######## controle_lampada ########
**controle_lampada: signal wires by layer**

Only two layers are drawn.
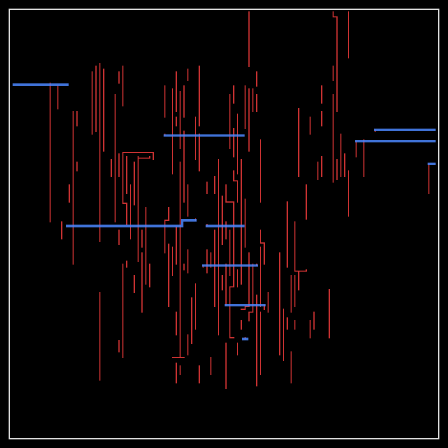

**src/rtl/controle_lampada.sv**
```systemverilog
// -----------------------------------------------------------------------------
// controle_lampada
//
// Lamp mode controller at the actuator end of the auto-shutdown path.
// A raw push button is debounced and each press is classified on release as
// short or long. A long press toggles between automatic and manual mode; a
// short press toggles the lamp while in manual mode. In automatic mode the
// lamp follows the infrared presence input and is switched off by the
// one-cycle shutdown pulse coming from the presence timer.
//
// Parameters
//   DEBOUNCE_T : minimum consecutive high samples for a valid press
//                (1 <= DEBOUNCE_T < LONG_T)
//   LONG_T     : high-sample count at or above which a press is long
//
// Ports
//   clk           in  : single clock, everything updates on posedge
//   rst           in  : synchronous active-high reset
//   push_button   in  : raw button level, 1 = pressed (already in clk domain)
//   infravermelho in  : presence detected, 1 = person present
//   c             in  : one-cycle auto-shutdown pulse
//   led           out : lamp drive, 1 = on
//   manual        out : 1 while in manual mode
// -----------------------------------------------------------------------------
module controle_lampada #(
    parameter int DEBOUNCE_T = 50,
    parameter int LONG_T     = 5000
) (
    input  logic clk,
    input  logic rst,
    input  logic push_button,
    input  logic infravermelho,
    input  logic c,
    output logic led,
    output logic manual
);

    // Counter is wide enough to hold LONG_T itself, where it saturates.
    localparam int CW = $clog2(LONG_T + 1);

    localparam logic [CW-1:0] LONG_C     = CW'(LONG_T);
    localparam logic [CW-1:0] DEBOUNCE_C = CW'(DEBOUNCE_T);
    localparam logic [CW-1:0] ONE_C      = CW'(1);

    typedef enum logic [1:0] {
        AUTO_OFF   = 2'b00,
        AUTO_ON    = 2'b01,
        MANUAL_OFF = 2'b10,
        MANUAL_ON  = 2'b11
    } state_t;

    // -------------------------------------------------------------------------
    // Press counter and release classification
    // -------------------------------------------------------------------------
    logic [CW-1:0] cnt_q;
    logic [CW-1:0] cnt_d;
    logic          long_evt_q;
    logic          long_evt_d;
    logic          short_evt_q;
    logic          short_evt_d;

    logic          cnt_at_long;
    logic          cnt_at_debounce;

    // Classification thresholds look at the count accumulated before the
    // release sample; the release sample itself never adds to it.
    assign cnt_at_long     = (cnt_q >= LONG_C);
    assign cnt_at_debounce = (cnt_q >= DEBOUNCE_C);

    always_comb begin
        cnt_d       = cnt_q;
        long_evt_d  = 1'b0;
        short_evt_d = 1'b0;

        if (push_button) begin
            // Holding the button past LONG_T just parks the counter; the
            // event is only produced once the button is let go.
            if (!cnt_at_long) begin
                cnt_d = cnt_q + ONE_C;
            end
        end else begin
            if (cnt_at_long) begin
                long_evt_d = 1'b1;
            end else if (cnt_at_debounce) begin
                short_evt_d = 1'b1;
            end
            // Anything shorter than the debounce window is a glitch and is
            // dropped silently. A single low sample is enough to re-arm.
            cnt_d = '0;
        end
    end

    always_ff @(posedge clk) begin
        if (rst) begin
            cnt_q       <= '0;
            long_evt_q  <= 1'b0;
            short_evt_q <= 1'b0;
        end else begin
            cnt_q       <= cnt_d;
            long_evt_q  <= long_evt_d;
            short_evt_q <= short_evt_d;
        end
    end

    // -------------------------------------------------------------------------
    // Mode / lamp state machine
    //
    // Priority inside one edge: long_evt > short_evt > c > infravermelho.
    // The events are registered, so the state reacts one edge after the
    // release was sampled (two cycles from release to visible output).
    // -------------------------------------------------------------------------
    state_t state_q;

    always_ff @(posedge clk) begin
        if (rst) begin
            state_q <= AUTO_OFF;
        end else begin
            case (state_q)
                AUTO_OFF: begin
                    if (long_evt_q) begin
                        state_q <= MANUAL_OFF;
                    end else if (infravermelho) begin
                        state_q <= AUTO_ON;
                    end
                end

                AUTO_ON: begin
                    // c wins over presence: a shutdown pulse coinciding with
                    // presence still turns the lamp off; the next presence
                    // sample relights it from AUTO_OFF.
                    if (long_evt_q) begin
                        state_q <= MANUAL_ON;
                    end else if (c) begin
                        state_q <= AUTO_OFF;
                    end
                end

                MANUAL_OFF: begin
                    if (long_evt_q) begin
                        state_q <= AUTO_OFF;
                    end else if (short_evt_q) begin
                        state_q <= MANUAL_ON;
                    end
                end

                MANUAL_ON: begin
                    if (long_evt_q) begin
                        state_q <= AUTO_OFF;
                    end else if (short_evt_q) begin
                        state_q <= MANUAL_OFF;
                    end
                end

                default: begin
                    state_q <= AUTO_OFF;
                end
            endcase
        end
    end

    // Outputs are pure decodes of the state register, so they are glitch-free
    // and change exactly on the state transition edge.
    assign led    = (state_q == AUTO_ON)    || (state_q == MANUAL_ON);
    assign manual = (state_q == MANUAL_OFF) || (state_q == MANUAL_ON);

endmodule

```
**config.mk**
```make
export PLATFORM = sky130hd
export DESIGN_NAME = controle_lampada
export DESIGN_NICKNAME = d
export VERILOG_FILES = /design/src/rtl/controle_lampada.sv
export SDC_FILE = /design/constraint.sdc
export NUM_CORES = 1
export LEC_CHECK = 0
export CAP_MARGIN = 0
export CORE_MARGIN = 4
export CORE_UTILIZATION = 45
export DETAILED_ROUTE_END_ITERATION = 8
export GPL_TIMING_DRIVEN = 0
export PLACE_DENSITY_LB_ADDON = 0.12
export SLEW_MARGIN = 15
export SYNTH_ARGS = -nofsm -noshare
export SYNTH_HDL_FRONTEND = slang
export SYNTH_SLANG_ARGS = --single-unit
```
**constraint.sdc**
```tcl
create_clock -name clk -period 1.8 [get_ports clk]
set_input_delay 0.36 -clock clk [delete_from_list [all_inputs] [get_ports clk]]
set_output_delay 0.36 -clock clk [all_outputs]
set_load 0.03 [all_outputs]
```
######## axi_burst_bridge ########
`config.mk`:
```
export PLATFORM = sky130hd
export DESIGN_NAME = axi_burst_bridge
export DESIGN_NICKNAME = d
export VERILOG_FILES = /design/src/rtl/axi_burst_bridge.sv
export SDC_FILE = /design/constraint.sdc
export NUM_CORES = 1
export LEC_CHECK = 0
export CORE_ASPECT_RATIO = 1.75
export CORE_MARGIN = 4
export CORE_UTILIZATION = 35
export DETAILED_ROUTE_END_ITERATION = 6
export HOLD_SLACK_MARGIN = 0.1
export PLACE_DENSITY = 0.84
export REMOVE_ABC_BUFFERS = 1
export SLEW_MARGIN = 20
export SYNTH_ARGS = -nofsm -noshare
export SYNTH_HDL_FRONTEND = slang
export SYNTH_SLANG_ARGS = --single-unit
```
`constraint.sdc`:
```
create_clock -name clk -period 3.6 [get_ports clk]
set_input_delay 0.72 -clock clk [delete_from_list [all_inputs] [get_ports clk]]
set_output_delay 0.72 -clock clk [all_outputs]
set_load 0.005 [all_outputs]
```
`src/rtl/axi_burst_bridge.sv`:
```
// axi_burst_bridge: converts one client read/write request of 1..2^LEN_W
// beats into a single AXI4 INCR burst, streaming beats with backpressure.
// Ports: clk/rst; client req_* (request), wr_* (write beats in),
// rd_* (read beats out), done/err (completion); AXI ar_*/r_* (read),
// aw_*/w_*/b_* (write).
module axi_burst_bridge #(
    parameter int unsigned       DATA_W    = 32,
    parameter int unsigned       ADDR_W    = 32,
    parameter int unsigned       CADDR_W   = 8,
    parameter int unsigned       LEN_W     = 4,
    parameter logic [ADDR_W-1:0] BASE_ADDR = 32'h10000
) (
    input  logic               clk,
    input  logic               rst,
    input  logic               req_valid,
    output logic               req_ready,
    input  logic               req_rw,
    input  logic [CADDR_W-1:0] req_addr,
    input  logic [LEN_W-1:0]   req_len,
    input  logic [DATA_W-1:0]  wr_data,
    input  logic               wr_valid,
    output logic               wr_ready,
    output logic [DATA_W-1:0]  rd_data,
    output logic               rd_valid,
    output logic               rd_last,
    input  logic               rd_ready,
    output logic               done,
    output logic               err,
    output logic [ADDR_W-1:0]  ar_addr,
    output logic [7:0]         ar_len,
    output logic               ar_valid,
    input  logic               ar_ready,
    input  logic [DATA_W-1:0]  r_data,
    input  logic [1:0]         r_resp,
    input  logic               r_last,
    input  logic               r_valid,
    output logic               r_ready,
    output logic [ADDR_W-1:0]  aw_addr,
    output logic [7:0]         aw_len,
    output logic               aw_valid,
    input  logic               aw_ready,
    output logic [DATA_W-1:0]  w_data,
    output logic               w_last,
    output logic               w_valid,
    input  logic               w_ready,
    input  logic [1:0]         b_resp,
    input  logic               b_valid,
    output logic               b_ready
);

    localparam int unsigned SHIFT = $clog2(DATA_W / 8);

    typedef enum logic [2:0] {
        S_IDLE, S_RADDR, S_RDATA, S_WADDR, S_WDATA, S_WRESP, S_DONE
    } state_t;

    state_t              state_q;
    logic [LEN_W-1:0]    len_q;
    logic [LEN_W:0]      cnt_q;
    logic                err_acc_q;
    logic [ADDR_W-1:0]   ar_addr_q, aw_addr_q;
    logic [7:0]          ar_len_q, aw_len_q;
    logic                ar_valid_q, aw_valid_q;
    logic                done_q, err_q;

    logic                last_beat;
    logic                rd_beat, w_beat;
    logic                r_beat_err, b_err;
    logic [ADDR_W-1:0]   byte_addr;

    assign byte_addr  = BASE_ADDR + (ADDR_W'(req_addr) << SHIFT);
    assign last_beat  = (cnt_q == {1'b0, len_q});
    assign rd_beat    = (state_q == S_RDATA) && r_valid && rd_ready;
    assign w_beat     = (state_q == S_WDATA) && wr_valid && w_ready;
    // A beat is bad on a non-OKAY response or when the slave's RLAST
    // disagrees with our own beat count.
    assign r_beat_err = (r_resp != 2'b00) || (r_last != last_beat);
    assign b_err      = (b_resp != 2'b00);

    assign req_ready = (state_q == S_IDLE);
    assign rd_data   = r_data;
    assign rd_valid  = (state_q == S_RDATA) && r_valid;
    assign r_ready   = (state_q == S_RDATA) && rd_ready;
    assign rd_last   = (state_q == S_RDATA) && last_beat;
    assign w_data    = wr_data;
    assign w_valid   = (state_q == S_WDATA) && wr_valid;
    assign wr_ready  = (state_q == S_WDATA) && w_ready;
    assign w_last    = (state_q == S_WDATA) && last_beat;
    assign b_ready   = (state_q == S_WRESP);

    assign ar_addr   = ar_addr_q;
    assign ar_len    = ar_len_q;
    assign ar_valid  = ar_valid_q;
    assign aw_addr   = aw_addr_q;
    assign aw_len    = aw_len_q;
    assign aw_valid  = aw_valid_q;
    assign done      = done_q;
    assign err       = err_q;

    always_ff @(posedge clk or posedge rst) begin
        if (rst) begin
            state_q    <= S_IDLE;
            len_q      <= '0;
            cnt_q      <= '0;
            err_acc_q  <= 1'b0;
            ar_addr_q  <= '0;
            ar_len_q   <= '0;
            ar_valid_q <= 1'b0;
            aw_addr_q  <= '0;
            aw_len_q   <= '0;
            aw_valid_q <= 1'b0;
            done_q     <= 1'b0;
            err_q      <= 1'b0;
        end else begin
            done_q <= 1'b0;
            err_q  <= 1'b0;
            unique case (state_q)
                S_IDLE: begin
                    if (req_valid) begin
                        len_q <= req_len;
                        if (req_rw) begin
                            ar_addr_q  <= byte_addr;
                            ar_len_q   <= 8'(req_len);
                            ar_valid_q <= 1'b1;
                            state_q    <= S_RADDR;
                        end else begin
                            aw_addr_q  <= byte_addr;
                            aw_len_q   <= 8'(req_len);
                            aw_valid_q <= 1'b1;
                            state_q    <= S_WADDR;
                        end
                    end
                end
                S_RADDR: begin
                    if (ar_ready) begin
                        ar_valid_q <= 1'b0;
                        state_q    <= S_RDATA;
                    end
                end
                S_RDATA: begin
                    if (rd_beat) begin
                        cnt_q     <= cnt_q + 1'b1;
                        err_acc_q <= err_acc_q | r_beat_err;
                        // Our count ends the burst even if RLAST never comes.
                        if (last_beat) begin
                            state_q <= S_DONE;
                            done_q  <= 1'b1;
                            err_q   <= err_acc_q | r_beat_err;
                        end
                    end
                end
                S_WADDR: begin
                    if (aw_ready) begin
                        aw_valid_q <= 1'b0;
                        state_q    <= S_WDATA;
                    end
                end
                S_WDATA: begin
                    if (w_beat) begin
                        cnt_q <= cnt_q + 1'b1;
                        if (last_beat) begin
                            state_q <= S_WRESP;
                        end
                    end
                end
                S_WRESP: begin
                    if (b_valid) begin
                        err_acc_q <= err_acc_q | b_err;
                        state_q   <= S_DONE;
                        done_q    <= 1'b1;
                        err_q     <= err_acc_q | b_err;
                    end
                end
                S_DONE: begin
                    cnt_q     <= '0;
                    err_acc_q <= 1'b0;
                    state_q   <= S_IDLE;
                end
                default: state_q <= S_IDLE;
            endcase
        end
    end

endmodule

```
######## cbus_arbiter ########
<file path="src/rtl/cbus_arbiter_pkg.sv">
// cbus_arbiter_pkg: cbus request/response types, AXI burst encodings and arbiter state
// shared by the cbus arbiter slice.
package cbus_arbiter_pkg;

    localparam int CBUS_ARB_MAX_MASTERS = 8;

    localparam logic [1:0] AXI_BURST_FIXED = 2'b00;
    localparam logic [1:0] AXI_BURST_INCR  = 2'b01;
    localparam logic [1:0] AXI_BURST_WRAP  = 2'b10;

    typedef struct packed {
        logic        valid;
        logic        is_write;
        logic [31:0] addr;
        logic [2:0]  size;
        logic [7:0]  len;
        logic [1:0]  burst;
        logic [63:0] data;
        logic [7:0]  strb;
    } cbus_req_t;

    typedef struct packed {
        logic        ready;
        logic        last;
        logic [63:0] data;
    } cbus_resp_t;

    typedef enum logic {
        ARB_IDLE = 1'b0,
        ARB_BUSY = 1'b1
    } arb_state_t;

endpackage

</file>
<file path="src/rtl/cbus_arb_pick.sv">
// cbus_arb_pick: combinational winner search over a valid vector, starting at 'start'
// and wrapping modulo NUM_MASTERS; the first valid index found wins.
module cbus_arb_pick #(
    parameter int NUM_MASTERS = 2,
    parameter int IDX_W       = 1
) (
    input  logic [NUM_MASTERS-1:0] valid,
    input  logic [IDX_W-1:0]       start,
    output logic [IDX_W-1:0]       winner,
    output logic                   any_valid
);

    // Walk offsets from farthest to nearest so the nearest valid index is the last writer.
    always_comb begin
        logic [IDX_W-1:0] idx;
        idx       = '0;
        winner    = '0;
        any_valid = |valid;
        for (int off = NUM_MASTERS - 1; off >= 0; off--) begin
            idx = IDX_W'((int'(start) + off) % NUM_MASTERS);
            if (valid[idx]) begin
                winner = idx;
            end
        end
    end

endmodule

</file>
<file path="src/rtl/cbus_arbiter.sv">
// cbus_arbiter: merges NUM_MASTERS cbus masters onto the single memory-model port, one transaction per grant.
// Define CBUS_ARB_ROUND_ROBIN_EN for round-robin arbitration; otherwise the lowest valid index wins.
module cbus_arbiter
    import cbus_arbiter_pkg::*;
#(
    parameter int NUM_MASTERS = 2,
    parameter int IDX_W       = (NUM_MASTERS > 1) ? $clog2(NUM_MASTERS) : 1
) (
    input  logic             clk,
    input  logic             reset,
    input  cbus_req_t        ireqs  [NUM_MASTERS],
    output cbus_resp_t       iresps [NUM_MASTERS],
    output cbus_req_t        oreq,
    input  cbus_resp_t       oresp,
    output logic             busy,
    output logic [IDX_W-1:0] grant_idx,
    output logic             proto_err
);

    localparam logic ST_IDLE = ARB_IDLE;
    localparam logic ST_BUSY = ARB_BUSY;

    logic                   state;
    logic [IDX_W-1:0]       grant_q;
    logic [7:0]             beat_cnt;
    logic [NUM_MASTERS-1:0] valid_vec;
    logic [IDX_W-1:0]       start_idx;
    logic [IDX_W-1:0]       pick_idx;
    logic                   pick_any;
    cbus_req_t              cur_req;
    logic                   snap_write;
    logic [31:0]            snap_addr;
    logic [2:0]             snap_size;
    logic [7:0]             snap_len;
    logic [1:0]             snap_burst;
    logic                   stable_bad;
    logic                   beat_bad;
    logic                   err_set;

    always_comb begin
        for (int i = 0; i < NUM_MASTERS; i++) begin
            valid_vec[i] = ireqs[i].valid;
        end
    end

    cbus_arb_pick #(
        .NUM_MASTERS(NUM_MASTERS),
        .IDX_W      (IDX_W)
    ) u_pick (
        .valid    (valid_vec),
        .start    (start_idx),
        .winner   (pick_idx),
        .any_valid(pick_any)
    );

`ifdef CBUS_ARB_ROUND_ROBIN_EN
    logic [IDX_W-1:0] rr_ptr;

    // Pointer names the master just after the most recent grant.
    always_ff @(posedge clk) begin
        if (!reset) begin
            rr_ptr <= '0;
        end else if (state == ST_IDLE && pick_any) begin
            rr_ptr <= (pick_idx == IDX_W'(NUM_MASTERS - 1)) ? '0 : pick_idx + IDX_W'(1);
        end
    end

    assign start_idx = rr_ptr;
`else
    assign start_idx = '0;
`endif

    assign cur_req   = ireqs[grant_q];
    assign busy      = (state == ST_BUSY);
    assign grant_idx = grant_q;

    always_comb begin
        oreq = '0;
        for (int i = 0; i < NUM_MASTERS; i++) begin
            iresps[i] = '0;
        end
        if (state == ST_BUSY) begin
            oreq            = cur_req;
            iresps[grant_q] = oresp;
        end
    end

    // Granted request must match what was captured at grant time; beat count must line up with len.
    always_comb begin
        stable_bad = (state == ST_BUSY) &&
                     (!cur_req.valid || cur_req.is_write != snap_write ||
                      cur_req.addr != snap_addr || cur_req.size != snap_size ||
                      cur_req.len != snap_len || cur_req.burst != snap_burst);
        beat_bad   = (state == ST_BUSY) && oresp.ready &&
                     (oresp.last ? (beat_cnt != cur_req.len) : (beat_cnt >= cur_req.len));
        err_set    = stable_bad || beat_bad;
    end

    always_ff @(posedge clk) begin
        if (!reset) begin
            state      <= ST_IDLE;
            grant_q    <= '0;
            beat_cnt   <= '0;
            proto_err  <= 1'b0;
            snap_write <= 1'b0;
            snap_addr  <= '0;
            snap_size  <= '0;
            snap_len   <= '0;
            snap_burst <= '0;
        end else begin
            if (err_set) begin
                proto_err <= 1'b1;
            end
            case (state)
                ST_IDLE: begin
                    if (pick_any) begin
                        state      <= ST_BUSY;
                        grant_q    <= pick_idx;
                        beat_cnt   <= '0;
                        snap_write <= ireqs[pick_idx].is_write;
                        snap_addr  <= ireqs[pick_idx].addr;
                        snap_size  <= ireqs[pick_idx].size;
                        snap_len   <= ireqs[pick_idx].len;
                        snap_burst <= ireqs[pick_idx].burst;
                    end
                end
                default: begin
                    if (oresp.ready) begin
                        if (oresp.last) begin
                            state   <= ST_IDLE;
                            grant_q <= '0;
                        end else begin
                            beat_cnt <= beat_cnt + 8'd1;
                        end
                    end
                end
            endcase
        end
    end

`ifdef SIMULATION
    always_ff @(posedge clk) begin
        if (reset && err_set && !proto_err) begin
            $display("ERROR: cbus arbiter protocol violation, master %d", grant_q);
        end
    end
`endif

endmodule

</file>
<file path="config.mk">
export PLATFORM = sky130hd
export DESIGN_NAME = cbus_arbiter
export DESIGN_NICKNAME = d
export VERILOG_FILES = /design/src/rtl/cbus_arbiter_pkg.sv /design/src/rtl/cbus_arb_pick.sv /design/src/rtl/cbus_arbiter.sv
export SDC_FILE = /design/constraint.sdc
export NUM_CORES = 1
export LEC_CHECK = 0
export CORE_AREA = 2 2 218 220
export CTS_CLUSTER_DIAMETER = 80
export DETAILED_ROUTE_END_ITERATION = 7
export DIE_AREA = 0 0 220 222
export PLACE_DENSITY_LB_ADDON = 0.25
export SYNTH_ARGS = -nofsm -noshare
export SYNTH_HDL_FRONTEND = slang
export SYNTH_SLANG_ARGS = --single-unit
export TNS_END_PERCENT = 5
</file>
<file path="constraint.sdc">
create_clock -name clk -period 2.38 [get_ports clk]
set_input_delay 0.238 -clock clk [delete_from_list [all_inputs] [get_ports clk]]
set_output_delay 0.238 -clock clk [all_outputs]
set_load 0.005 [all_outputs]
</file>
######## seq_shifter ########
File: config.mk
export PLATFORM = sky130hd
export DESIGN_NAME = seq_shifter
export DESIGN_NICKNAME = d
export VERILOG_FILES = /design/src/rtl/seq_shifter_pkg.sv /design/src/rtl/seq_shifter_step.sv /design/src/rtl/seq_shifter.sv
export SDC_FILE = /design/constraint.sdc
export NUM_CORES = 1
export LEC_CHECK = 0
export CORE_MARGIN = 2
export CORE_UTILIZATION = 40
export CTS_CLUSTER_SIZE = 25
export DETAILED_ROUTE_END_ITERATION = 16
export GPL_TIMING_DRIVEN = 0
export MAX_ROUTING_LAYER = met4
export PLACE_DENSITY = 0.72
export SYNTH_ARGS = -nofsm -noshare
export SYNTH_HDL_FRONTEND = slang
export SYNTH_SLANG_ARGS = --single-unit
File: constraint.sdc
create_clock -name clk -period 4.25 [get_ports clk]
set_input_delay 0.85 -clock clk [delete_from_list [all_inputs] [get_ports clk]]
set_output_delay 0.85 -clock clk [all_outputs]
set_load 0.02 [all_outputs]
File: src/rtl/seq_shifter_pkg.sv
// Shared definitions for the sequential shifter: shift opcodes and FSM states.
package seq_shifter_pkg;

    // Shift opcodes (3-bit function field); 101..111 are pass-through.
    localparam logic [2:0] FN_ROL = 3'b000;
    localparam logic [2:0] FN_ROR = 3'b001;
    localparam logic [2:0] FN_SHL = 3'b010;
    localparam logic [2:0] FN_SHR = 3'b011;
    localparam logic [2:0] FN_ASR = 3'b100;

    // Controller states.
    typedef enum logic [1:0] {
        IDLE  = 2'd0,
        SHIFT = 2'd1,
        DONE  = 2'd2
    } state_t;

endpackage

File: src/rtl/seq_shifter_step.sv
// Combinational single-position shift/rotate step with carry-out.
module shift_step
    import seq_shifter_pkg::*;
#(
    parameter int WIDTH = 8
) (
    input  logic [WIDTH-1:0] i_data,
    input  logic [2:0]       i_func,
    output logic [WIDTH-1:0] o_data,
    output logic             o_carry
);

    // One position of the selected operation; unknown opcodes pass data through.
    always_comb begin
        o_data  = i_data;
        o_carry = 1'b0;
        case (i_func)
            FN_ROL: begin
                o_data  = {i_data[WIDTH-2:0], i_data[WIDTH-1]};
                o_carry = i_data[WIDTH-1];
            end
            FN_ROR: begin
                o_data  = {i_data[0], i_data[WIDTH-1:1]};
                o_carry = i_data[0];
            end
            FN_SHL: begin
                o_data  = {i_data[WIDTH-2:0], 1'b0};
                o_carry = i_data[WIDTH-1];
            end
            FN_SHR: begin
                o_data  = {1'b0, i_data[WIDTH-1:1]};
                o_carry = i_data[0];
            end
            FN_ASR: begin
                o_data  = {i_data[WIDTH-1], i_data[WIDTH-1:1]};
                o_carry = i_data[0];
            end
            default: begin
                o_data  = i_data;
                o_carry = 1'b0;
            end
        endcase
    end

endmodule

File: src/rtl/seq_shifter.sv
// Multi-cycle shift/rotate unit: one (or two, with SEQ_SHIFTER_DUAL_STEP_EN
// defined) positions per clock under a start/done handshake. The last bit
// shifted out is reported on carry.
module seq_shifter
    import seq_shifter_pkg::*;
#(
    parameter int WIDTH = 8,
    parameter int CNT_W = 3
) (
    input  logic             clk,
    input  logic             rst,
    input  logic             start,
    input  logic [WIDTH-1:0] a,
    input  logic [2:0]       func,
    input  logic [CNT_W-1:0] amount,
    output logic             ready,
    output logic             busy,
    output logic             done,
    output logic [WIDTH-1:0] out,
    output logic             carry
);

    state_t           r_state;
    logic [CNT_W-1:0] r_count;
    logic [2:0]       r_func;
    logic [WIDTH-1:0] r_out;
    logic             r_carry;

    logic [WIDTH-1:0] w_step1_data;
    logic             w_step1_carry;

    // First step always operates on the current result register.
    shift_step #(.WIDTH(WIDTH)) u_step1 (
        .i_data  (r_out),
        .i_func  (r_func),
        .o_data  (w_step1_data),
        .o_carry (w_step1_carry)
    );

`ifdef SEQ_SHIFTER_DUAL_STEP_EN
    logic [WIDTH-1:0] w_step2_data;
    logic             w_step2_carry;

    // Second step chained after the first for two positions per cycle.
    shift_step #(.WIDTH(WIDTH)) u_step2 (
        .i_data  (w_step1_data),
        .i_func  (r_func),
        .o_data  (w_step2_data),
        .o_carry (w_step2_carry)
    );
`endif

    // Controller, position counter and result registers.
    always_ff @(posedge clk) begin
        if (rst) begin
            r_state <= IDLE;
            r_count <= '0;
            r_func  <= '0;
            r_out   <= '0;
            r_carry <= 1'b0;
        end else begin
            case (r_state)
                IDLE: begin
                    if (start) begin
                        r_out   <= a;
                        r_count <= amount;
                        r_func  <= func;
                        r_carry <= 1'b0;
                        // Zero-step work (amount 0 or pass-through) skips SHIFT.
                        if (amount != '0 && func <= FN_ASR)
                            r_state <= SHIFT;
                        else
                            r_state <= DONE;
                    end
                end
                SHIFT: begin
`ifdef SEQ_SHIFTER_DUAL_STEP_EN
                    if (r_count >= CNT_W'(2)) begin
                        r_out   <= w_step2_data;
                        r_carry <= w_step2_carry;
                        r_count <= r_count - CNT_W'(2);
                        if (r_count == CNT_W'(2))
                            r_state <= DONE;
                    end else begin
                        r_out   <= w_step1_data;
                        r_carry <= w_step1_carry;
                        r_count <= r_count - CNT_W'(1);
                        r_state <= DONE;
                    end
`else
                    r_out   <= w_step1_data;
                    r_carry <= w_step1_carry;
                    r_count <= r_count - CNT_W'(1);
                    if (r_count == CNT_W'(1))
                        r_state <= DONE;
`endif
                end
                DONE: begin
                    r_state <= IDLE;
                end
                default: begin
                    r_state <= IDLE;
                end
            endcase
        end
    end

    assign ready = (r_state == IDLE);
    assign busy  = (r_state == SHIFT) || (r_state == DONE);
    assign done  = (r_state == DONE);
    assign out   = r_out;
    assign carry = r_carry;

endmodule
######## mips_exec_unit ########
===== src/rtl/mips_exec_unit.sv =====
// Execution stage of the single-cycle MIPS core: ALU-control decode, 32-bit ALU,
// PC-increment and branch-target adders, with results captured one clock after operands.
module mips_exec_unit #(
  parameter int unsigned WIDTH = 32
) (
  input  logic             clk,
  input  logic             reset,
  input  logic [1:0]       alu_op,
  input  logic [5:0]       funct,
  input  logic [4:0]       shamt,
  input  logic [WIDTH-1:0] a,
  input  logic [WIDTH-1:0] b,
  input  logic [WIDTH-1:0] pc,
  input  logic [15:0]      imm,
  input  logic             halt,
  input  logic             branch,
  output logic [2:0]       operation,
  output logic [WIDTH-1:0] alu_result,
  output logic             zero,
  output logic [WIDTH-1:0] pc_next
);

  typedef enum logic [2:0] {
    OpAnd = 3'b000,
    OpOr  = 3'b001,
    OpAdd = 3'b010,
    OpSll = 3'b011,
    OpSrl = 3'b100,
    OpNop = 3'b101,
    OpSub = 3'b110,
    OpSlt = 3'b111
  } alu_sel_e;

  localparam logic [5:0] FunctAdd = 6'b100000;
  localparam logic [5:0] FunctSub = 6'b100010;
  localparam logic [5:0] FunctAnd = 6'b100100;
  localparam logic [5:0] FunctOr  = 6'b100101;
  localparam logic [5:0] FunctSlt = 6'b101010;
  localparam logic [5:0] FunctSll = 6'b000000;
  localparam logic [5:0] FunctSrl = 6'b000010;

  alu_sel_e         alu_sel;
  logic [WIDTH-1:0] alu_d;
  logic             zero_d;
  logic [WIDTH-1:0] pc_incr;
  logic [WIDTH-1:0] br_offset;
  logic [WIDTH-1:0] br_target;
  logic [WIDTH-1:0] pc_next_d;

  logic [WIDTH-1:0] alu_result_q;
  logic             zero_q;
  logic [WIDTH-1:0] pc_next_q;

  // ALU-control decode; unknown R-type functs fall back to ADD
  always_comb begin
    alu_sel = OpAdd;
    unique case (alu_op)
      2'b00: alu_sel = OpAdd;
      2'b01: alu_sel = OpSub;
      2'b11: alu_sel = OpOr;
      2'b10: begin
        case (funct)
          FunctAdd: alu_sel = OpAdd;
          FunctSub: alu_sel = OpSub;
          FunctAnd: alu_sel = OpAnd;
          FunctOr:  alu_sel = OpOr;
          FunctSlt: alu_sel = OpSlt;
          FunctSll: alu_sel = OpSll;
          FunctSrl: alu_sel = OpSrl;
          default:  alu_sel = OpAdd;
        endcase
      end
      default: alu_sel = OpAdd;
    endcase
  end

  assign operation = alu_sel;

  always_comb begin
    alu_d = '0;
    unique case (alu_sel)
      OpAnd: alu_d = a & b;
      OpOr:  alu_d = a | b;
      OpAdd: alu_d = a + b;
      OpSub: alu_d = a - b;
      OpSlt: alu_d = {{(WIDTH-1){1'b0}}, ($signed(a) < $signed(b))};
      OpSll: alu_d = b << shamt;
      OpSrl: alu_d = b >> shamt;
      OpNop: alu_d = '0;
      default: alu_d = '0;
    endcase
  end

  assign zero_d = (alu_d == '0);

  assign pc_incr   = pc + (halt ? WIDTH'(0) : WIDTH'(4));
  assign br_offset = {{(WIDTH-16){imm[15]}}, imm} << 2;
  assign br_target = pc_incr + br_offset;
  assign pc_next_d = (branch && zero_d) ? br_target : pc_incr;

  always_ff @(posedge clk or posedge reset) begin
    if (reset) begin
      alu_result_q <= '0;
      zero_q       <= 1'b0;
      pc_next_q    <= '0;
    end else begin
      alu_result_q <= alu_d;
      zero_q       <= zero_d;
      pc_next_q    <= pc_next_d;
    end
  end

  assign alu_result = alu_result_q;
  assign zero       = zero_q;
  assign pc_next    = pc_next_q;

endmodule


===== config.mk =====
export PLATFORM = sky130hd
export DESIGN_NAME = mips_exec_unit
export DESIGN_NICKNAME = d
export VERILOG_FILES = /design/src/rtl/mips_exec_unit.sv
export SDC_FILE = /design/constraint.sdc
export NUM_CORES = 1
export LEC_CHECK = 0
export CAP_MARGIN = 20
export CORE_UTILIZATION = 45
export DETAILED_ROUTE_END_ITERATION = 10
export GPL_TIMING_DRIVEN = 0
export MAX_ROUTING_LAYER = met4
export PLACE_DENSITY_LB_ADDON = 0.3
export SYNTH_ARGS = -nofsm -noshare
export SYNTH_HDL_FRONTEND = slang
export SYNTH_SLANG_ARGS = --single-unit

===== constraint.sdc =====
create_clock -name clk -period 3.24 [get_ports clk]
set_input_delay 0.324 -clock clk [delete_from_list [all_inputs] [get_ports clk]]
set_output_delay 0.324 -clock clk [all_outputs]
set_load 0.02 [all_outputs]

**controle_lampada: sequential cells grouped by signal name**

Bar = 20 µm. Other sequential cells in the stronger gray, the rest of the logic in the fainter gray.
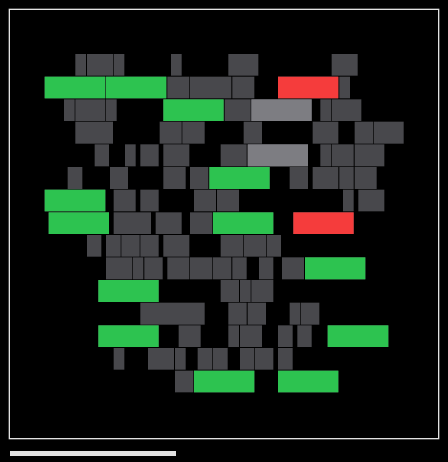
[green] `cnt_q` | flops: 13
[red] `state_q` | flops: 2
sequential share of cell area: 35.2%
power in sequential cells: 384 µW
final standard cell utilization of the core: 54.8%
Reg area: 340 µm²

**controle_lampada: routed metal per tile**

10 x 10 tiles, from dark purple (low) to yellow (high), scaled to the fullest tile. Values are wire area over tile area, all layers added.
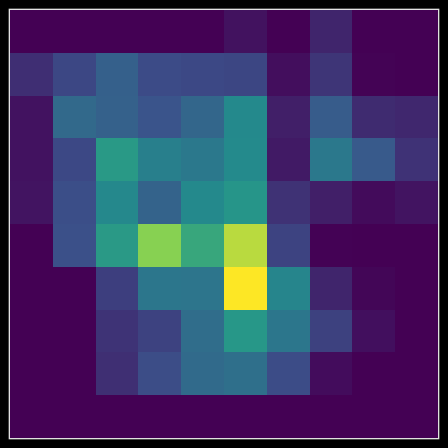
mean over tiles: 0.095
densest ninth of the die: center
fullest tile: 0.51
tiles over half the peak: 8.0%
nearly empty tiles: 35%
Total Routing Usage GR: 15.5%
Routed Wire Length: 1570 µm

About 'signal wires by layer' of controle_lampada:
[blue] metal 3 | wire length: 64.8 µm
[red] metal 2 | wire length: 695 µm

==> reports/summary.log, controle_lampada <==
[outcome] result of the run finished clean
[detailed_routing] met3 routed wirelength 64 µm
[die] Tapcells 25
[detailed_routing] number of design-rule violations left by the first detailed-router iteration 18
[synthesis] fraction of the yosys area taken by sequential cells 40.0%
[power_and_ir_drop] Switching Share 22.2%
[setup_path] required time of the critical path 2030 ps
[cts] CTS buffer count 3
[setup_path] number of cells on the critical path 4
[placement] total of buffers placed on input and output ports 6
[die] Die Area 2650 µm²
[synthesis] number of cells in Yosys stat 94
[cells_and_area] ratio of cells with drive above 1 in the final layout 9.62%
[synthesis] Synth top area share 40.0%
[setup_path] destination of the critical timing path cnt_q[11]
[synthesis] cell with the most instances after synthesis dfxtp_1
[cells_and_area] area growth from synthesis to layout 13.5%
[synthesis] Post-Syn Area 851 µm²
[synthesis] post-synth tally of flip-flops with integrated enable 0
[cells_and_area] portion of the layout cell area used by non-clock buffers 8.94%
[final_timing] Min Clock Period, post-route 1650 ps
[final_timing] headroom to the max-slew limit 67.3%
[synthesis] aoi/oai-family share of the synthesized area 17.8%
[synthesis] Mapped Cells 94
[cts] count of hold-fix buffers inserted at cts 0
[die] width of the die 51.5 µm
[setup_path] delay of the slowest cell on the worst path 510 ps
[setup_path] Max stage delay cell, worst path or4_1
[setup_path] Arr. time, crit path 1870 ps
[cells_and_area] max reg flops 13
[synthesis] mux contribution to synthesized area 1.18%
[cells_and_area] cell kind with the greatest summed area combinational gates
[detailed_routing] post-route met1 wirelength 770 µm
[setup_path] beginning of the critical path cnt_q[4]
[job] count of maximum capacitance violations 0
[cells_and_area] inverter count 2
[setup_path] crit-path leading delay family simple AND/OR/NAND/NOR gates
[final_timing] period utilisation layout 91.4%
[detailed_routing] uppermost signal routing layer after detailed routing met4
[cts] clock net sink count 17
[final_timing] clock skew 2.19 ps
[detailed_routing] routed length on met2 695 µm
[setup_path] number of buffer and inverter stages on the critical path 0
[power_and_ir_drop] cell area power density 648 nW/µm²
[power_and_ir_drop] worst IR drop on VDD 343 µV
[worst_hold_path] launch point of the worst hold path cnt_q[11]
[cells_and_area] count of plain and timing-repair buffers 10
[cts] insertion delay to the later sink of the worst-skew pair 290 ps
[cells_and_area] final cell count without fillers 129
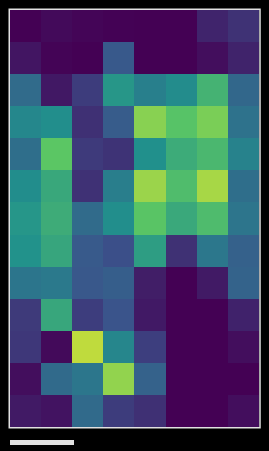
**Above:** axi_burst_bridge (local utilization).
Bar = 20 µm. 8 x 13 tiles, from dark purple (low) to yellow (high), 0 to 100% covered.
emptiest ninth of the die: south-east
nearly empty tiles: 18%
fullest tile: 90%
mean over tiles: 30%
tiles over 75% full: 5.8%

==> reports/summary.log, axi_burst_bridge <==
[cells_and_area] cell kind with the greatest summed area combinational gates
[final_timing] fmax 0.357 GHz
[global_route] GRT Max-Usage Layer met2
[synthesis] leading cell types by count after synthesis buf_4, dfrtp_1, mux2_2
[cells_and_area] number of combinational gates with multiple inputs 168
[cells_and_area] most frequent cells in the layout clkdlybuf4s50_1, conb_1, dfrtp_1
[setup_path] element type at the critical path end output pin
[cts] total of cells resized after clock tree synthesis 0
[cells_and_area] ClkCell Share 4.77%
[synthesis] number of cells in Yosys stat 290
[cells_and_area] number of nets in the layout 383
[setup_path] Critical Path Start Type flop
[cells_and_area] share of cell area taken by multi-input logic gates 35.3%
[die] Core Footprint 8260 µm²
[setup_path] critical-path cell list inv_1 -> nor3_1 -> nand3_1 -> inv_1 -> clkdlybuf4s50_1
[setup_path] most frequent CP cell inv_1
[synthesis] mux contribution to synthesized area 12.7%
[cells_and_area] sequential share of cell area 34.4%
[cts] insertion delay to the later sink of the worst-skew pair 280 ps
[setup_path] Arr. time, crit path 2080 ps
[final_timing] Min Clock Period, post-route 2800 ps
[global_route] largest net degree at the start of global routing 44
[cts] Root Buffer clkbuf_16
[cells_and_area] dominant logic cell type in the layout clkdlybuf4s50_1
[power_and_ir_drop] sequential power share 37.7%
[detailed_routing] remaining antenna violation count after routing 0
[outcome] result of the run finished clean
[synthesis] Synth top area share 36.4%
[synthesis] synthesis area per yosys 2960 µm²
[power_and_ir_drop] share of total power in combinational logic 43.3%
[cells_and_area] clock buffer count in the final layout 5
**mips_exec_unit: clock wiring as the flow saved it**

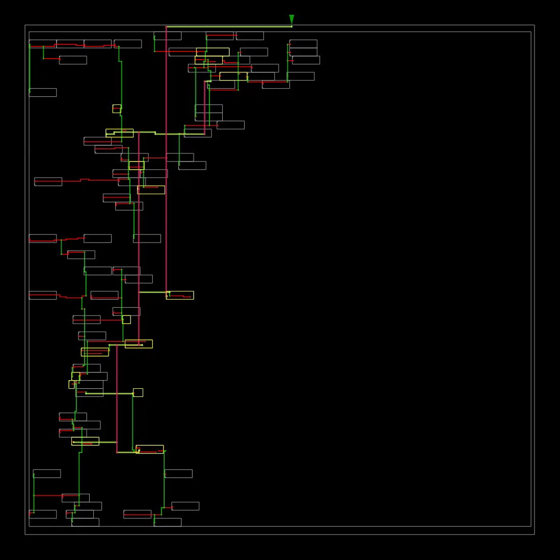
CTS buffer count: 9
sequential cell count: 65

==> reports/summary.log, mips_exec_unit <==
[cells_and_area] ClkCell Share 1.65%
[detailed_routing] number of search-and-repair iterations in the first detailed-routing pass 10
[final_timing] fin worst setup slack -1240 ps
[detailed_routing] number of design-rule violations left by the first detailed-router iteration 1876
[final_timing] number of setup violations in the final report 32
[detailed_routing] met3 routed wirelength 8000 µm
[cells_and_area] inverter count 113
[setup_path] Critical Setup Path Class input pin to flop
[synthesis] xor-xnor portion of the synthesized cell area 5.39%
[cts] total of cells resized after clock tree synthesis 500
[cells_and_area] final cell count without fillers 2298
[cells_and_area] Antenna Cells 0
[global_route] gr ovfl total 0
[cells_and_area] share of cell area taken by multi-input logic gates 65.0%
[synthesis] Mapped Avg Cell Area 8.04 µm²
[power_and_ir_drop] Switching Share 44.3%
[cells_and_area] ratio of cells with drive above 1 in the final layout 31.5%
[cells_and_area] area growth from synthesis to layout 44.0%
[setup_path] destination of the critical timing path pc_next[11]
[cts] Root Buffer clkbuf_16
[setup_path] critical-path cell list dlygate4sd2_1 -> or4b_2 -> nor2_1 -> nand2_1 -> nor4_1 -> or4_4 -> o22a_1 -> or4_4 -> a2111oi_4 -> nand4_1 -> nor4b_4 -> nand4b_4 -> nor2_8 -> buf_12 -> buf_12 -> buf_12 -> mux2_4
[placement] Cell Count Post-Placement 2172
[outcome] violated checks setup timing
[setup_path] most frequent CP cell buf_12
[detailed_routing] uppermost signal routing layer after detailed routing met4
[power_and_ir_drop] Top Consumer combinational cells
[die] Core Footprint 27900 µm²
[setup_path] required time of the critical path 3470 ps
[synthesis] number of distinct standard cells referenced by the synthesized netlist 85
[global_route] met2 track demand over resource 68.4%
[detailed_routing] post-route met1 wirelength 24100 µm
[final_timing] final number of hold-violating endpoints 0
[synthesis] Yosys reg bits 65
[power_and_ir_drop] worst IR drop on VDD 283 µV
[power_and_ir_drop] power in sequential cells 934 µW
[cells_and_area] most frequent cells in the layout clkdlybuf4s50_1, buf_4, nor2_1
[global_route] largest net degree at the start of global routing 43
[final_timing] Hold WS 336 ps
[global_route] GRT Max-Usage Layer met2
[cts] level count of the clock H-tree 3
[final_timing] number of slew-limit violations in the final report 0
[power_and_ir_drop] power of the clock network 1.03 mW
[setup_path] Arr. time, crit path 4710 ps
[outcome] result of the run finished, violations left
[cells_and_area] number of fillers in the final layout 2309
[cells_and_area] number of combinational gates with multiple inputs 1327
[die] Die Y-Extent 171 µm
[placement] placer's final routability congestion estimate 1.07
[cells_and_area] number of nets in the layout 2181
[synthesis] aoi/oai-family share of the synthesized area 26.4%
[setup_path] number of buffer and inverter stages on the critical path 4
[synthesis] Async SR Flop Fraction 100%
[setup_path] element type at the critical path end flop
[detailed_routing] average detailed-routed wire length per instance 28.3 µm
[die] Init Core Util 46.0%
[synthesis] main logic family after synthesis AND-OR/OR-AND gates
[synthesis] Mapped Cells 1597
[die] width of the die 171 µm
[global_route] global-route wire length before repair 94100 µm
[detailed_routing] Vias 15.7k
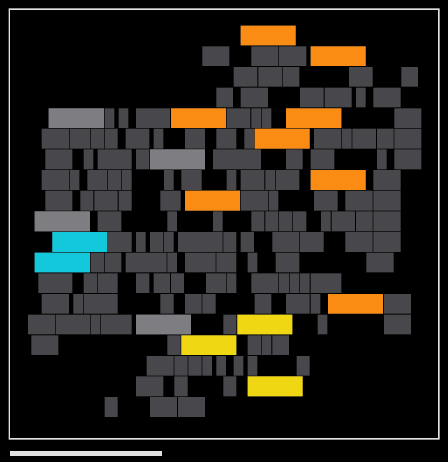
**Above:** seq_shifter (sequential cells grouped by signal name).
Bar = 20 µm. Other sequential cells in the stronger gray, the rest of the logic in the fainter gray.
[cyan] `r_state` | flops: 2
[orange] `out` | flops: 8
[yellow] `r_func` | flops: 3
not colored: 4

==> reports/summary.log, seq_shifter <==
[cells_and_area] number of fillers in the final layout 254
[die] Die Y-Extent 56.4 µm
[detailed_routing] number of design-rule violations left by the first detailed-router iteration 23
[synthesis] aoi/oai-family share of the synthesized area 28.6%
[setup_path] number of cells on the critical path 3
[synthesis] predominant post-synthesis flop cell dfxtp_1
[cells_and_area] share of cell area taken by multi-input logic gates 45.7%
[final_timing] number of slew-limit violations in the final report 0
[placement] placed inst area 1400 µm²
[final_timing] Hold WS 486 ps
[final_timing] clock skew 2.53 ps
[setup_path] delay of the slowest cell on the worst path 590 ps
[cts] clk buf depth 2
[cells_and_area] area growth from synthesis to layout 29.6%
[synthesis] Synth area leader dfxtp_1
[global_route] global routing usage on met1 23.2%
[setup_path] Worst Path Max Fanout 3
[cells_and_area] portion of the layout cell area used by non-clock buffers 22.7%
[outcome] result of the run finished clean
[cts] level count of the clock H-tree 1
[setup_path] destination of the critical timing path busy
[global_route] number of antenna violations at the first check in global routing 0
**cbus_arbiter: signal wires by layer**

Only two layers are drawn.
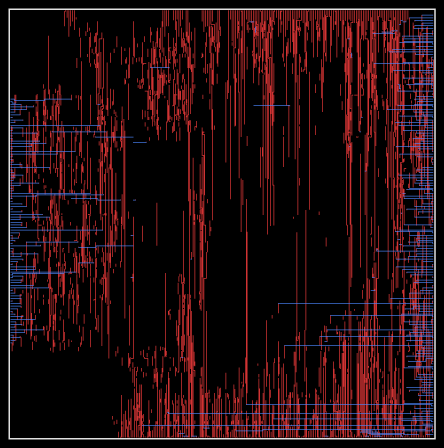
[red] metal 2 | wire length: 20.7 mm
[blue] metal 3 | wire length: 3490 µm

==> reports/summary.log, cbus_arbiter <==
[job] count of maximum capacitance violations 0
[detailed_routing] routed length on met2 20700 µm
[outcome] result of the run finished, violations left
[setup_path] Critical Path Start Type flop
[synthesis] post-synth tally of flip-flops with integrated enable 0
[die] standard-cell rows 79
[final_timing] number of setup violations in the final report 7
[power_and_ir_drop] sequential power share 22.5%
[final_timing] fin worst setup slack -27.3 ps
[final_timing] Hold WS 420 ps
[worst_hold_path] cell depth of the worst min-delay path 2
[synthesis] Mapped Cells 763
[synthesis] predominant post-synthesis flop cell dfxtp_1
[cells_and_area] sequential cell count 57
[cells_and_area] number of nets in the layout 1645
[final_timing] unrepaired setup endpoints after global routing true
[synthesis] Async SR Flop Fraction 0%
[global_route] Total Routing Usage GR 16.4%
[setup_path] number of cells on the critical path 8
[die] count of boundary I/O pins 560
[final_timing] fmax 0.415 GHz
[global_route] gr ovfl total 0
[cts] level count of the clock H-tree 3
[placement] placer's final routability congestion estimate 0.923
[outcome] violated checks setup timing

######## wb_gpio_irq ########
**wb_gpio_irq: local utilization**

Bar = 50 µm. 20 x 20 tiles, from dark purple (low) to yellow (high), 0 to 100% covered.
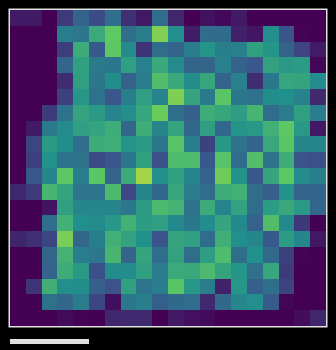

===== src/rtl/gpio_pkg.sv =====
// -----------------------------------------------------------------------------
// gpio_pkg
// Shared definitions for the Wishbone GPIO peripheral: the width of the
// word-offset field decoded from the bus address and the register map
// offsets used by the top level and the testbench.
// Contents:
//    GPIO_OFFSET_W  width of the decoded word offset (address bits [4:2])
//    gpioReg_t      enumerated register offsets
// -----------------------------------------------------------------------------
package gpio_pkg;

   localparam int GPIO_OFFSET_W = 3;

   // Word offsets of the peripheral registers. OSET/OCLR only do something
   // when the set/clear feature is built in; otherwise they behave like RSVD.
   typedef enum logic [GPIO_OFFSET_W-1:0] {
      GPIO_IN   = 3'd0,
      GPIO_OUT  = 3'd1,
      GPIO_MASK = 3'd2,
      GPIO_PEND = 3'd3,
      GPIO_EDGE = 3'd4,
      GPIO_OSET = 3'd5,
      GPIO_OCLR = 3'd6,
      GPIO_RSVD = 3'd7
   } gpioReg_t;

endpackage


===== src/rtl/gpio_debounce.sv =====
// -----------------------------------------------------------------------------
// gpio_debounce
// One input channel: a two-flop synchroniser followed by a stability counter.
// The debounced output only follows the synchronised pin once the pin has
// disagreed with it for 2^DEB_BITS consecutive cycles, so shorter glitches
// are swallowed.
// Ports:
//    clk     system clock
//    reset   asynchronous active-high reset
//    pinIn   raw asynchronous pin
//    debOut  debounced, clock-domain-safe pin value
// -----------------------------------------------------------------------------
module gpio_debounce
   import gpio_pkg::*;
#(
   parameter int DEB_BITS = 14
) (
   input  logic clk,
   input  logic reset,
   input  logic pinIn,
   output logic debOut
);

   logic                syncStage1;
   logic                syncStage2;
   logic [DEB_BITS-1:0] stableCount;

   // The synchroniser brings the pin into the clock domain. The counter
   // measures how long the synchronised value has disagreed with the accepted
   // value; any agreement restarts the measurement. When the counter has
   // reached its all-ones value and the disagreement persists, the new value
   // is accepted and the counter starts over.
   always_ff @(posedge clk or posedge reset) begin
      if (reset) begin
         syncStage1  <= 1'b0;
         syncStage2  <= 1'b0;
         stableCount <= '0;
         debOut      <= 1'b0;
      end else begin
         syncStage1 <= pinIn;
         syncStage2 <= syncStage1;
         if (syncStage2 == debOut) begin
            stableCount <= '0;
         end else if (stableCount == '1) begin
            debOut      <= syncStage2;
            stableCount <= '0;
         end else begin
            stableCount <= stableCount + 1'b1;
         end
      end
   end

endmodule


===== src/rtl/wb_gpio_irq.sv =====
// -----------------------------------------------------------------------------
// wb_gpio_irq
// Wishbone slave GPIO block with N_IN debounced inputs, N_OUT registered
// outputs, per-input edge detection with selectable polarity, a write-1-to-
// clear pending register, a per-bit interrupt mask and one registered level
// interrupt.
// Register map (word offset = wb_adr_i[4:2]), unused upper bits read 0:
//    0 IN   (ro)  debounced inputs
//    1 OUT  (rw)  output pins
//    2 MASK (rw)  1 = interrupt enabled
//    3 PEND (w1c) latched edge events
//    4 EDGE (rw)  1 = rising edge, 0 = falling edge
//    5 OUT_SET / 6 OUT_CLR when GPIO_OUT_SETCLR_EN is defined, else like 7
//    7 reserved: reads 0, writes ignored
// Build option: define GPIO_OUT_SETCLR_EN to enable the OUT_SET/OUT_CLR
// registers.
// Ports:
//    clk, reset                       clock, asynchronous active-high reset
//    wb_stb_i, wb_cyc_i, wb_we_i      Wishbone request qualifiers
//    wb_adr_i, wb_sel_i, wb_dat_i     address (only [4:2] used), byte selects
//                                     (ignored), write data
//    wb_dat_o, wb_ack_o               registered read data, acknowledge
//    intr                             level interrupt to the CPU
//    gpio_in, gpio_out                raw pins in, registered pins out
// -----------------------------------------------------------------------------
module wb_gpio_irq
   import gpio_pkg::*;
#(
   parameter int N_IN     = 13,
   parameter int N_OUT    = 7,
   parameter int DEB_BITS = 14
) (
   input  logic              clk,
   input  logic              reset,
   input  logic              wb_stb_i,
   input  logic              wb_cyc_i,
   input  logic              wb_we_i,
   input  logic [31:0]       wb_adr_i,
   input  logic [3:0]        wb_sel_i,
   input  logic [31:0]       wb_dat_i,
   output logic [31:0]       wb_dat_o,
   output logic              wb_ack_o,
   output logic              intr,
   input  logic [N_IN-1:0]   gpio_in,
   output logic [N_OUT-1:0]  gpio_out
);

   logic [N_IN-1:0]  debIn;
   logic [N_IN-1:0]  inReg;
   logic [N_IN-1:0]  maskReg;
   logic [N_IN-1:0]  pendReg;
   logic [N_IN-1:0]  edgeReg;
   logic [N_IN-1:0]  edgeEvent;
   logic [N_IN-1:0]  pendClear;
   logic [N_OUT-1:0] outReg;
   logic             ackReg;
   logic             accessStart;
   logic             writeStart;
   gpioReg_t         regSel;
   logic [31:0]      readData;
   logic             unusedBusBits;

   // Byte selects and the address bits outside [4:2] carry no meaning here;
   // folding them into one signal documents that they are deliberately ignored.
   assign unusedBusBits = ^{wb_sel_i, wb_adr_i[31:5], wb_adr_i[1:0]};

   // An access is accepted on the edge where the request is seen with the
   // internal ack low; the ack that follows is qualified by the live request
   // so it is exactly one cycle wide and a held request is served every
   // second cycle.
   assign regSel      = gpioReg_t'(wb_adr_i[4:2]);
   assign accessStart = wb_stb_i & wb_cyc_i & ~ackReg;
   assign writeStart  = accessStart & wb_we_i;
   assign wb_ack_o    = wb_stb_i & wb_cyc_i & ackReg;
   assign gpio_out    = outReg;

   // One debouncer per input pin.
   for (genvar i = 0; i < N_IN; i++) begin : genDebounce
      gpio_debounce #(
         .DEB_BITS(DEB_BITS)
      ) debounceInst (
         .clk    (clk),
         .reset  (reset),
         .pinIn  (gpio_in[i]),
         .debOut (debIn[i])
      );
   end

   // inReg is the debounced value one cycle late; comparing the two gives a
   // one-cycle event in the direction selected by EDGE. Because the event only
   // depends on a change of the debounced value, rewriting EDGE alone never
   // produces one. W1C bits are only taken from an accepted PEND write.
   assign edgeEvent = (edgeReg & debIn & ~inReg) | (~edgeReg & ~debIn & inReg);
   assign pendClear = (writeStart && (regSel == GPIO_PEND)) ? wb_dat_i[N_IN-1:0] : '0;

   // Read multiplexer: every register is zero-extended to the bus width and
   // all undefined or write-only offsets read back as zero.
   always_comb begin
      readData = '0;
      case (regSel)
         GPIO_IN:   readData[N_IN-1:0]  = inReg;
         GPIO_OUT:  readData[N_OUT-1:0] = outReg;
         GPIO_MASK: readData[N_IN-1:0]  = maskReg;
         GPIO_PEND: readData[N_IN-1:0]  = pendReg;
         GPIO_EDGE: readData[N_IN-1:0]  = edgeReg;
         default:   readData = '0;
      endcase
   end

   // Bus side: the ack register, the read data capture and all writable
   // control registers update on the same edge that accepts the access, so a
   // write is visible in the same cycle its ack is.
   always_ff @(posedge clk or posedge reset) begin
      if (reset) begin
         ackReg   <= 1'b0;
         wb_dat_o <= '0;
         outReg   <= '0;
         maskReg  <= '0;
         edgeReg  <= '0;
      end else begin
         ackReg <= wb_stb_i & wb_cyc_i & ~ackReg;
         if (accessStart) begin
            wb_dat_o <= readData;
         end
         if (writeStart) begin
            case (regSel)
               GPIO_OUT:  outReg  <= wb_dat_i[N_OUT-1:0];
               GPIO_MASK: maskReg <= wb_dat_i[N_IN-1:0];
               GPIO_EDGE: edgeReg <= wb_dat_i[N_IN-1:0];
`ifdef GPIO_OUT_SETCLR_EN
               GPIO_OSET: outReg  <= outReg | wb_dat_i[N_OUT-1:0];
               GPIO_OCLR: outReg  <= outReg & ~wb_dat_i[N_OUT-1:0];
`endif
               default:   ;
            endcase
         end
      end
   end

   // Event side: delayed debounced inputs, the pending register and the
   // registered interrupt. A new event is ORed in after the clear is applied
   // so an event always wins over a simultaneous W1C of the same bit.
   always_ff @(posedge clk or posedge reset) begin
      if (reset) begin
         inReg   <= '0;
         pendReg <= '0;
         intr    <= 1'b0;
      end else begin
         inReg   <= debIn;
         pendReg <= (pendReg & ~pendClear) | edgeEvent;
         intr    <= |(pendReg & maskReg);
      end
   end

endmodule


===== config.mk =====
export PLATFORM = sky130hd
export DESIGN_NAME = wb_gpio_irq
export DESIGN_NICKNAME = d
export VERILOG_FILES = /design/src/rtl/gpio_pkg.sv /design/src/rtl/gpio_debounce.sv /design/src/rtl/wb_gpio_irq.sv
export SDC_FILE = /design/constraint.sdc
export NUM_CORES = 1
export LEC_CHECK = 0
export CAP_MARGIN = 20
export CELL_PAD_IN_SITES_DETAIL_PLACEMENT = 0
export CELL_PAD_IN_SITES_GLOBAL_PLACEMENT = 1
export CORE_UTILIZATION = 34
export DETAILED_ROUTE_END_ITERATION = 8
export DONT_BUFFER_PORTS = 1
export PLACE_DENSITY_LB_ADDON = 0.25
export SYNTH_ARGS = -nofsm -noshare
export SYNTH_HDL_FRONTEND = slang
export SYNTH_SLANG_ARGS = --single-unit

===== constraint.sdc =====
create_clock -name clk -period 21.9 [get_ports clk]
set_input_delay 3.285 -clock clk [delete_from_list [all_inputs] [get_ports clk]]
set_output_delay 3.285 -clock clk [all_outputs]
set_load 0.02 [all_outputs]

######## fifo_push_arbiter ########
===== src/rtl/fifo_arb_pkg.sv =====
// Shared types and defaults for the FIFO push arbiter.
package fifo_arb_pkg;

    typedef enum logic [0:0] {IDLE, LOCKED} state_e;

    localparam int unsigned DEF_N         = 4;
    localparam int unsigned DEF_DW        = 32;
    localparam int unsigned DEF_MAX_BURST = 4;

    function automatic int unsigned clog2(input int unsigned v);
        int unsigned r;
        r = 0;
        for (int i = 0; i < 32; i++) begin
            if ((64'd1 << i) < 64'(v)) r = i + 1;
        end
        return r;
    endfunction

endpackage


===== src/rtl/rr_pick.sv =====
// Rotating-priority encoder: first set request at or after ptr, wrapping N-1 -> 0.
module rr_pick #(
    parameter int unsigned N  = 4,
    parameter int unsigned PW = 2
) (
    input  logic [N-1:0]  req,
    input  logic [PW-1:0] ptr,
    output logic [N-1:0]  grant,
    output logic [PW-1:0] index,
    output logic          valid
);

    int unsigned idx;

    always_comb begin
        grant = '0;
        index = '0;
        valid = 1'b0;
        idx   = 0;
        for (int k = 0; k < N; k++) begin
            idx = (32'(ptr) + 32'(k)) % N;
            if (!valid && req[idx]) begin
                valid      = 1'b1;
                grant[idx] = 1'b1;
                index      = PW'(idx);
            end
        end
    end

endmodule


===== src/rtl/fifo_push_arbiter.sv =====
// Round-robin arbiter sharing one FIFO write port among N producers,
// with optional locked bursts of up to MAX_BURST words.
module fifo_push_arbiter
    import fifo_arb_pkg::*;
#(
    parameter  int unsigned N         = DEF_N,
    parameter  int unsigned DW        = DEF_DW,
    parameter  int unsigned MAX_BURST = DEF_MAX_BURST,
    localparam int unsigned PW        = clog2(N),
    localparam int unsigned BW        = clog2(MAX_BURST) + 1
) (
    input  logic            clk,
    input  logic            rst,
    input  logic [N-1:0]    req,
    input  logic [N-1:0]    lock,
    input  logic [N*DW-1:0] req_data,
    output logic [N-1:0]    ack,
    output logic            fifo_push,
    output logic [DW-1:0]   fifo_in_data,
    input  logic            fifo_full,
    output logic [PW-1:0]   owner,
    output logic            locked
);

    state_e        state_q, state_d;
    logic [PW-1:0] rr_ptr_q, rr_ptr_d;
    logic [PW-1:0] owner_q, owner_d;
    logic [BW-1:0] burst_q, burst_d;
    logic [PW-1:0] sel;

    logic [N-1:0]  pick_grant;
    logic [PW-1:0] pick_idx;
    logic          pick_valid;

    rr_pick #(
        .N  (N),
        .PW (PW)
    ) u_rr_pick (
        .req   (req),
        .ptr   (rr_ptr_q),
        .grant (pick_grant),
        .index (pick_idx),
        .valid (pick_valid)
    );

    function automatic logic [PW-1:0] next_ptr(input logic [PW-1:0] i);
        if (32'(i) == N - 1) return '0;
        return i + PW'(1);
    endfunction

    always_comb begin
        ack      = '0;
        sel      = '0;
        state_d  = state_q;
        rr_ptr_d = rr_ptr_q;
        owner_d  = owner_q;
        burst_d  = burst_q;
        // A full FIFO (or reset) freezes everything: no grant, no state change.
        if (!rst && !fifo_full) begin
            case (state_q)
                IDLE: begin
                    if (pick_valid) begin
                        ack      = pick_grant;
                        sel      = pick_idx;
                        rr_ptr_d = next_ptr(pick_idx);
                        owner_d  = pick_idx;
                        if (lock[pick_idx] && MAX_BURST > 1) begin
                            state_d = LOCKED;
                            burst_d = BW'(1);
                        end
                    end
                end
                LOCKED: begin
                    if (req[owner_q]) begin
                        ack[owner_q] = 1'b1;
                        sel          = owner_q;
                        rr_ptr_d     = next_ptr(owner_q);
                        if (lock[owner_q] && (32'(burst_q) + 1) < MAX_BURST) begin
                            burst_d = burst_q + BW'(1);
                        end else begin
                            state_d = IDLE;
                            burst_d = '0;
                        end
                    end else begin
                        state_d = IDLE;
                        burst_d = '0;
                    end
                end
                default: state_d = IDLE;
            endcase
        end
    end

    always_comb begin
        fifo_push    = |ack;
        fifo_in_data = fifo_push ? req_data[32'(sel)*DW +: DW] : '0;
        owner        = owner_q;
        locked       = (state_q == LOCKED);
    end

    always_ff @(posedge clk or posedge rst) begin
        if (rst) begin
            state_q  <= IDLE;
            rr_ptr_q <= '0;
            owner_q  <= '0;
            burst_q  <= '0;
        end else begin
            state_q  <= state_d;
            rr_ptr_q <= rr_ptr_d;
            owner_q  <= owner_d;
            burst_q  <= burst_d;
        end
    end

endmodule


===== config.mk =====
export PLATFORM = sky130hd
export DESIGN_NAME = fifo_push_arbiter
export DESIGN_NICKNAME = d
export VERILOG_FILES = /design/src/rtl/fifo_arb_pkg.sv /design/src/rtl/rr_pick.sv /design/src/rtl/fifo_push_arbiter.sv
export SDC_FILE = /design/constraint.sdc
export NUM_CORES = 1
export LEC_CHECK = 0
export ABC_AREA = 1
export CAP_MARGIN = 30
export CORE_ASPECT_RATIO = 1.4
export CORE_MARGIN = 2
export CORE_UTILIZATION = 43
export CTS_CLUSTER_SIZE = 16
export DETAILED_ROUTE_END_ITERATION = 7
export GPL_TIMING_DRIVEN = 0
export PLACE_DENSITY = 0.89
export SYNTH_ARGS = -nofsm -noshare
export SYNTH_HDL_FRONTEND = slang
export SYNTH_HIERARCHICAL = 1
export SYNTH_SLANG_ARGS = --single-unit

===== constraint.sdc =====
create_clock -name clk -period 6.6 [get_ports clk]
set_input_delay 1.32 -clock clk [delete_from_list [all_inputs] [get_ports clk]]
set_output_delay 1.32 -clock clk [all_outputs]
set_load 0.05 [all_outputs]

######## sdram_ctrl_fsm ########
## src/rtl/sdram_ctrl_fsm.sv

```systemverilog
// SDRAM control-state sequencer: power-up init chain, then a work FSM arbitrating refresh/write/read.
// Optional macro SDRAM_SIM_FAST_INIT_EN shortens the power-up NOP wait to 16 cycles for simulation.
module sdram_ctrl_fsm #(
    parameter int T_PWRUP = 10000,
    parameter int T_REFI  = 780,
    parameter int T_TRP   = 1,
    parameter int T_TRF   = 4,
    parameter int T_TMRD  = 2,
    parameter int T_TRCD  = 1,
    parameter int T_CL    = 2,
    parameter int T_BL    = 8,
    parameter int T_TDAL  = 2
) (
    input  logic       clk,
    input  logic       rst_n,
    input  logic       wr_req,
    input  logic       rd_req,
    output logic [4:0] init_state,
    output logic [3:0] work_state,
    output logic       wr_ack,
    output logic       rd_ack,
    output logic       wr_data_en,
    output logic       rd_data_en,
    output logic       sdram_busy
);

`ifdef SDRAM_SIM_FAST_INIT_EN
    localparam int NOP_WAIT = 16;
`else
    localparam int NOP_WAIT = T_PWRUP;
`endif
    localparam int CNT_W = ($clog2(NOP_WAIT + 1) > 14) ? $clog2(NOP_WAIT + 1) : 14;
    localparam int REF_W = $clog2(T_REFI + 1);

    typedef enum logic [4:0] {
        I_NOP  = 5'd0,  I_PRE  = 5'd1,  I_TRP  = 5'd2,
        I_AR1  = 5'd3,  I_TRF1 = 5'd4,  I_AR2  = 5'd5,  I_TRF2 = 5'd6,
        I_AR3  = 5'd7,  I_TRF3 = 5'd8,  I_AR4  = 5'd9,  I_TRF4 = 5'd10,
        I_AR5  = 5'd11, I_TRF5 = 5'd12, I_AR6  = 5'd13, I_TRF6 = 5'd14,
        I_AR7  = 5'd15, I_TRF7 = 5'd16, I_AR8  = 5'd17, I_TRF8 = 5'd18,
        I_MRS  = 5'd19, I_TMRD = 5'd20, I_DONE = 5'd21
    } init_state_e;

    typedef enum logic [3:0] {
        W_IDLE  = 4'd0, W_ACTIVE = 4'd1, W_TRCD = 4'd2, W_READ = 4'd3,
        W_CL    = 4'd4, W_RD     = 4'd5, W_WRITE = 4'd6, W_WD  = 4'd7,
        W_TDAL  = 4'd8, W_AR     = 4'd9, W_TRFC = 4'd10
    } work_state_e;

    init_state_e      init_q, init_d;
    work_state_e      work_q, work_d;
    logic [CNT_W-1:0] cnt_q, cnt_d;
    logic [REF_W-1:0] ref_cnt_q, ref_cnt_d;
    logic             ref_pend_q, ref_pend_d;
    logic             is_wr_q, is_wr_d;
    int               cur_dur;
    logic             wait_done;
    logic             ref_wrap;

    // Dwell time of the current state; the shared counter is compared against it.
    always_comb begin
        cur_dur = 1;
        if (init_q != I_DONE) begin
            case (init_q)
                I_NOP:   cur_dur = NOP_WAIT;
                I_TRP:   cur_dur = T_TRP;
                I_TMRD:  cur_dur = T_TMRD;
                default: cur_dur = (!init_q[0] && init_q >= I_TRF1 && init_q <= I_TRF8) ? T_TRF : 1;
            endcase
        end else begin
            case (work_q)
                W_TRCD:  cur_dur = T_TRCD;
                W_CL:    cur_dur = T_CL;
                W_RD:    cur_dur = T_BL;
                W_WD:    cur_dur = T_BL - 1;
                W_TDAL:  cur_dur = T_TDAL;
                W_TRFC:  cur_dur = T_TRF;
                default: cur_dur = 1;
            endcase
        end
    end

    assign wait_done = (cnt_q == CNT_W'(cur_dur - 1));
    assign ref_wrap  = (init_q == I_DONE) && (ref_cnt_q == REF_W'(T_REFI - 1));

    // Requests are levels held by the user until the matching one-cycle ack; they are
    // sampled only in W_IDLE, and the chosen path is latched in is_wr_q at that point.
    always_comb begin
        init_d  = init_q;
        work_d  = work_q;
        is_wr_d = is_wr_q;
        if (init_q != I_DONE) begin
            work_d = W_IDLE;
            if (wait_done) init_d = init_state_e'(init_q + 5'd1);
        end else begin
            case (work_q)
                W_IDLE: begin
                    if (ref_pend_q) begin
                        work_d = W_AR;
                    end else if (wr_req) begin
                        work_d  = W_ACTIVE;
                        is_wr_d = 1'b1;
                    end else if (rd_req) begin
                        work_d  = W_ACTIVE;
                        is_wr_d = 1'b0;
                    end
                end
                W_ACTIVE: work_d = W_TRCD;
                W_TRCD:   if (wait_done) work_d = is_wr_q ? W_WRITE : W_READ;
                W_READ:   work_d = W_CL;
                W_CL:     if (wait_done) work_d = W_RD;
                W_RD:     if (wait_done) work_d = W_IDLE;
                W_WRITE:  work_d = W_WD;
                W_WD:     if (wait_done) work_d = W_TDAL;
                W_TDAL:   if (wait_done) work_d = W_IDLE;
                W_AR:     work_d = W_TRFC;
                W_TRFC:   if (wait_done) work_d = W_IDLE;
                default:  work_d = W_IDLE;
            endcase
        end

        if (init_d != init_q || work_d != work_q || (init_q == I_DONE && work_q == W_IDLE))
            cnt_d = '0;
        else
            cnt_d = cnt_q + 1'b1;

        ref_cnt_d = ref_cnt_q;
        if (init_q == I_DONE) ref_cnt_d = ref_wrap ? '0 : ref_cnt_q + 1'b1;

        // A wrap wins over the clear, so a wrap landing on W_AR entry stays pending.
        ref_pend_d = ref_pend_q;
        if (ref_wrap)
            ref_pend_d = 1'b1;
        else if (work_d == W_AR && work_q != W_AR)
            ref_pend_d = 1'b0;
    end

    always_ff @(posedge clk or negedge rst_n) begin
        if (!rst_n) begin
            init_q     <= I_NOP;
            work_q     <= W_IDLE;
            cnt_q      <= '0;
            ref_cnt_q  <= '0;
            ref_pend_q <= 1'b0;
            is_wr_q    <= 1'b0;
        end else begin
            init_q     <= init_d;
            work_q     <= work_d;
            cnt_q      <= cnt_d;
            ref_cnt_q  <= ref_cnt_d;
            ref_pend_q <= ref_pend_d;
            is_wr_q    <= is_wr_d;
        end
    end

    assign init_state = init_q;
    assign work_state = work_q;
    assign wr_ack     = (work_q == W_TDAL) && wait_done;
    assign rd_ack     = (work_q == W_RD) && wait_done;
    assign wr_data_en = (work_q == W_WRITE) || (work_q == W_WD);
    assign rd_data_en = (work_q == W_RD);
    assign sdram_busy = (init_q != I_DONE) || (work_q != W_IDLE);

endmodule

```

## config.mk

```make
export PLATFORM = sky130hd
export DESIGN_NAME = sdram_ctrl_fsm
export DESIGN_NICKNAME = d
export VERILOG_FILES = /design/src/rtl/sdram_ctrl_fsm.sv
export SDC_FILE = /design/constraint.sdc
export NUM_CORES = 1
export LEC_CHECK = 0
export CORE_UTILIZATION = 45
export DETAILED_ROUTE_END_ITERATION = 8
export HOLD_SLACK_MARGIN = 0.03
export PLACE_DENSITY = 0.67
export SYNTH_ARGS = -nofsm -noshare
export SYNTH_HDL_FRONTEND = slang
export SYNTH_SLANG_ARGS = --single-unit
```

## constraint.sdc

```tcl
create_clock -name clk -period 7.1 [get_ports clk]
set_input_delay 1.775 -clock clk [delete_from_list [all_inputs] [get_ports clk]]
set_output_delay 1.775 -clock clk [all_outputs]
set_load 0.05 [all_outputs]
```

**wb_gpio_irq: sequential cells grouped by signal name**

Bar = 50 µm. Other sequential cells in the stronger gray, the rest of the logic in the fainter gray.
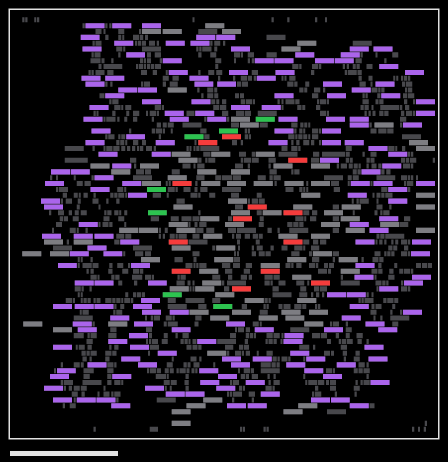
[green] `gpio_out` | flops: 7
[purple] `genDebounce.debounceInst.stableCount` | flops: 182 | where: widely spread
[red] `pendReg` | flops: 13 | where: center
not colored: 93

Notes on 'local utilization' of wb_gpio_irq above:
fullest tile: 86%
mean over tiles: 36%
emptiest ninth of the die: north-west
nearly empty tiles: 16%
final standard cell utilization of the core: 39.1%
Init Core Util: 34.8%
Core Footprint: 37900 µm²

==> reports/summary.log, wb_gpio_irq <==
[placement] placer's final routability congestion estimate 0.767
[detailed_routing] mean number of vias per cell 4.80
[setup_path] FF-to-FF setup slack 19530 ps
[cells_and_area] combinational cell area excluding buffers and inverters 5520 µm²
[placement] Cell Count Post-Placement 1710
[final_timing] Hold WS 345 ps
[detailed_routing] met3 routed wirelength 1580 µm
[die] standard-cell rows 71
[detailed_routing] Vias 8505
[power_and_ir_drop] total power draw 1.23 mW
[outcome] result of the run finished clean
[synthesis] Post-Syn Area 13200 µm²
[cts] buffers inserted during post-CTS setup optimization 0
[power_and_ir_drop] Psw 286 µW
[detailed_routing] number of design-rule violations left by the first detailed-router iteration 376
**sdram_ctrl_fsm: clock wiring as the flow saved it**

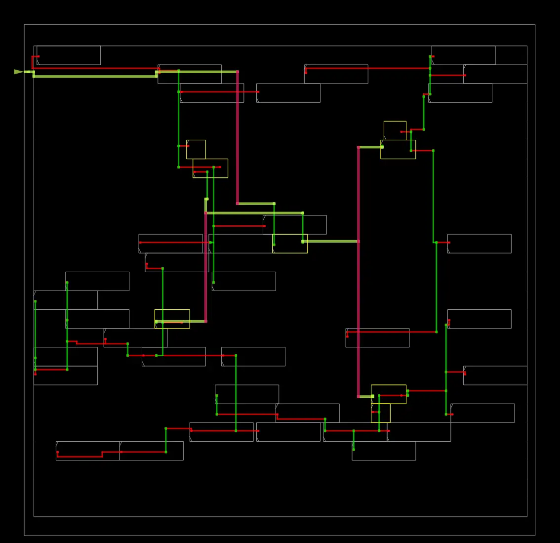
sequential cell count: 35
clock skew: 8.64 ps

==> reports/summary.log, sdram_ctrl_fsm <==
[outcome] result of the run finished clean
[cts] count of hold-fix buffers inserted at cts 0
[detailed_routing] number of design-rule violations left by the first detailed-router iteration 98
[cells_and_area] final standard cell utilization of the core 53.9%
[synthesis] tally of yosys warning messages 0
[die] Init Core Util 47.9%
[setup_path] number of cells on the critical path 15
[setup_path] most frequent CP cell ha_1
[cells_and_area] ClkCell Share 3.54%
[cells_and_area] sequential share of cell area 33.5%
[die] width of the die 73.8 µm
[detailed_routing] drt drc 0
[synthesis] Yosys reg bits 35
[die] Core Footprint 4850 µm²
[cts] clock net sink count 35
[final_timing] number of slew-limit violations in the final report 0
[cells_and_area] number of nets in the layout 280
[setup_path] r2r endpoint cnt_q[5]
[cts] clock transition at the registers of the reported paths 80 ps
[synthesis] number of cells in Yosys stat 252
[power_and_ir_drop] sequential power share 55.3%
[cts] total of cells resized after clock tree synthesis 0
[synthesis] cell with the most instances after synthesis nor2_1
[cells_and_area] Layout Cell Area excl Fill 2620 µm²
[setup_path] beginning of the critical path init_state[0]
[cells_and_area] most frequent cells in the layout nor2_1, dfrtp_1, nand2_1
[setup_path] number of buffer and inverter stages on the critical path 2
[power_and_ir_drop] internal portion of total power 272 µW
[placement] worst-case setup slack after placement 905 ps
[power_and_ir_drop] share of total power in combinational logic 1.9%
[synthesis] mux contribution to synthesized area 2.32%
[global_route] global routing usage on met3 4.12%
[power_and_ir_drop] combinational power 6.97 µW
[cells_and_area] share of cell area taken by multi-input logic gates 51.2%
[detailed_routing] routed length on met2 1950 µm
[power_and_ir_drop] worst IR drop on VDD 108 µV
[global_route] Total Routing Usage GR 18.9%
[final_timing] Min Clock Period, post-route 6460 ps
[cts] insertion delay to the later sink of the worst-skew pair 300 ps
[global_route] largest net degree at the start of global routing 36
**fifo_push_arbiter: clock wiring as the flow saved it**

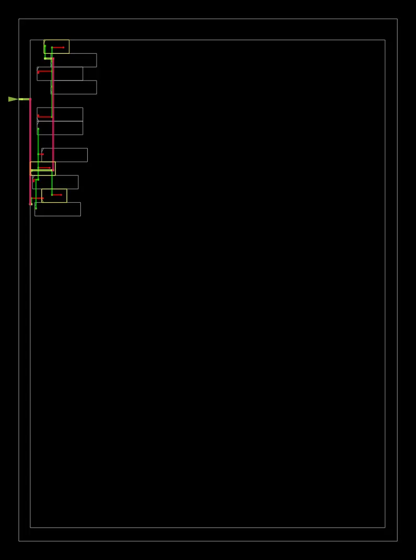
power of the clock network: 56.0 µW
insertion delay to the later sink of the worst-skew pair: 220 ps
CTS buffer count: 3
clock buffer count in the final layout: 3

==> reports/summary.log, fifo_push_arbiter <==
[cells_and_area] most frequent cells in the layout inv_1, clkdlybuf4s50_1, nand2_1
[die] Die Y-Extent 105 µm
[global_route] global routing usage on met1 32.7%
[detailed_routing] post-route met1 wirelength 4530 µm
[power_and_ir_drop] clock network fraction of total power 2.8%
[worst_hold_path] worst min-delay path category flop to flop
[detailed_routing] uppermost signal routing layer after detailed routing met4
[cts] clk buf depth 2
[die] Tapcells 95
[cells_and_area] ClkCell Share 0.815%
[cells_and_area] max reg flops 3
[cells_and_area] area growth from synthesis to layout 62.1%
[setup_path] FF-to-FF setup slack 3530 ps
[detailed_routing] mean number of vias per cell 5.00
[cells_and_area] combinational cell area excluding buffers and inverters 2000 µm²
[cells_and_area] ratio of cells with drive above 1 in the final layout 8.58%
[detailed_routing] Vias 4497
[synthesis] Mapped Cells 623
[setup_path] Max stage delay cell, worst path clkdlybuf4s50_1
[cells_and_area] inverter count 187
[synthesis] Async SR Flop Fraction 100%
[synthesis] number of distinct standard cells referenced by the synthesized netlist 25
[global_route] Total Routing Usage GR 29.4%
[cells_and_area] number of nets in the layout 956
[synthesis] mux contribution to synthesized area 0%
[placement] placed inst area 5030 µm²
[power_and_ir_drop] total power draw 2.00 mW
[synthesis] area fraction in and, or, nand and nor cells 54.6%
[placement] total of buffers placed on input and output ports 178
[global_route] global-route wire length before repair 19700 µm
[final_timing] clock skew 0.549 ps
[power_and_ir_drop] total leakage power 3.03 nW
[job] count of maximum capacitance violations 0
[synthesis] predominant post-synthesis flop cell dfrtp_1
[outcome] result of the run finished clean
[power_and_ir_drop] internal portion of total power 731 µW
[power_and_ir_drop] share of total power in combinational logic 91.8%
[placement] Cell Count Post-Placement 896
[setup_path] most frequent CP cell inv_1
[synthesis] leading cell types by count after synthesis inv_1, nand2_1, nand3_1
[synthesis] number of cells in Yosys stat 623
[cells_and_area] number of combinational gates with multiple inputs 398
[final_timing] number of setup violations in the final report 0
[synthesis] Mapped Avg Cell Area 5.02 µm²
[cts] count of hold-fix buffers inserted at cts 0
[final_timing] final number of hold-violating endpoints 0
[die] standard-cell rows 36
[cts] Root Buffer clkbuf_8
[worst_hold_path] launch point of the worst hold path burst_q[2]
[global_route] largest net degree at the start of global routing 11
[power_and_ir_drop] combinational power 1.83 mW
[final_timing] period utilisation layout 91.7%
[cells_and_area] Reg area 200 µm²
[placement] worst-case setup slack after placement 653 ps

######## selfwrite_packer ########
**selfwrite_packer: sequential cells grouped by signal name**

Bar = 20 µm. Other sequential cells in the stronger gray, the rest of the logic in the fainter gray.
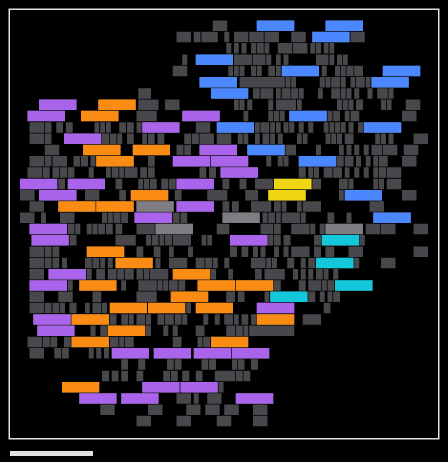

### config.mk
export PLATFORM = sky130hd
export DESIGN_NAME = selfwrite_packer
export DESIGN_NICKNAME = d
export VERILOG_FILES = /design/src/rtl/selfwrite_pkg.sv /design/src/rtl/selfwrite_packer.sv
export SDC_FILE = /design/constraint.sdc
export NUM_CORES = 1
export LEC_CHECK = 0
export ABC_AREA = 1
export CAP_MARGIN = 10
export CORE_MARGIN = 2
export CORE_UTILIZATION = 40
export DETAILED_ROUTE_END_ITERATION = 7
export PLACE_DENSITY = 0.74
export RECOVER_POWER = 100
export SLEW_MARGIN = 40
export SYNTH_ARGS = -nofsm -noshare
export SYNTH_HDL_FRONTEND = slang
export SYNTH_SLANG_ARGS = --single-unit
export TNS_END_PERCENT = 50
### constraint.sdc
create_clock -name CLK -period 7.15 [get_ports CLK]
set_input_delay 1.43 -clock CLK [delete_from_list [all_inputs] [get_ports CLK]]
set_output_delay 1.43 -clock CLK [all_outputs]
set_load 0.005 [all_outputs]
### src/rtl/selfwrite_pkg.sv
// Shared types and sizing for the self-write byte packer.
// Imported by selfwrite_packer for its FSM encoding and counter widths.
package selfwrite_pkg;

    typedef enum logic [1:0] {
        COLLECT = 2'd0,
        SETUP   = 2'd1,
        STROBE  = 2'd2,
        GAP     = 2'd3
    } sw_state_t;

    localparam int SW_WORD_BYTES = 4;
    localparam int SW_CNT_W      = 4;
    localparam int SW_WCNT_W     = 16;

endpackage

### src/rtl/selfwrite_packer.sv
// Packs a byte stream MSB-first into 32-bit words and paces them onto the
// fabric self-write port with setup / strobe / gap timing.
module selfwrite_packer
    import selfwrite_pkg::*;
#(
    parameter int SETUP_CYCLES = 2,
    parameter int GAP_CYCLES   = 2
) (
    input  logic                 CLK,
    input  logic                 reset,
    input  logic [7:0]           s_data,
    input  logic                 s_valid,
    input  logic                 s_last,
    output logic                 s_ready,
    output logic [31:0]          SelfWriteData,
    output logic                 SelfWriteStrobe,
    output logic [SW_WCNT_W-1:0] word_count,
    output logic                 done
);

    localparam logic [SW_CNT_W-1:0] SETUP_LOAD =
        SW_CNT_W'((SETUP_CYCLES > 0) ? SETUP_CYCLES - 1 : 0);
    localparam logic [SW_CNT_W-1:0] GAP_LOAD =
        SW_CNT_W'((GAP_CYCLES > 0) ? GAP_CYCLES - 1 : 0);

    sw_state_t            state_reg, state_next;
    logic [1:0]           idx_reg, idx_next;
    logic [31:0]          asm_reg, asm_next;
    logic [31:0]          data_reg, data_next;
    logic [SW_CNT_W-1:0]  cnt_reg, cnt_next;
    logic                 last_reg, last_next;
    logic [SW_WCNT_W-1:0] word_count_reg, word_count_next;
    logic                 done_reg, done_next;

    logic                 accept;
    logic [31:0]          packed_word;

    assign accept = s_valid && (state_reg == COLLECT);

    // Lanes below idx come from the assembly register, lane idx takes the
    // incoming byte, and lanes above it are zero so short words pad cleanly.
    for (genvar gi = 0; gi < SW_WORD_BYTES; gi++) begin : g_lane
        assign packed_word[31-8*gi -: 8] =
            (idx_reg > 2'(gi))  ? asm_reg[31-8*gi -: 8] :
            (idx_reg == 2'(gi)) ? s_data : 8'h00;
    end

    always_ff @(posedge CLK or posedge reset) begin
        if (reset) begin
            state_reg      <= COLLECT;
            idx_reg        <= '0;
            asm_reg        <= '0;
            data_reg       <= '0;
            cnt_reg        <= '0;
            last_reg       <= 1'b0;
            word_count_reg <= '0;
            done_reg       <= 1'b0;
        end else begin
            state_reg      <= state_next;
            idx_reg        <= idx_next;
            asm_reg        <= asm_next;
            data_reg       <= data_next;
            cnt_reg        <= cnt_next;
            last_reg       <= last_next;
            word_count_reg <= word_count_next;
            done_reg       <= done_next;
        end
    end

    always_comb begin
        state_next      = state_reg;
        idx_next        = idx_reg;
        asm_next        = asm_reg;
        data_next       = data_reg;
        cnt_next        = cnt_reg;
        last_next       = last_reg;
        word_count_next = word_count_reg;
        done_next       = done_reg;

        case (state_reg)
            COLLECT: begin
                if (accept) begin
                    asm_next  = packed_word;
                    done_next = 1'b0;
                    if (idx_reg == 2'd3 || s_last) begin
                        data_next  = packed_word;
                        last_next  = s_last;
                        idx_next   = '0;
                        cnt_next   = SETUP_LOAD;
                        state_next = (SETUP_CYCLES == 0) ? STROBE : SETUP;
                    end else begin
                        idx_next = idx_reg + 2'd1;
                    end
                end
            end
            SETUP: begin
                if (cnt_reg == '0) begin
                    state_next = STROBE;
                end else begin
                    cnt_next = cnt_reg - 1'b1;
                end
            end
            STROBE: begin
                if (!(&word_count_reg)) begin
                    word_count_next = word_count_reg + SW_WCNT_W'(1);
                end
                if (last_reg) begin
                    done_next = 1'b1;
                end
                cnt_next   = GAP_LOAD;
                state_next = (GAP_CYCLES == 0) ? COLLECT : GAP;
            end
            GAP: begin
                if (cnt_reg == '0) begin
                    state_next = COLLECT;
                end else begin
                    cnt_next = cnt_reg - 1'b1;
                end
            end
            default: state_next = COLLECT;
        endcase
    end

    assign s_ready         = (state_reg == COLLECT);
    assign SelfWriteStrobe = (state_reg == STROBE);
    assign SelfWriteData   = data_reg;
    assign word_count      = word_count_reg;
    assign done            = done_reg;

endmodule

######## instr_loader ########
$ cat config.mk
export PLATFORM = sky130hd
export DESIGN_NAME = instr_loader
export DESIGN_NICKNAME = d
export VERILOG_FILES = /design/src/rtl/loader_pkg.sv /design/src/rtl/byte_packer.sv /design/src/rtl/instr_loader.sv
export SDC_FILE = /design/constraint.sdc
export NUM_CORES = 1
export LEC_CHECK = 0
export ABC_AREA = 1
export CAP_MARGIN = 20
export CORE_UTILIZATION = 50
export CTS_CLUSTER_SIZE = 16
export DETAILED_ROUTE_END_ITERATION = 10
export PLACE_DENSITY = 0.79
export SETUP_SLACK_MARGIN = 0.15
export SLEW_MARGIN = 20
export SYNTH_ARGS = -nofsm -noshare
export SYNTH_HDL_FRONTEND = slang
export SYNTH_SLANG_ARGS = --single-unit
$ cat constraint.sdc
create_clock -name clock -period 3 [get_ports clock]
set_input_delay 0.6 -clock clock [delete_from_list [all_inputs] [get_ports clock]]
set_output_delay 0.6 -clock clock [all_outputs]
set_load 0.02 [all_outputs]
$ cat src/rtl/loader_pkg.sv
// loader_pkg: shared definitions for the instruction-memory boot loader.
//   state_e    - loader FSM states
//   HDR_BYTES  - bytes in the big-endian word-count header
//   WORD_BYTES - bytes per instruction word
package loader_pkg;

    typedef enum logic [2:0] {
        ST_IDLE    = 3'd0,
        ST_HEADER  = 3'd1,
        ST_PAYLOAD = 3'd2,
        ST_CHECK   = 3'd3,
        ST_DONE    = 3'd4,
        ST_ERROR   = 3'd5
    } state_e;

    localparam int HDR_BYTES  = 4;
    localparam int WORD_BYTES = 4;

endpackage

$ cat src/rtl/byte_packer.sv
// byte_packer: collects four stream bytes into one 32-bit word, first byte in
// the most significant lane ({b0,b1,b2,b3}).
// Ports:
//   clock, reset   - rising-edge clock, synchronous active-high reset
//   clear          - synchronous clear of the partial word (start of a frame)
//   in_byte        - byte to pack
//   in_take        - in_byte is consumed this cycle
//   word           - last completed word; holds its value between words
//   word_valid     - one-cycle pulse, the cycle after the 4th byte was taken
//   last_byte      - the next taken byte completes a word
module byte_packer
    import loader_pkg::*;
(
    input  logic        clock,
    input  logic        reset,
    input  logic        clear,
    input  logic [7:0]  in_byte,
    input  logic        in_take,
    output logic [31:0] word,
    output logic        word_valid,
    output logic        last_byte
);

    logic [1:0]  byte_cnt_q, byte_cnt_d;
    logic [31:0] shift_q, shift_d;
    logic [31:0] shift_next;
    logic [31:0] word_q, word_d;
    logic        word_valid_q, word_valid_d;

    // New byte enters lane 0, older bytes move one lane towards the MSB, so
    // after four bytes the first one sits in [31:24].
    assign shift_next[7:0] = in_byte;
    generate
        for (genvar gi = 1; gi < WORD_BYTES; gi++) begin : g_lane
            assign shift_next[gi*8 +: 8] = shift_q[(gi-1)*8 +: 8];
        end
    endgenerate

    assign last_byte = (byte_cnt_q == 2'(WORD_BYTES - 1));

    always_comb begin
        byte_cnt_d   = byte_cnt_q;
        shift_d      = shift_q;
        word_d       = word_q;
        word_valid_d = 1'b0;
        if (clear) begin
            byte_cnt_d = 2'd0;
            shift_d    = 32'd0;
        end else if (in_take) begin
            byte_cnt_d = byte_cnt_q + 2'd1;
            shift_d    = shift_next;
            if (last_byte) begin
                word_d       = shift_next;
                word_valid_d = 1'b1;
            end
        end
    end

    always_ff @(posedge clock) begin
        if (reset) begin
            byte_cnt_q   <= 2'd0;
            shift_q      <= 32'd0;
            word_q       <= 32'd0;
            word_valid_q <= 1'b0;
        end else begin
            byte_cnt_q   <= byte_cnt_d;
            shift_q      <= shift_d;
            word_q       <= word_d;
            word_valid_q <= word_valid_d;
        end
    end

    assign word       = word_q;
    assign word_valid = word_valid_q;

endmodule

$ cat src/rtl/instr_loader.sv
// instr_loader: boot-time loader in front of the CPU instruction memory.
// Receives a framed byte stream (4-byte big-endian word count N, N*4 payload
// bytes, 1 checksum byte = mod-256 sum of the payload), writes each packed
// word to memory and keeps the CPU in reset until a verified image is loaded.
// Ports:
//   clock, reset          - rising-edge clock, synchronous active-high reset
//   start                 - begin a load (accepted in IDLE, DONE, ERROR)
//   in_data/in_valid/in_ready - byte stream handshake
//   mem_we/mem_addr/mem_wdata - one-cycle word write to instruction memory
//   cpu_reset             - high until a load completes successfully
//   done / error          - load result
module instr_loader
    import loader_pkg::*;
#(
    parameter int MEM_BYTES  = 1024,
    parameter int ADDR_WIDTH = 32
) (
    input  logic                  clock,
    input  logic                  reset,
    input  logic                  start,
    input  logic [7:0]            in_data,
    input  logic                  in_valid,
    output logic                  in_ready,
    output logic                  mem_we,
    output logic [ADDR_WIDTH-1:0] mem_addr,
    output logic [31:0]           mem_wdata,
    output logic                  cpu_reset,
    output logic                  done,
    output logic                  error
);

    // Bound check against the word capacity so N*4 never has to be formed.
    localparam logic [31:0] MAX_WORDS = 32'(MEM_BYTES / WORD_BYTES);

    state_e                state_q, state_d;
    logic [1:0]            hdr_cnt_q, hdr_cnt_d;
    logic [31:0]           n_q, n_d;
    logic [31:0]           word_cnt_q, word_cnt_d;
    logic [7:0]            csum_q, csum_d;
    logic [ADDR_WIDTH-1:0] mem_addr_q, mem_addr_d;

    logic        take;
    logic        enter_header;
    logic        hdr_last;
    logic [31:0] hdr_n;
    logic        payload_take;
    logic        last_byte;
    logic        word_valid;
    logic [31:0] packed_word;

    assign take         = in_valid && in_ready;
    assign enter_header = start && (state_q == ST_IDLE || state_q == ST_DONE
                                    || state_q == ST_ERROR);
    assign hdr_last     = (hdr_cnt_q == 2'(HDR_BYTES - 1));
    assign hdr_n        = {n_q[23:0], in_data};
    assign payload_take = take && (state_q == ST_PAYLOAD);

    byte_packer u_packer (
        .clock      (clock),
        .reset      (reset),
        .clear      (enter_header),
        .in_byte    (in_data),
        .in_take    (payload_take),
        .word       (packed_word),
        .word_valid (word_valid),
        .last_byte  (last_byte)
    );

    // State register
    always_ff @(posedge clock) begin
        if (reset) begin
            state_q <= ST_IDLE;
        end else begin
            state_q <= state_d;
        end
    end

    // Next-state logic
    always_comb begin
        state_d = state_q;
        case (state_q)
            ST_IDLE, ST_DONE, ST_ERROR: begin
                if (start) state_d = ST_HEADER;
            end
            ST_HEADER: begin
                if (take && hdr_last) begin
                    if (hdr_n > MAX_WORDS)  state_d = ST_ERROR;
                    else if (hdr_n == 32'd0) state_d = ST_CHECK;
                    else                     state_d = ST_PAYLOAD;
                end
            end
            ST_PAYLOAD: begin
                if (take && last_byte && (word_cnt_q + 32'd1 == n_q))
                    state_d = ST_CHECK;
            end
            ST_CHECK: begin
                if (take) state_d = (in_data == csum_q) ? ST_DONE : ST_ERROR;
            end
            default: state_d = ST_IDLE;
        endcase
    end

    // Output logic
    always_comb begin
        in_ready  = 1'b0;
        done      = 1'b0;
        error     = 1'b0;
        cpu_reset = 1'b1;
        case (state_q)
            ST_HEADER, ST_PAYLOAD, ST_CHECK: in_ready = 1'b1;
            ST_DONE: begin
                done      = 1'b1;
                cpu_reset = 1'b0;
            end
            ST_ERROR: error = 1'b1;
            default: ;
        endcase
    end

    // Datapath: header count, word counter, checksum, write address.
    always_comb begin
        hdr_cnt_d  = hdr_cnt_q;
        n_d        = n_q;
        word_cnt_d = word_cnt_q;
        csum_d     = csum_q;
        mem_addr_d = mem_addr_q;
        if (enter_header) begin
            hdr_cnt_d  = 2'd0;
            n_d        = 32'd0;
            word_cnt_d = 32'd0;
            csum_d     = 8'd0;
        end else if (take && state_q == ST_HEADER) begin
            hdr_cnt_d = hdr_cnt_q + 2'd1;
            n_d       = hdr_n;
        end else if (payload_take) begin
            csum_d = csum_q + in_data;
            if (last_byte) begin
                word_cnt_d = word_cnt_q + 32'd1;
                // Address is registered on the same edge the packer completes
                // the word, so it lines up with word_valid.
                mem_addr_d = ADDR_WIDTH'({word_cnt_q, 2'b00});
            end
        end
    end

    always_ff @(posedge clock) begin
        if (reset) begin
            hdr_cnt_q  <= 2'd0;
            n_q        <= 32'd0;
            word_cnt_q <= 32'd0;
            csum_q     <= 8'd0;
            mem_addr_q <= '0;
        end else begin
            hdr_cnt_q  <= hdr_cnt_d;
            n_q        <= n_d;
            word_cnt_q <= word_cnt_d;
            csum_q     <= csum_d;
            mem_addr_q <= mem_addr_d;
        end
    end

    assign mem_we    = word_valid;
    assign mem_addr  = mem_addr_q;
    assign mem_wdata = packed_word;

endmodule


## Gallery

Signal wires by layer.
Only two layers are drawn.
picture 1
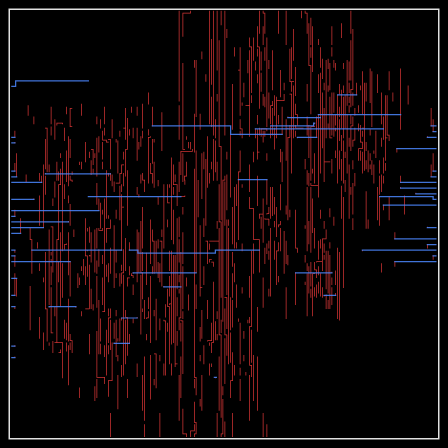
picture 2
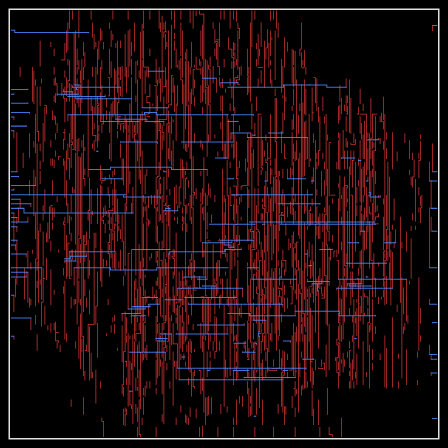
The one with the most wire is picture 2.
selfwrite_packer: picture 1
instr_loader: picture 2

**selfwrite_packer: clock wiring as the flow saved it**

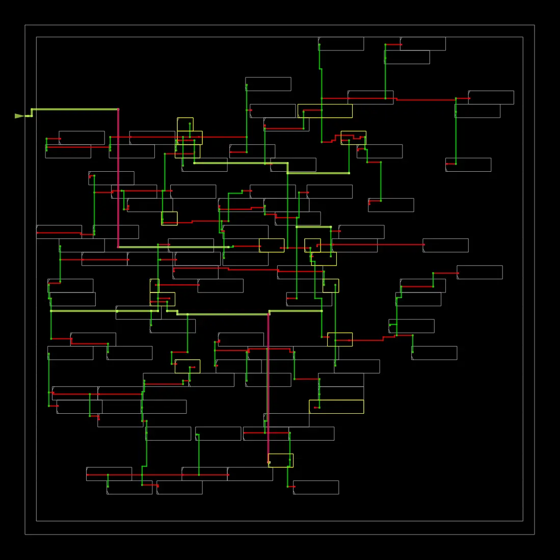
clock buffer count in the final layout: 9
clock skew: 13.1 ps

Notes on 'sequential cells grouped by signal name' of selfwrite_packer above:
[purple] `SelfWriteData` | flops: 32
[blue] `word_count` | flops: 16
[yellow] `state_reg` | flops: 2
[orange] `asm_reg` | flops: 24
[cyan] `cnt_reg` | flops: 4
not colored: 4

==> reports/summary.log, selfwrite_packer <==
[setup_path] critical-path cell list dlygate4sd3_1 -> nor2_1 -> clkbuf_1 -> nand2_1 -> nand2_1 -> a21oi_1 -> nand3_1 -> o21ai_0
[placement] worst-case setup slack after placement 3710 ps
[final_timing] period utilisation layout 58.6%
[synthesis] aoi/oai-family share of the synthesized area 17.4%
[setup_path] Max stage delay cell, worst path nor2_1
[job] count of maximum capacitance violations 1
[detailed_routing] post-route met1 wirelength 4290 µm
[setup_path] number of buffer and inverter stages on the critical path 2
[setup_path] Worst Path Max Fanout 31
[power_and_ir_drop] internal portion of total power 1.12 mW
[final_timing] number of setup violations in the final report 0
[detailed_routing] number of design-rule violations left by the first detailed-router iteration 201
[setup_path] worst r2r path cells 8
[setup_path] Critical Path Start Type input pin
[detailed_routing] remaining antenna violation count after routing 0
[global_route] global-route wire length before repair 15200 µm
[die] Tapcells 133
[job] count of tool warnings 34
[synthesis] number of cells in Yosys stat 469
[die] standard-cell rows 36
[die] Die Y-Extent 103 µm
[final_timing] number of slew-limit violations in the final report 50
[setup_path] crit-path leading delay family buffers and inverters
[power_and_ir_drop] worst IR drop on VDD 164 µV
[cts] clock net sink count 82
[synthesis] Post-Syn Area 3930 µm²
[setup_path] number of cells on the critical path 8
[final_timing] final number of hold-violating endpoints 0
[final_timing] fin worst setup slack 2960 ps
[synthesis] post-synth tally of flip-flops with integrated enable 0
[final_timing] Min Clock Period, post-route 4190 ps
[cells_and_area] ClkCell Share 4.62%
[placement] placer's final routability congestion estimate 0.835
[cells_and_area] Antenna Cells 0
[synthesis] number of distinct standard cells referenced by the synthesized netlist 27
[worst_hold_path] launch point of the worst hold path asm_reg[25]
[synthesis] Async SR Flop Fraction 100%
[cts] buffers inserted during post-CTS setup optimization 0
[synthesis] fraction of the yosys area taken by sequential cells 52.3%
[setup_path] r2r startpoint idx_reg[1]
[power_and_ir_drop] total leakage power 2.33 nW
[cells_and_area] Layout Cell Area excl Fill 4850 µm²
[final_timing] headroom to the max-slew limit -18.8%
[setup_path] element type at the critical path end flop
[cells_and_area] dominant logic cell type in the layout nand2_1
[synthesis] mux contribution to synthesized area 0%
[worst_hold_path] Worst Hold Endpoint asm_reg[25]
[cts] Root Buffer clkbuf_8
[die] Init Core Util 40.7%
[outcome] violated checks capacitance limit, slew limit
[outcome] result of the run finished, violations left
[final_timing] transition time at the pin with the least slew margin 1780 ps
**instr_loader: local utilization**

Bar = 50 µm. 13 x 13 tiles, from dark purple (low) to yellow (high), 0 to 100% covered.
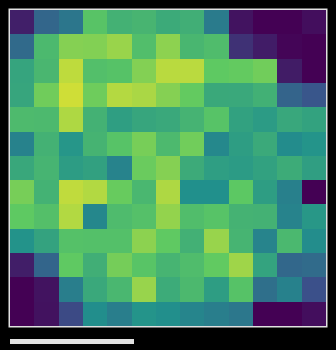
emptiest ninth of the die: north-east
nearly empty tiles: 5.9%
densest ninth of the die: north
fullest tile: 93%
tiles over 75% full: 22%

==> reports/summary.log, instr_loader <==
[worst_hold_path] worst min-delay path category flop to flop
[synthesis] Post-Syn Area 7860 µm²
[final_timing] period utilisation layout 83.3%
[global_route] largest net degree at the start of global routing 135
[final_timing] fmax 0.400 GHz
[synthesis] xor-xnor portion of the synthesized cell area 2.44%
[cells_and_area] ratio of cells with drive above 1 in the final layout 7.00%
[cells_and_area] number of fillers in the final layout 1397
[synthesis] Synth area leader dfxtp_1
[final_timing] Min Clock Period, post-route 2500 ps
[cells_and_area] Layout Cell Area excl Fill 9410 µm²
[synthesis] fraction of the yosys area taken by sequential cells 42.3%
[placement] Cell Count Post-Placement 1364
[placement] placer's final routability congestion estimate 0.932
[die] Tapcells 211
[cts] TritonCTS clock tree built
[detailed_routing] number of design-rule violations left by the first detailed-router iteration 597
[global_route] GRT Max-Usage Layer met2
[synthesis] area fraction in and, or, nand and nor cells 26.5%
[cells_and_area] sequential share of cell area 35.3%
[cts] total of cells resized after clock tree synthesis 0
[detailed_routing] met3 routed wirelength 1190 µm
[die] Die Y-Extent 127 µm
[setup_path] destination of the critical timing path done
[power_and_ir_drop] internal portion of total power 3.89 mW
[cts] count of hold-fix buffers inserted at cts 0
[outcome] result of the run finished clean
[synthesis] Yosys reg bits 166
[job] count of maximum capacitance violations 0
[cells_and_area] combinational cell area excluding buffers and inverters 3930 µm²
[synthesis] leading cell types by count after synthesis nand2_1, dfxtp_1, o21ai_0
[synthesis] Async SR Flop Fraction 0%
[final_timing] number of setup violations in the final report 0
[worst_hold_path] Worst Hold Endpoint u_packer.shift_q[17]
[placement] total of buffers placed on input and output ports 78
[setup_path] Critical Path Start Type flop
[cells_and_area] Reg area 3320 µm²
[detailed_routing] Vias 7417
[die] standard-cell rows 45
[setup_path] number of buffer and inverter stages on the critical path 2
[power_and_ir_drop] power of the clock network 2.22 mW
[setup_path] critical-path cell list inv_1 -> nand2_1 -> nor2_1 -> clkdlybuf4s50_1
[detailed_routing] post-route met1 wirelength 9270 µm
[power_and_ir_drop] Top Consumer registers
[synthesis] post-synth tally of flip-flops with integrated enable 0
[global_route] global routing usage on met3 5.90%
[detailed_routing] average detailed-routed wire length per instance 15.0 µm
[final_timing] clock skew 7.85 ps
[setup_path] delay of the slowest cell on the worst path 650 ps
[cts] level count of the clock H-tree 4
[setup_path] Max stage delay cell, worst path clkdlybuf4s50_1
[global_route] global routing usage on met1 33.9%
[synthesis] predominant post-synthesis flop cell dfxtp_1

######## ifetch_unit ########
**ifetch_unit: clock wiring as the flow saved it**

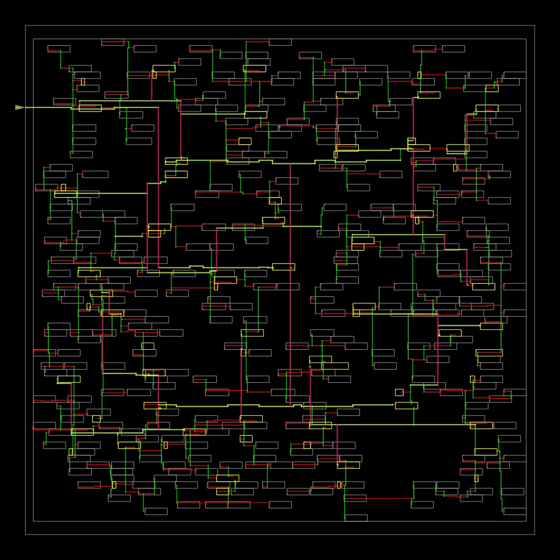

<file path="config.mk">
export PLATFORM = sky130hd
export DESIGN_NAME = ifetch_unit
export DESIGN_NICKNAME = d
export VERILOG_FILES = /design/src/rtl/ifetch_unit.sv
export SDC_FILE = /design/constraint.sdc
export NUM_CORES = 1
export LEC_CHECK = 0
export CAP_MARGIN = 0
export CORE_MARGIN = 3
export CORE_UTILIZATION = 40
export DETAILED_ROUTE_END_ITERATION = 6
export GPL_TIMING_DRIVEN = 0
export MAX_ROUTING_LAYER = met4
export PLACE_DENSITY = 0.74
export REMOVE_ABC_BUFFERS = 1
export SLEW_MARGIN = 0
export SYNTH_ARGS = -nofsm -noshare
export SYNTH_HDL_FRONTEND = slang
export SYNTH_SLANG_ARGS = --single-unit
export TNS_END_PERCENT = 50
</file>
<file path="constraint.sdc">
create_clock -name clk -period 2.23 [get_ports clk]
set_clock_uncertainty 0.2 [all_clocks]
set_input_delay 0.223 -clock clk [delete_from_list [all_inputs] [get_ports clk]]
set_output_delay 0.223 -clock clk [all_outputs]
set_load 0.05 [all_outputs]
</file>
<file path="src/rtl/ifetch_unit.sv">
// Instruction fetch unit: keeps one bus request in flight and buffers the returned
// instructions in a small queue for decode, with redirect flush and misaligned-PC trap.
module ifetch_unit #(
    parameter logic [63:0] RESET_PC = 64'h8000_0000,
    parameter int          QDEPTH   = 2
) (
    input  logic        clk,
    input  logic        reset,
    output logic        ireq_valid,
    output logic [63:0] ireq_addr,
    input  logic        iresp_addr_ok,
    input  logic        iresp_data_ok,
    input  logic [31:0] iresp_data,
    input  logic        redirect_valid,
    input  logic [63:0] redirect_pc,
    output logic        out_valid,
    input  logic        out_ready,
    output logic [31:0] out_instr,
    output logic [63:0] out_pc,
    output logic        out_misalign
);

    // state | meaning
    // IDLE  | no request in flight; issue when queue has room, trap if pc misaligned
    // REQ   | request on the bus, waiting for addr_ok
    // WAIT  | request accepted, waiting for data_ok to push into queue
    // DROP  | accepted request was overtaken by a redirect; swallow its data
    // HALT  | misaligned entry queued; wait for a redirect
    typedef enum logic [2:0] {IDLE, REQ, WAIT, DROP, HALT} state_t;

    localparam int PW = $clog2(QDEPTH);
    localparam int CW = PW + 1;

    state_t      state_q, state_d;
    logic [63:0] pc_q, pc_d;
    logic [63:0] req_pc_q, req_pc_d;
    logic        killed_q, killed_d;

    logic        push, pop, has_room;
    logic [31:0] push_instr;
    logic [63:0] push_pc;
    logic        push_mis;

    logic [31:0] instr_q [QDEPTH];
    logic [63:0] pcs_q   [QDEPTH];
    logic        mis_q   [QDEPTH];
    logic [PW-1:0] wr_q, rd_q;
    logic [CW-1:0] cnt_q;

    assign has_room     = cnt_q < CW'(QDEPTH);
    assign out_valid    = cnt_q != '0;
    assign out_instr    = instr_q[rd_q];
    assign out_pc       = pcs_q[rd_q];
    assign out_misalign = mis_q[rd_q];
    assign pop          = out_valid && out_ready && !redirect_valid;
    assign ireq_valid   = state_q == REQ;
    assign ireq_addr    = req_pc_q;

    always_comb begin
        state_d    = state_q;
        pc_d       = pc_q;
        req_pc_d   = req_pc_q;
        killed_d   = killed_q;
        push       = 1'b0;
        push_instr = iresp_data;
        push_pc    = req_pc_q;
        push_mis   = 1'b0;
        case (state_q)
            IDLE, HALT: begin
                if (redirect_valid) begin
                    // queue is flushed by the redirect, so an aligned target can issue at once
                    pc_d = redirect_pc;
                    if (redirect_pc[1:0] == 2'b00) begin
                        state_d  = REQ;
                        req_pc_d = redirect_pc;
                    end else begin
                        state_d = IDLE;
                    end
                end else if (state_q == IDLE && has_room) begin
                    if (pc_q[1:0] == 2'b00) begin
                        state_d  = REQ;
                        req_pc_d = pc_q;
                    end else begin
                        push       = 1'b1;
                        push_instr = 32'h0000_0013;
                        push_pc    = pc_q;
                        push_mis   = 1'b1;
                        state_d    = HALT;
                    end
                end
            end
            REQ: begin
                // a redirect cannot retract a posted request; remember it and drop the data later
                if (redirect_valid) pc_d = redirect_pc;
                if (iresp_addr_ok) begin
                    killed_d = 1'b0;
                    if (redirect_valid || killed_q) begin
                        state_d = DROP;
                    end else begin
                        state_d = WAIT;
                        pc_d    = pc_q + 64'd4;
                    end
                end else if (redirect_valid) begin
                    killed_d = 1'b1;
                end
            end
            WAIT: begin
                if (redirect_valid) begin
                    pc_d    = redirect_pc;
                    state_d = iresp_data_ok ? IDLE : DROP;
                end else if (iresp_data_ok) begin
                    push    = 1'b1;
                    state_d = IDLE;
                end
            end
            DROP: begin
                if (redirect_valid) pc_d = redirect_pc;
                if (iresp_data_ok) state_d = IDLE;
            end
            default: state_d = IDLE;
        endcase
    end

    always_ff @(posedge clk or negedge reset) begin
        if (!reset) begin
            state_q  <= IDLE;
            pc_q     <= RESET_PC;
            req_pc_q <= RESET_PC;
            killed_q <= 1'b0;
        end else begin
            state_q  <= state_d;
            pc_q     <= pc_d;
            req_pc_q <= req_pc_d;
            killed_q <= killed_d;
        end
    end

    always_ff @(posedge clk or negedge reset) begin
        if (!reset) begin
            wr_q  <= '0;
            rd_q  <= '0;
            cnt_q <= '0;
            for (int i = 0; i < QDEPTH; i++) begin
                instr_q[i] <= '0;
                pcs_q[i]   <= '0;
                mis_q[i]   <= 1'b0;
            end
        end else if (redirect_valid) begin
            wr_q  <= '0;
            rd_q  <= '0;
            cnt_q <= '0;
        end else begin
            if (push) begin
                instr_q[wr_q] <= push_instr;
                pcs_q[wr_q]   <= push_pc;
                mis_q[wr_q]   <= push_mis;
                wr_q          <= wr_q + PW'(1);
            end
            if (pop) rd_q <= rd_q + PW'(1);
            cnt_q <= cnt_q + CW'(push) - CW'(pop);
        end
    end

endmodule

</file>
######## store_buffer ########
[src/rtl/store_buffer.sv]
// Posted-write store buffer: in-order FIFO drain to data memory with youngest-match load forwarding.
// Build option: define STORE_BUF_COALESCE_EN to merge a store into the youngest entry on an address match.
module store_buffer #(
    parameter int unsigned DEPTH = 4
) (
    input  logic                     clk,
    input  logic                     rst_n,
    input  logic                     st_valid,
    input  logic [31:0]              st_addr,
    input  logic [31:0]              st_data,
    output logic                     st_ready,
    input  logic                     ld_valid,
    input  logic [31:0]              ld_addr,
    output logic                     ld_hit,
    output logic [31:0]              ld_data,
    output logic                     mem_we,
    output logic [31:0]              mem_addr,
    output logic [31:0]              mem_wdata,
    output logic                     empty,
    output logic [$clog2(DEPTH):0]   count
);

    localparam int unsigned PW = $clog2(DEPTH);
    localparam logic [PW:0] C_FULL = DEPTH[PW:0];

    logic [31:0]   r_addr [DEPTH];
    logic [31:0]   r_data [DEPTH];
    logic [PW-1:0] r_head;
    logic [PW-1:0] r_tail;
    logic [PW:0]   r_count;
    logic          r_empty;
    logic          r_st_ready;

    logic          w_pop;
    logic          w_alloc;
    logic          w_coal;
    logic [PW-1:0] w_young;
    logic [PW:0]   w_count_nxt;
    logic          w_hit;
    logic [31:0]   w_fwd;
    logic [PW-1:0] w_idx;

    assign w_pop   = !r_empty && !ld_valid;
    assign w_young = r_tail - PW'(1);

`ifdef STORE_BUF_COALESCE_EN
    // Merging into an entry that is leaving this cycle would lose the store, so allocate instead.
    assign w_coal = st_valid && !r_empty
                 && (r_addr[w_young][31:2] == st_addr[31:2])
                 && !(w_pop && (r_count == (PW+1)'(1)));
`else
    assign w_coal = 1'b0;
`endif

    assign w_alloc = st_valid && r_st_ready && !w_coal;

    always_comb begin
        w_count_nxt = r_count;
        if (w_alloc && !w_pop) begin
            w_count_nxt = r_count + (PW+1)'(1);
        end else if (!w_alloc && w_pop) begin
            w_count_nxt = r_count - (PW+1)'(1);
        end
    end

    always_ff @(posedge clk or negedge rst_n) begin
        if (!rst_n) begin
            r_head     <= '0;
            r_tail     <= '0;
            r_count    <= '0;
            r_empty    <= 1'b1;
            r_st_ready <= 1'b1;
            for (int unsigned i = 0; i < DEPTH; i++) begin
                r_addr[PW'(i)] <= '0;
                r_data[PW'(i)] <= '0;
            end
        end else begin
            if (w_alloc) begin
                r_addr[r_tail] <= st_addr;
                r_data[r_tail] <= st_data;
                r_tail         <= r_tail + PW'(1);
            end else if (w_coal) begin
                r_data[w_young] <= st_data;
            end
            if (w_pop) begin
                r_head <= r_head + PW'(1);
            end
            r_count    <= w_count_nxt;
            r_empty    <= (w_count_nxt == '0);
            r_st_ready <= (w_count_nxt != C_FULL);
        end
    end

    // Scan oldest to youngest so the last match seen is the youngest one.
    always_comb begin
        w_hit = 1'b0;
        w_fwd = '0;
        w_idx = r_head;
        for (int unsigned k = 0; k < DEPTH; k++) begin
            w_idx = r_head + PW'(k);
            if (((PW+1)'(k) < r_count) && (r_addr[w_idx][31:2] == ld_addr[31:2])) begin
                w_hit = 1'b1;
                w_fwd = r_data[w_idx];
            end
        end
    end

    assign st_ready  = r_st_ready;
    assign ld_hit    = w_hit;
    assign ld_data   = w_fwd;
    assign mem_we    = w_pop;
    assign mem_addr  = r_addr[r_head];
    assign mem_wdata = r_data[r_head];
    assign empty     = r_empty;
    assign count     = r_count;

endmodule

[config.mk]
export PLATFORM = sky130hd
export DESIGN_NAME = store_buffer
export DESIGN_NICKNAME = d
export VERILOG_FILES = /design/src/rtl/store_buffer.sv
export SDC_FILE = /design/constraint.sdc
export NUM_CORES = 1
export LEC_CHECK = 0
export CORE_UTILIZATION = 45
export CTS_CLUSTER_DIAMETER = 100
export DETAILED_ROUTE_END_ITERATION = 6
export GPL_TIMING_DRIVEN = 0
export PLACE_DENSITY = 0.7
export SYNTH_ARGS = -nofsm -noshare
export SYNTH_HDL_FRONTEND = slang
export SYNTH_SLANG_ARGS = --single-unit
[constraint.sdc]
create_clock -name clk -period 5 [get_ports clk]
set_input_delay 1.25 -clock clk [delete_from_list [all_inputs] [get_ports clk]]
set_output_delay 1.25 -clock clk [all_outputs]
set_load 0.02 [all_outputs]
**store_buffer: routed metal per tile**

21 x 21 tiles, from dark purple (low) to yellow (high), scaled to the fullest tile. Values are wire area over tile area, all layers added.
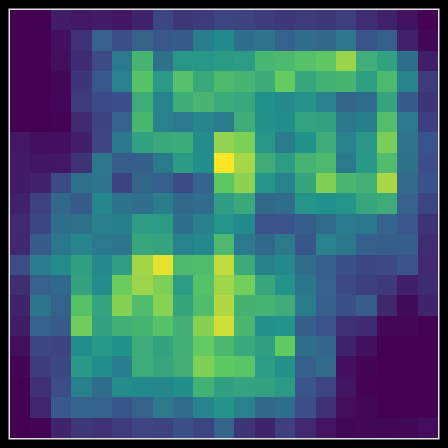
nearly empty tiles: 9.3%
tiles over half the peak: 32%
emptiest ninth of the die: south-east
mean over tiles: 0.30
Total Routing Usage GR: 34.0%
Vias: 17.4k
average detailed-routed wire length per instance: 29.8 µm
Routed Wire Length: 76900 µm

**store_buffer: signal wires by layer**

Only two layers are drawn.
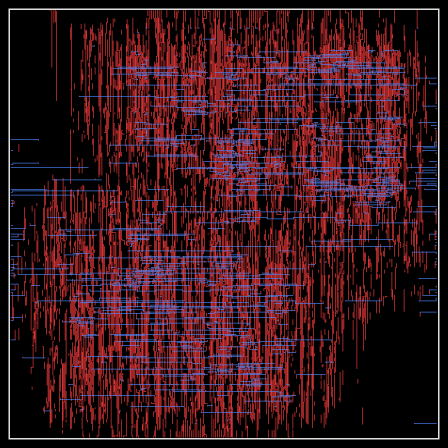
[red] metal 2 | wire length: 33.8 mm
[blue] metal 3 | wire length: 7430 µm

==> reports/summary.log, store_buffer <==
[outcome] result of the run finished, violations left
[outcome] violated checks DRC, setup timing
[synthesis] post-synth tally of flip-flops with integrated enable 0
[synthesis] Synth top area share 34.1%
[detailed_routing] post-route met1 wirelength 31900 µm
[cts] count of hold-fix buffers inserted at cts 0
[power_and_ir_drop] total power draw 21.0 mW
[setup_path] critical-path cell list buf_6 -> buf_12 -> bufbuf_16 -> mux2i_1 -> a221oi_1 -> nand2_1 -> a2111oi_4 -> and2_4 -> nand2_4 -> buf_8 -> buf_12 -> buf_12 -> o31ai_4 -> a41oi_2 -> a31oi_1 -> buf_4
[cells_and_area] Antenna Cells 4
[synthesis] number of cells in Yosys stat 1691
[setup_path] r2r startpoint st_ready
[synthesis] Synth area leader dfrtp_1
[final_timing] number of setup violations in the final report 33
[placement] total of buffers placed on input and output ports 179
[global_route] global-route wire length before repair 110000 µm
[placement] placed inst area 21800 µm²
[detailed_routing] uppermost signal routing layer after detailed routing met5
[global_route] global routing usage on met3 7.27%
[detailed_routing] number of search-and-repair iterations in the first detailed-routing pass 7
[synthesis] synthesis area per yosys 19300 µm²
[cells_and_area] number of nets in the layout 2121
[synthesis] tally of yosys warning messages 0
[setup_path] most frequent CP cell buf_12
[die] count of boundary I/O pins 203
[power_and_ir_drop] cell area power density 811 nW/µm²
[placement] placer's final routability congestion estimate 1.03
[final_timing] clock skew 27.9 ps
[detailed_routing] drt drc 6
[global_route] gr ovfl total 0
[setup_path] delay of the slowest cell on the worst path 500 ps
[cells_and_area] portion of the layout cell area used by non-clock buffers 17.0%
[synthesis] main logic family after synthesis multiplexers
[cells_and_area] inverter count 12
[cells_and_area] final cell count without fillers 2581
[synthesis] number of distinct standard cells referenced by the synthesized netlist 74
[power_and_ir_drop] Top Consumer combinational cells
[cells_and_area] sequential share of cell area 25.6%
[synthesis] Yosys reg bits 265
[setup_path] number of buffer and inverter stages on the critical path 7
[placement] detailed placement HPWL 52200 µm
[setup_path] r2r endpoint r_addr[0]
[synthesis] area fraction in full adders, half adders and majority gates 0.454%
[die] standard-cell rows 75
[synthesis] predominant post-synthesis flop cell dfrtp_1
[setup_path] required time of the critical path 3750 ps
[synthesis] leading cell types by count after synthesis mux2_2, dfrtp_1, mux2i_1
[setup_path] Max stage delay cell, worst path a2111oi_4
[power_and_ir_drop] sequential power share 21.7%
[global_route] GRT Max-Usage Layer met2
[power_and_ir_drop] internal portion of total power 11.4 mW
[setup_path] number of cells on the critical path 16
[cts] CTS buffer count 34
[cts] TritonCTS clock tree built
[cells_and_area] dominant logic cell type in the layout mux2_2
[setup_path] Critical Path Start Type flop
[die] Tapcells 539
[synthesis] net count of the mapped netlist 1798
[global_route] global routing usage on met1 47.7%
[final_timing] period utilisation layout 110%
[cts] level count of the clock H-tree 2
[final_timing] fin worst setup slack -494 ps
[synthesis] Async SR Flop Fraction 100%
**ifetch_unit: routed metal per tile**

21 x 21 tiles, from dark purple (low) to yellow (high), scaled to the fullest tile. Values are wire area over tile area, all layers added.
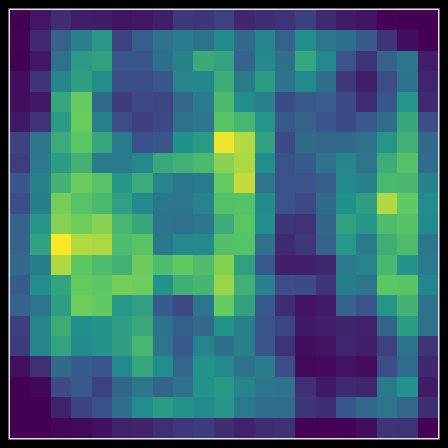
mean over tiles: 0.29
nearly empty tiles: 4.1%
tiles over half the peak: 30%
fullest tile: 0.75

About 'clock wiring as the flow saved it' of ifetch_unit:
clock buffer count in the final layout: 62
power of the clock network: 6.59 mW
insertion delay to the later sink of the worst-skew pair: 580 ps

==> reports/summary.log, ifetch_unit <==
[setup_path] required time of the critical path 2460 ps
[job] count of tool warnings 33
[setup_path] FF-to-FF setup slack -260 ps
[outcome] violated checks setup timing
[detailed_routing] number of search-and-repair iterations in the first detailed-routing pass 6
[synthesis] area fraction in full adders, half adders and majority gates 0.227%
[detailed_routing] remaining antenna violation count after routing 0
[power_and_ir_drop] Switching Share 47.1%
[synthesis] aoi/oai-family share of the synthesized area 15.2%
[die] Die Area 43900 µm²
[global_route] number of global-route vias before repair 15.7k
[setup_path] crit-path leading delay family buffers and inverters
[cts] Root Buffer clkbuf_16
[power_and_ir_drop] internal portion of total power 22.9 mW
[cts] TritonCTS clock tree built
[cts] clk buf depth 3
[setup_path] beginning of the critical path state_q[1]
[final_timing] Min Clock Period, post-route 2490 ps
[outcome] result of the run finished, violations left
[global_route] Total Routing Usage GR 26.7%
[synthesis] leading cell types by count after synthesis dfrtp_1, nand2_1, o21ai_0
[setup_path] delay of the slowest cell on the worst path 440 ps
[final_timing] number of setup violations in the final report 329
[final_timing] period utilisation layout 112%
[detailed_routing] Routed Wire Length 73400 µm
[detailed_routing] post-route met1 wirelength 28800 µm
[synthesis] Async SR Flop Fraction 100%
[setup_path] Arr. time, crit path 2730 ps
[worst_hold_path] worst min-delay path category input pin to flop
[placement] total of buffers placed on input and output ports 264
[cells_and_area] share of cell area taken by multi-input logic gates 35.3%
[placement] detailed placement HPWL 36200 µm
[synthesis] predominant post-synthesis flop cell dfrtp_1
[cts] clock net sink count 330
[synthesis] fraction of the yosys area taken by sequential cells 49.9%
[final_timing] headroom to the max-slew limit 31.5%
[cells_and_area] largest register by flop count pcs_q
[synthesis] post-synth tally of flip-flops with integrated enable 0
[synthesis] cell with the most instances after synthesis dfrtp_1
[cells_and_area] most frequent cells in the layout dfrtp_1, nand2_1, clkdlybuf4s50_1
[job] count of maximum capacitance violations 0
[cells_and_area] ratio of cells with drive above 1 in the final layout 36.2%
[setup_path] number of buffer and inverter stages on the critical path 7
[setup_path] element type at the critical path end flop
[placement] worst-case setup slack after placement -1350 ps
[power_and_ir_drop] cell area power density 1660 nW/µm²
[final_timing] fin worst setup slack -263 ps

==> notes/layouts.md <==
Pictures saved along the way, in no particular order.

Sequential cells grouped by signal name.
Bar = 50 µm. Other sequential cells in the stronger gray, the rest of the logic in the fainter gray.
shot_01.png
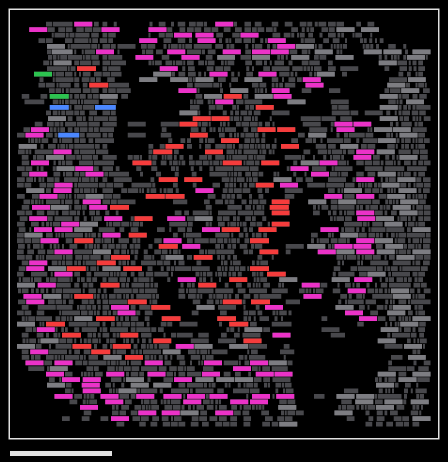
shot_02.png
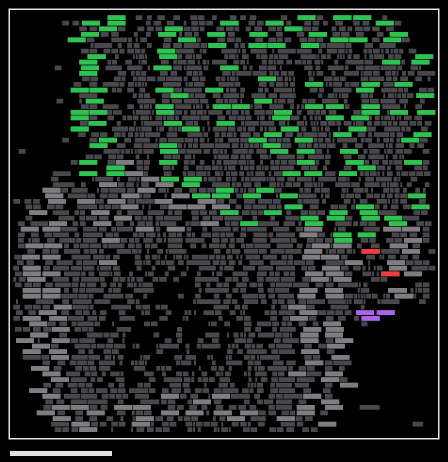
- store_buffer = shot_02.png
- ifetch_unit = shot_01.png
- most sequential cells: shot_01.png



## Gallery

Clock wiring as the flow saved it.
(a)
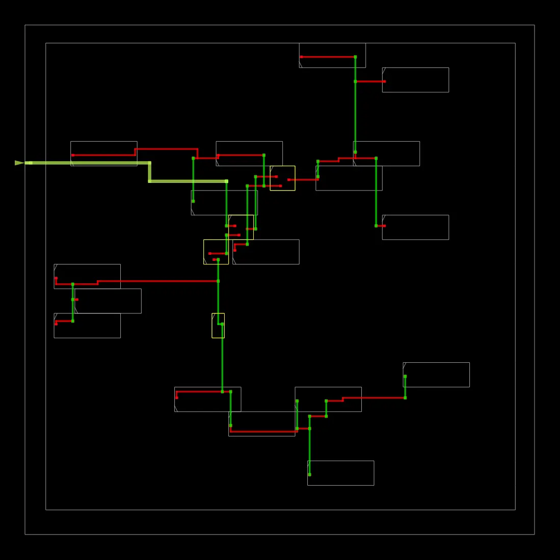
(b)
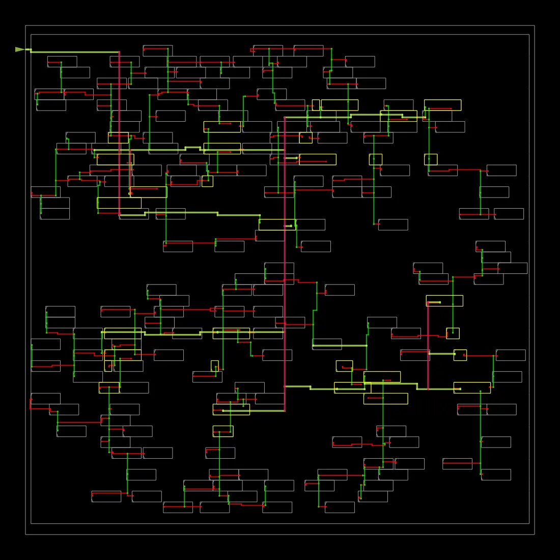
(c)
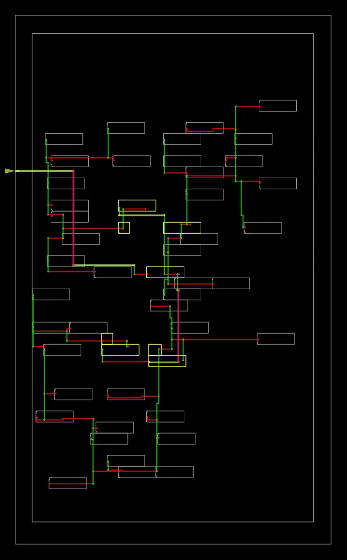
(d)
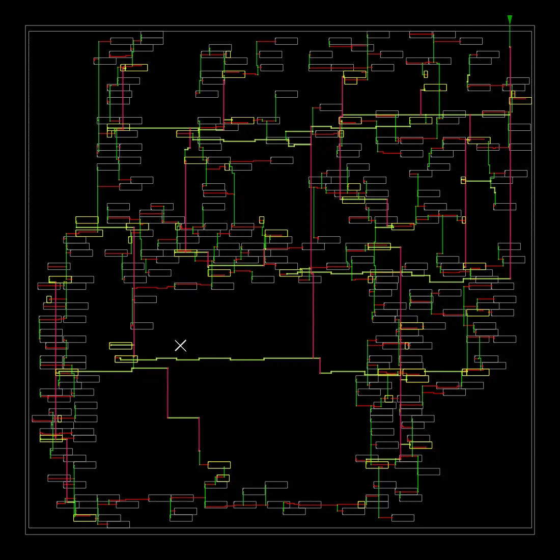
(e)
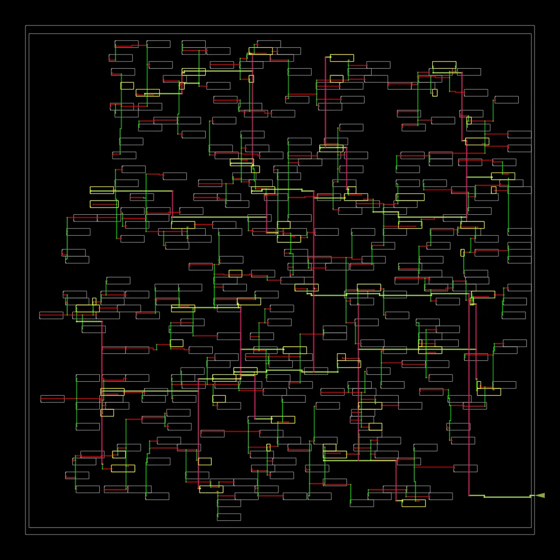
(f)
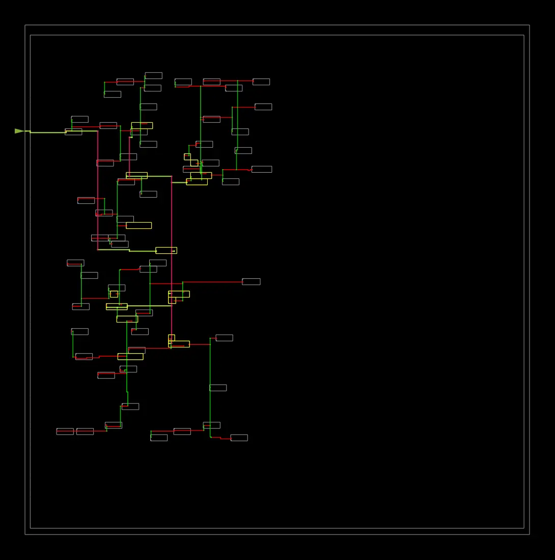
| picture | from |
|---|---|
| (a) | seq_shifter |
| (d) | store_buffer |
| (e) | wb_gpio_irq |
| (b) | instr_loader |
| (c) | axi_burst_bridge |
| (f) | cbus_arbiter |


==> screenshots <==
Sequential cells grouped by signal name.
image #1
Bar = 20 µm. Other sequential cells in the stronger gray, the rest of the logic in the fainter gray.
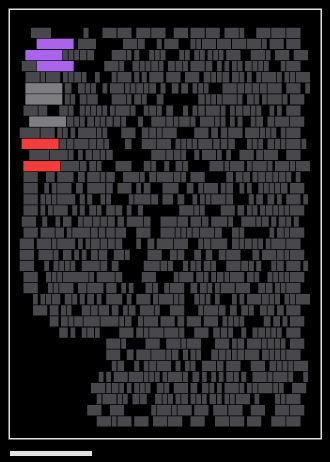
image #2
Bar = 20 µm. Other sequential cells in the stronger gray, the rest of the logic in the fainter gray.
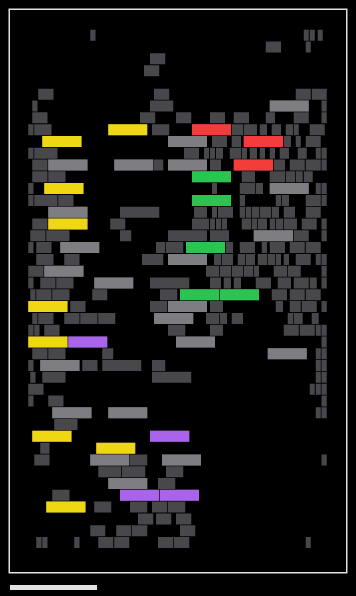
image #3
Bar = 50 µm. Other sequential cells in the stronger gray, the rest of the logic in the fainter gray.
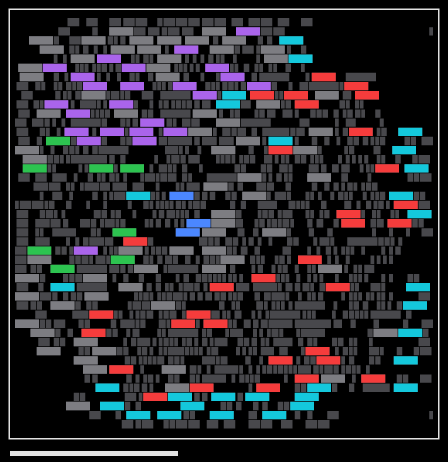
image #4
Bar = 50 µm. Other sequential cells in the stronger gray, the rest of the logic in the fainter gray.
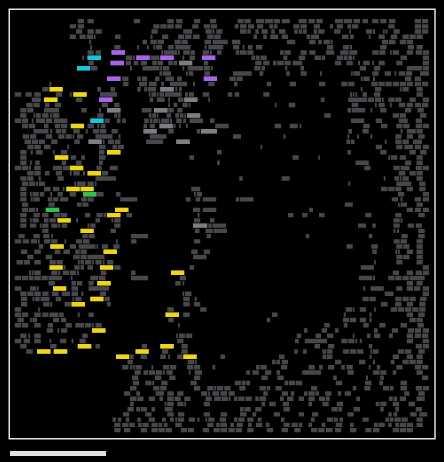
image #5
Bar = 20 µm. Other sequential cells in the stronger gray, the rest of the logic in the fainter gray.
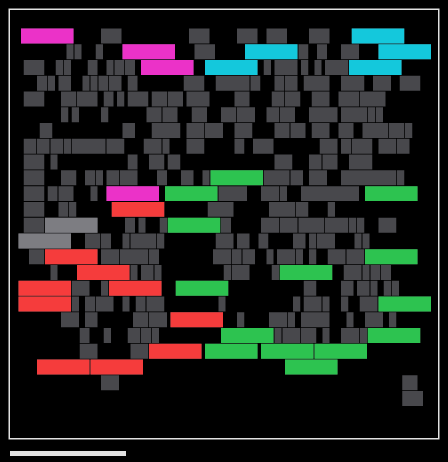
- instr_loader = image #3
- axi_burst_bridge = image #2
- fifo_push_arbiter = image #1
- cbus_arbiter = image #4
- sdram_ctrl_fsm = image #5
Of these, most cells: image #4
Of these, most sequential cells: image #3

Key to image #5:
[magenta] `work_state` | flops: 4
[cyan] `init_state` | flops: 5 | where: north-east
[red] `ref_cnt_q` | flops: 10
[green] `cnt_q` | flops: 14

Power is estimated from default activity; no workload was simulated.
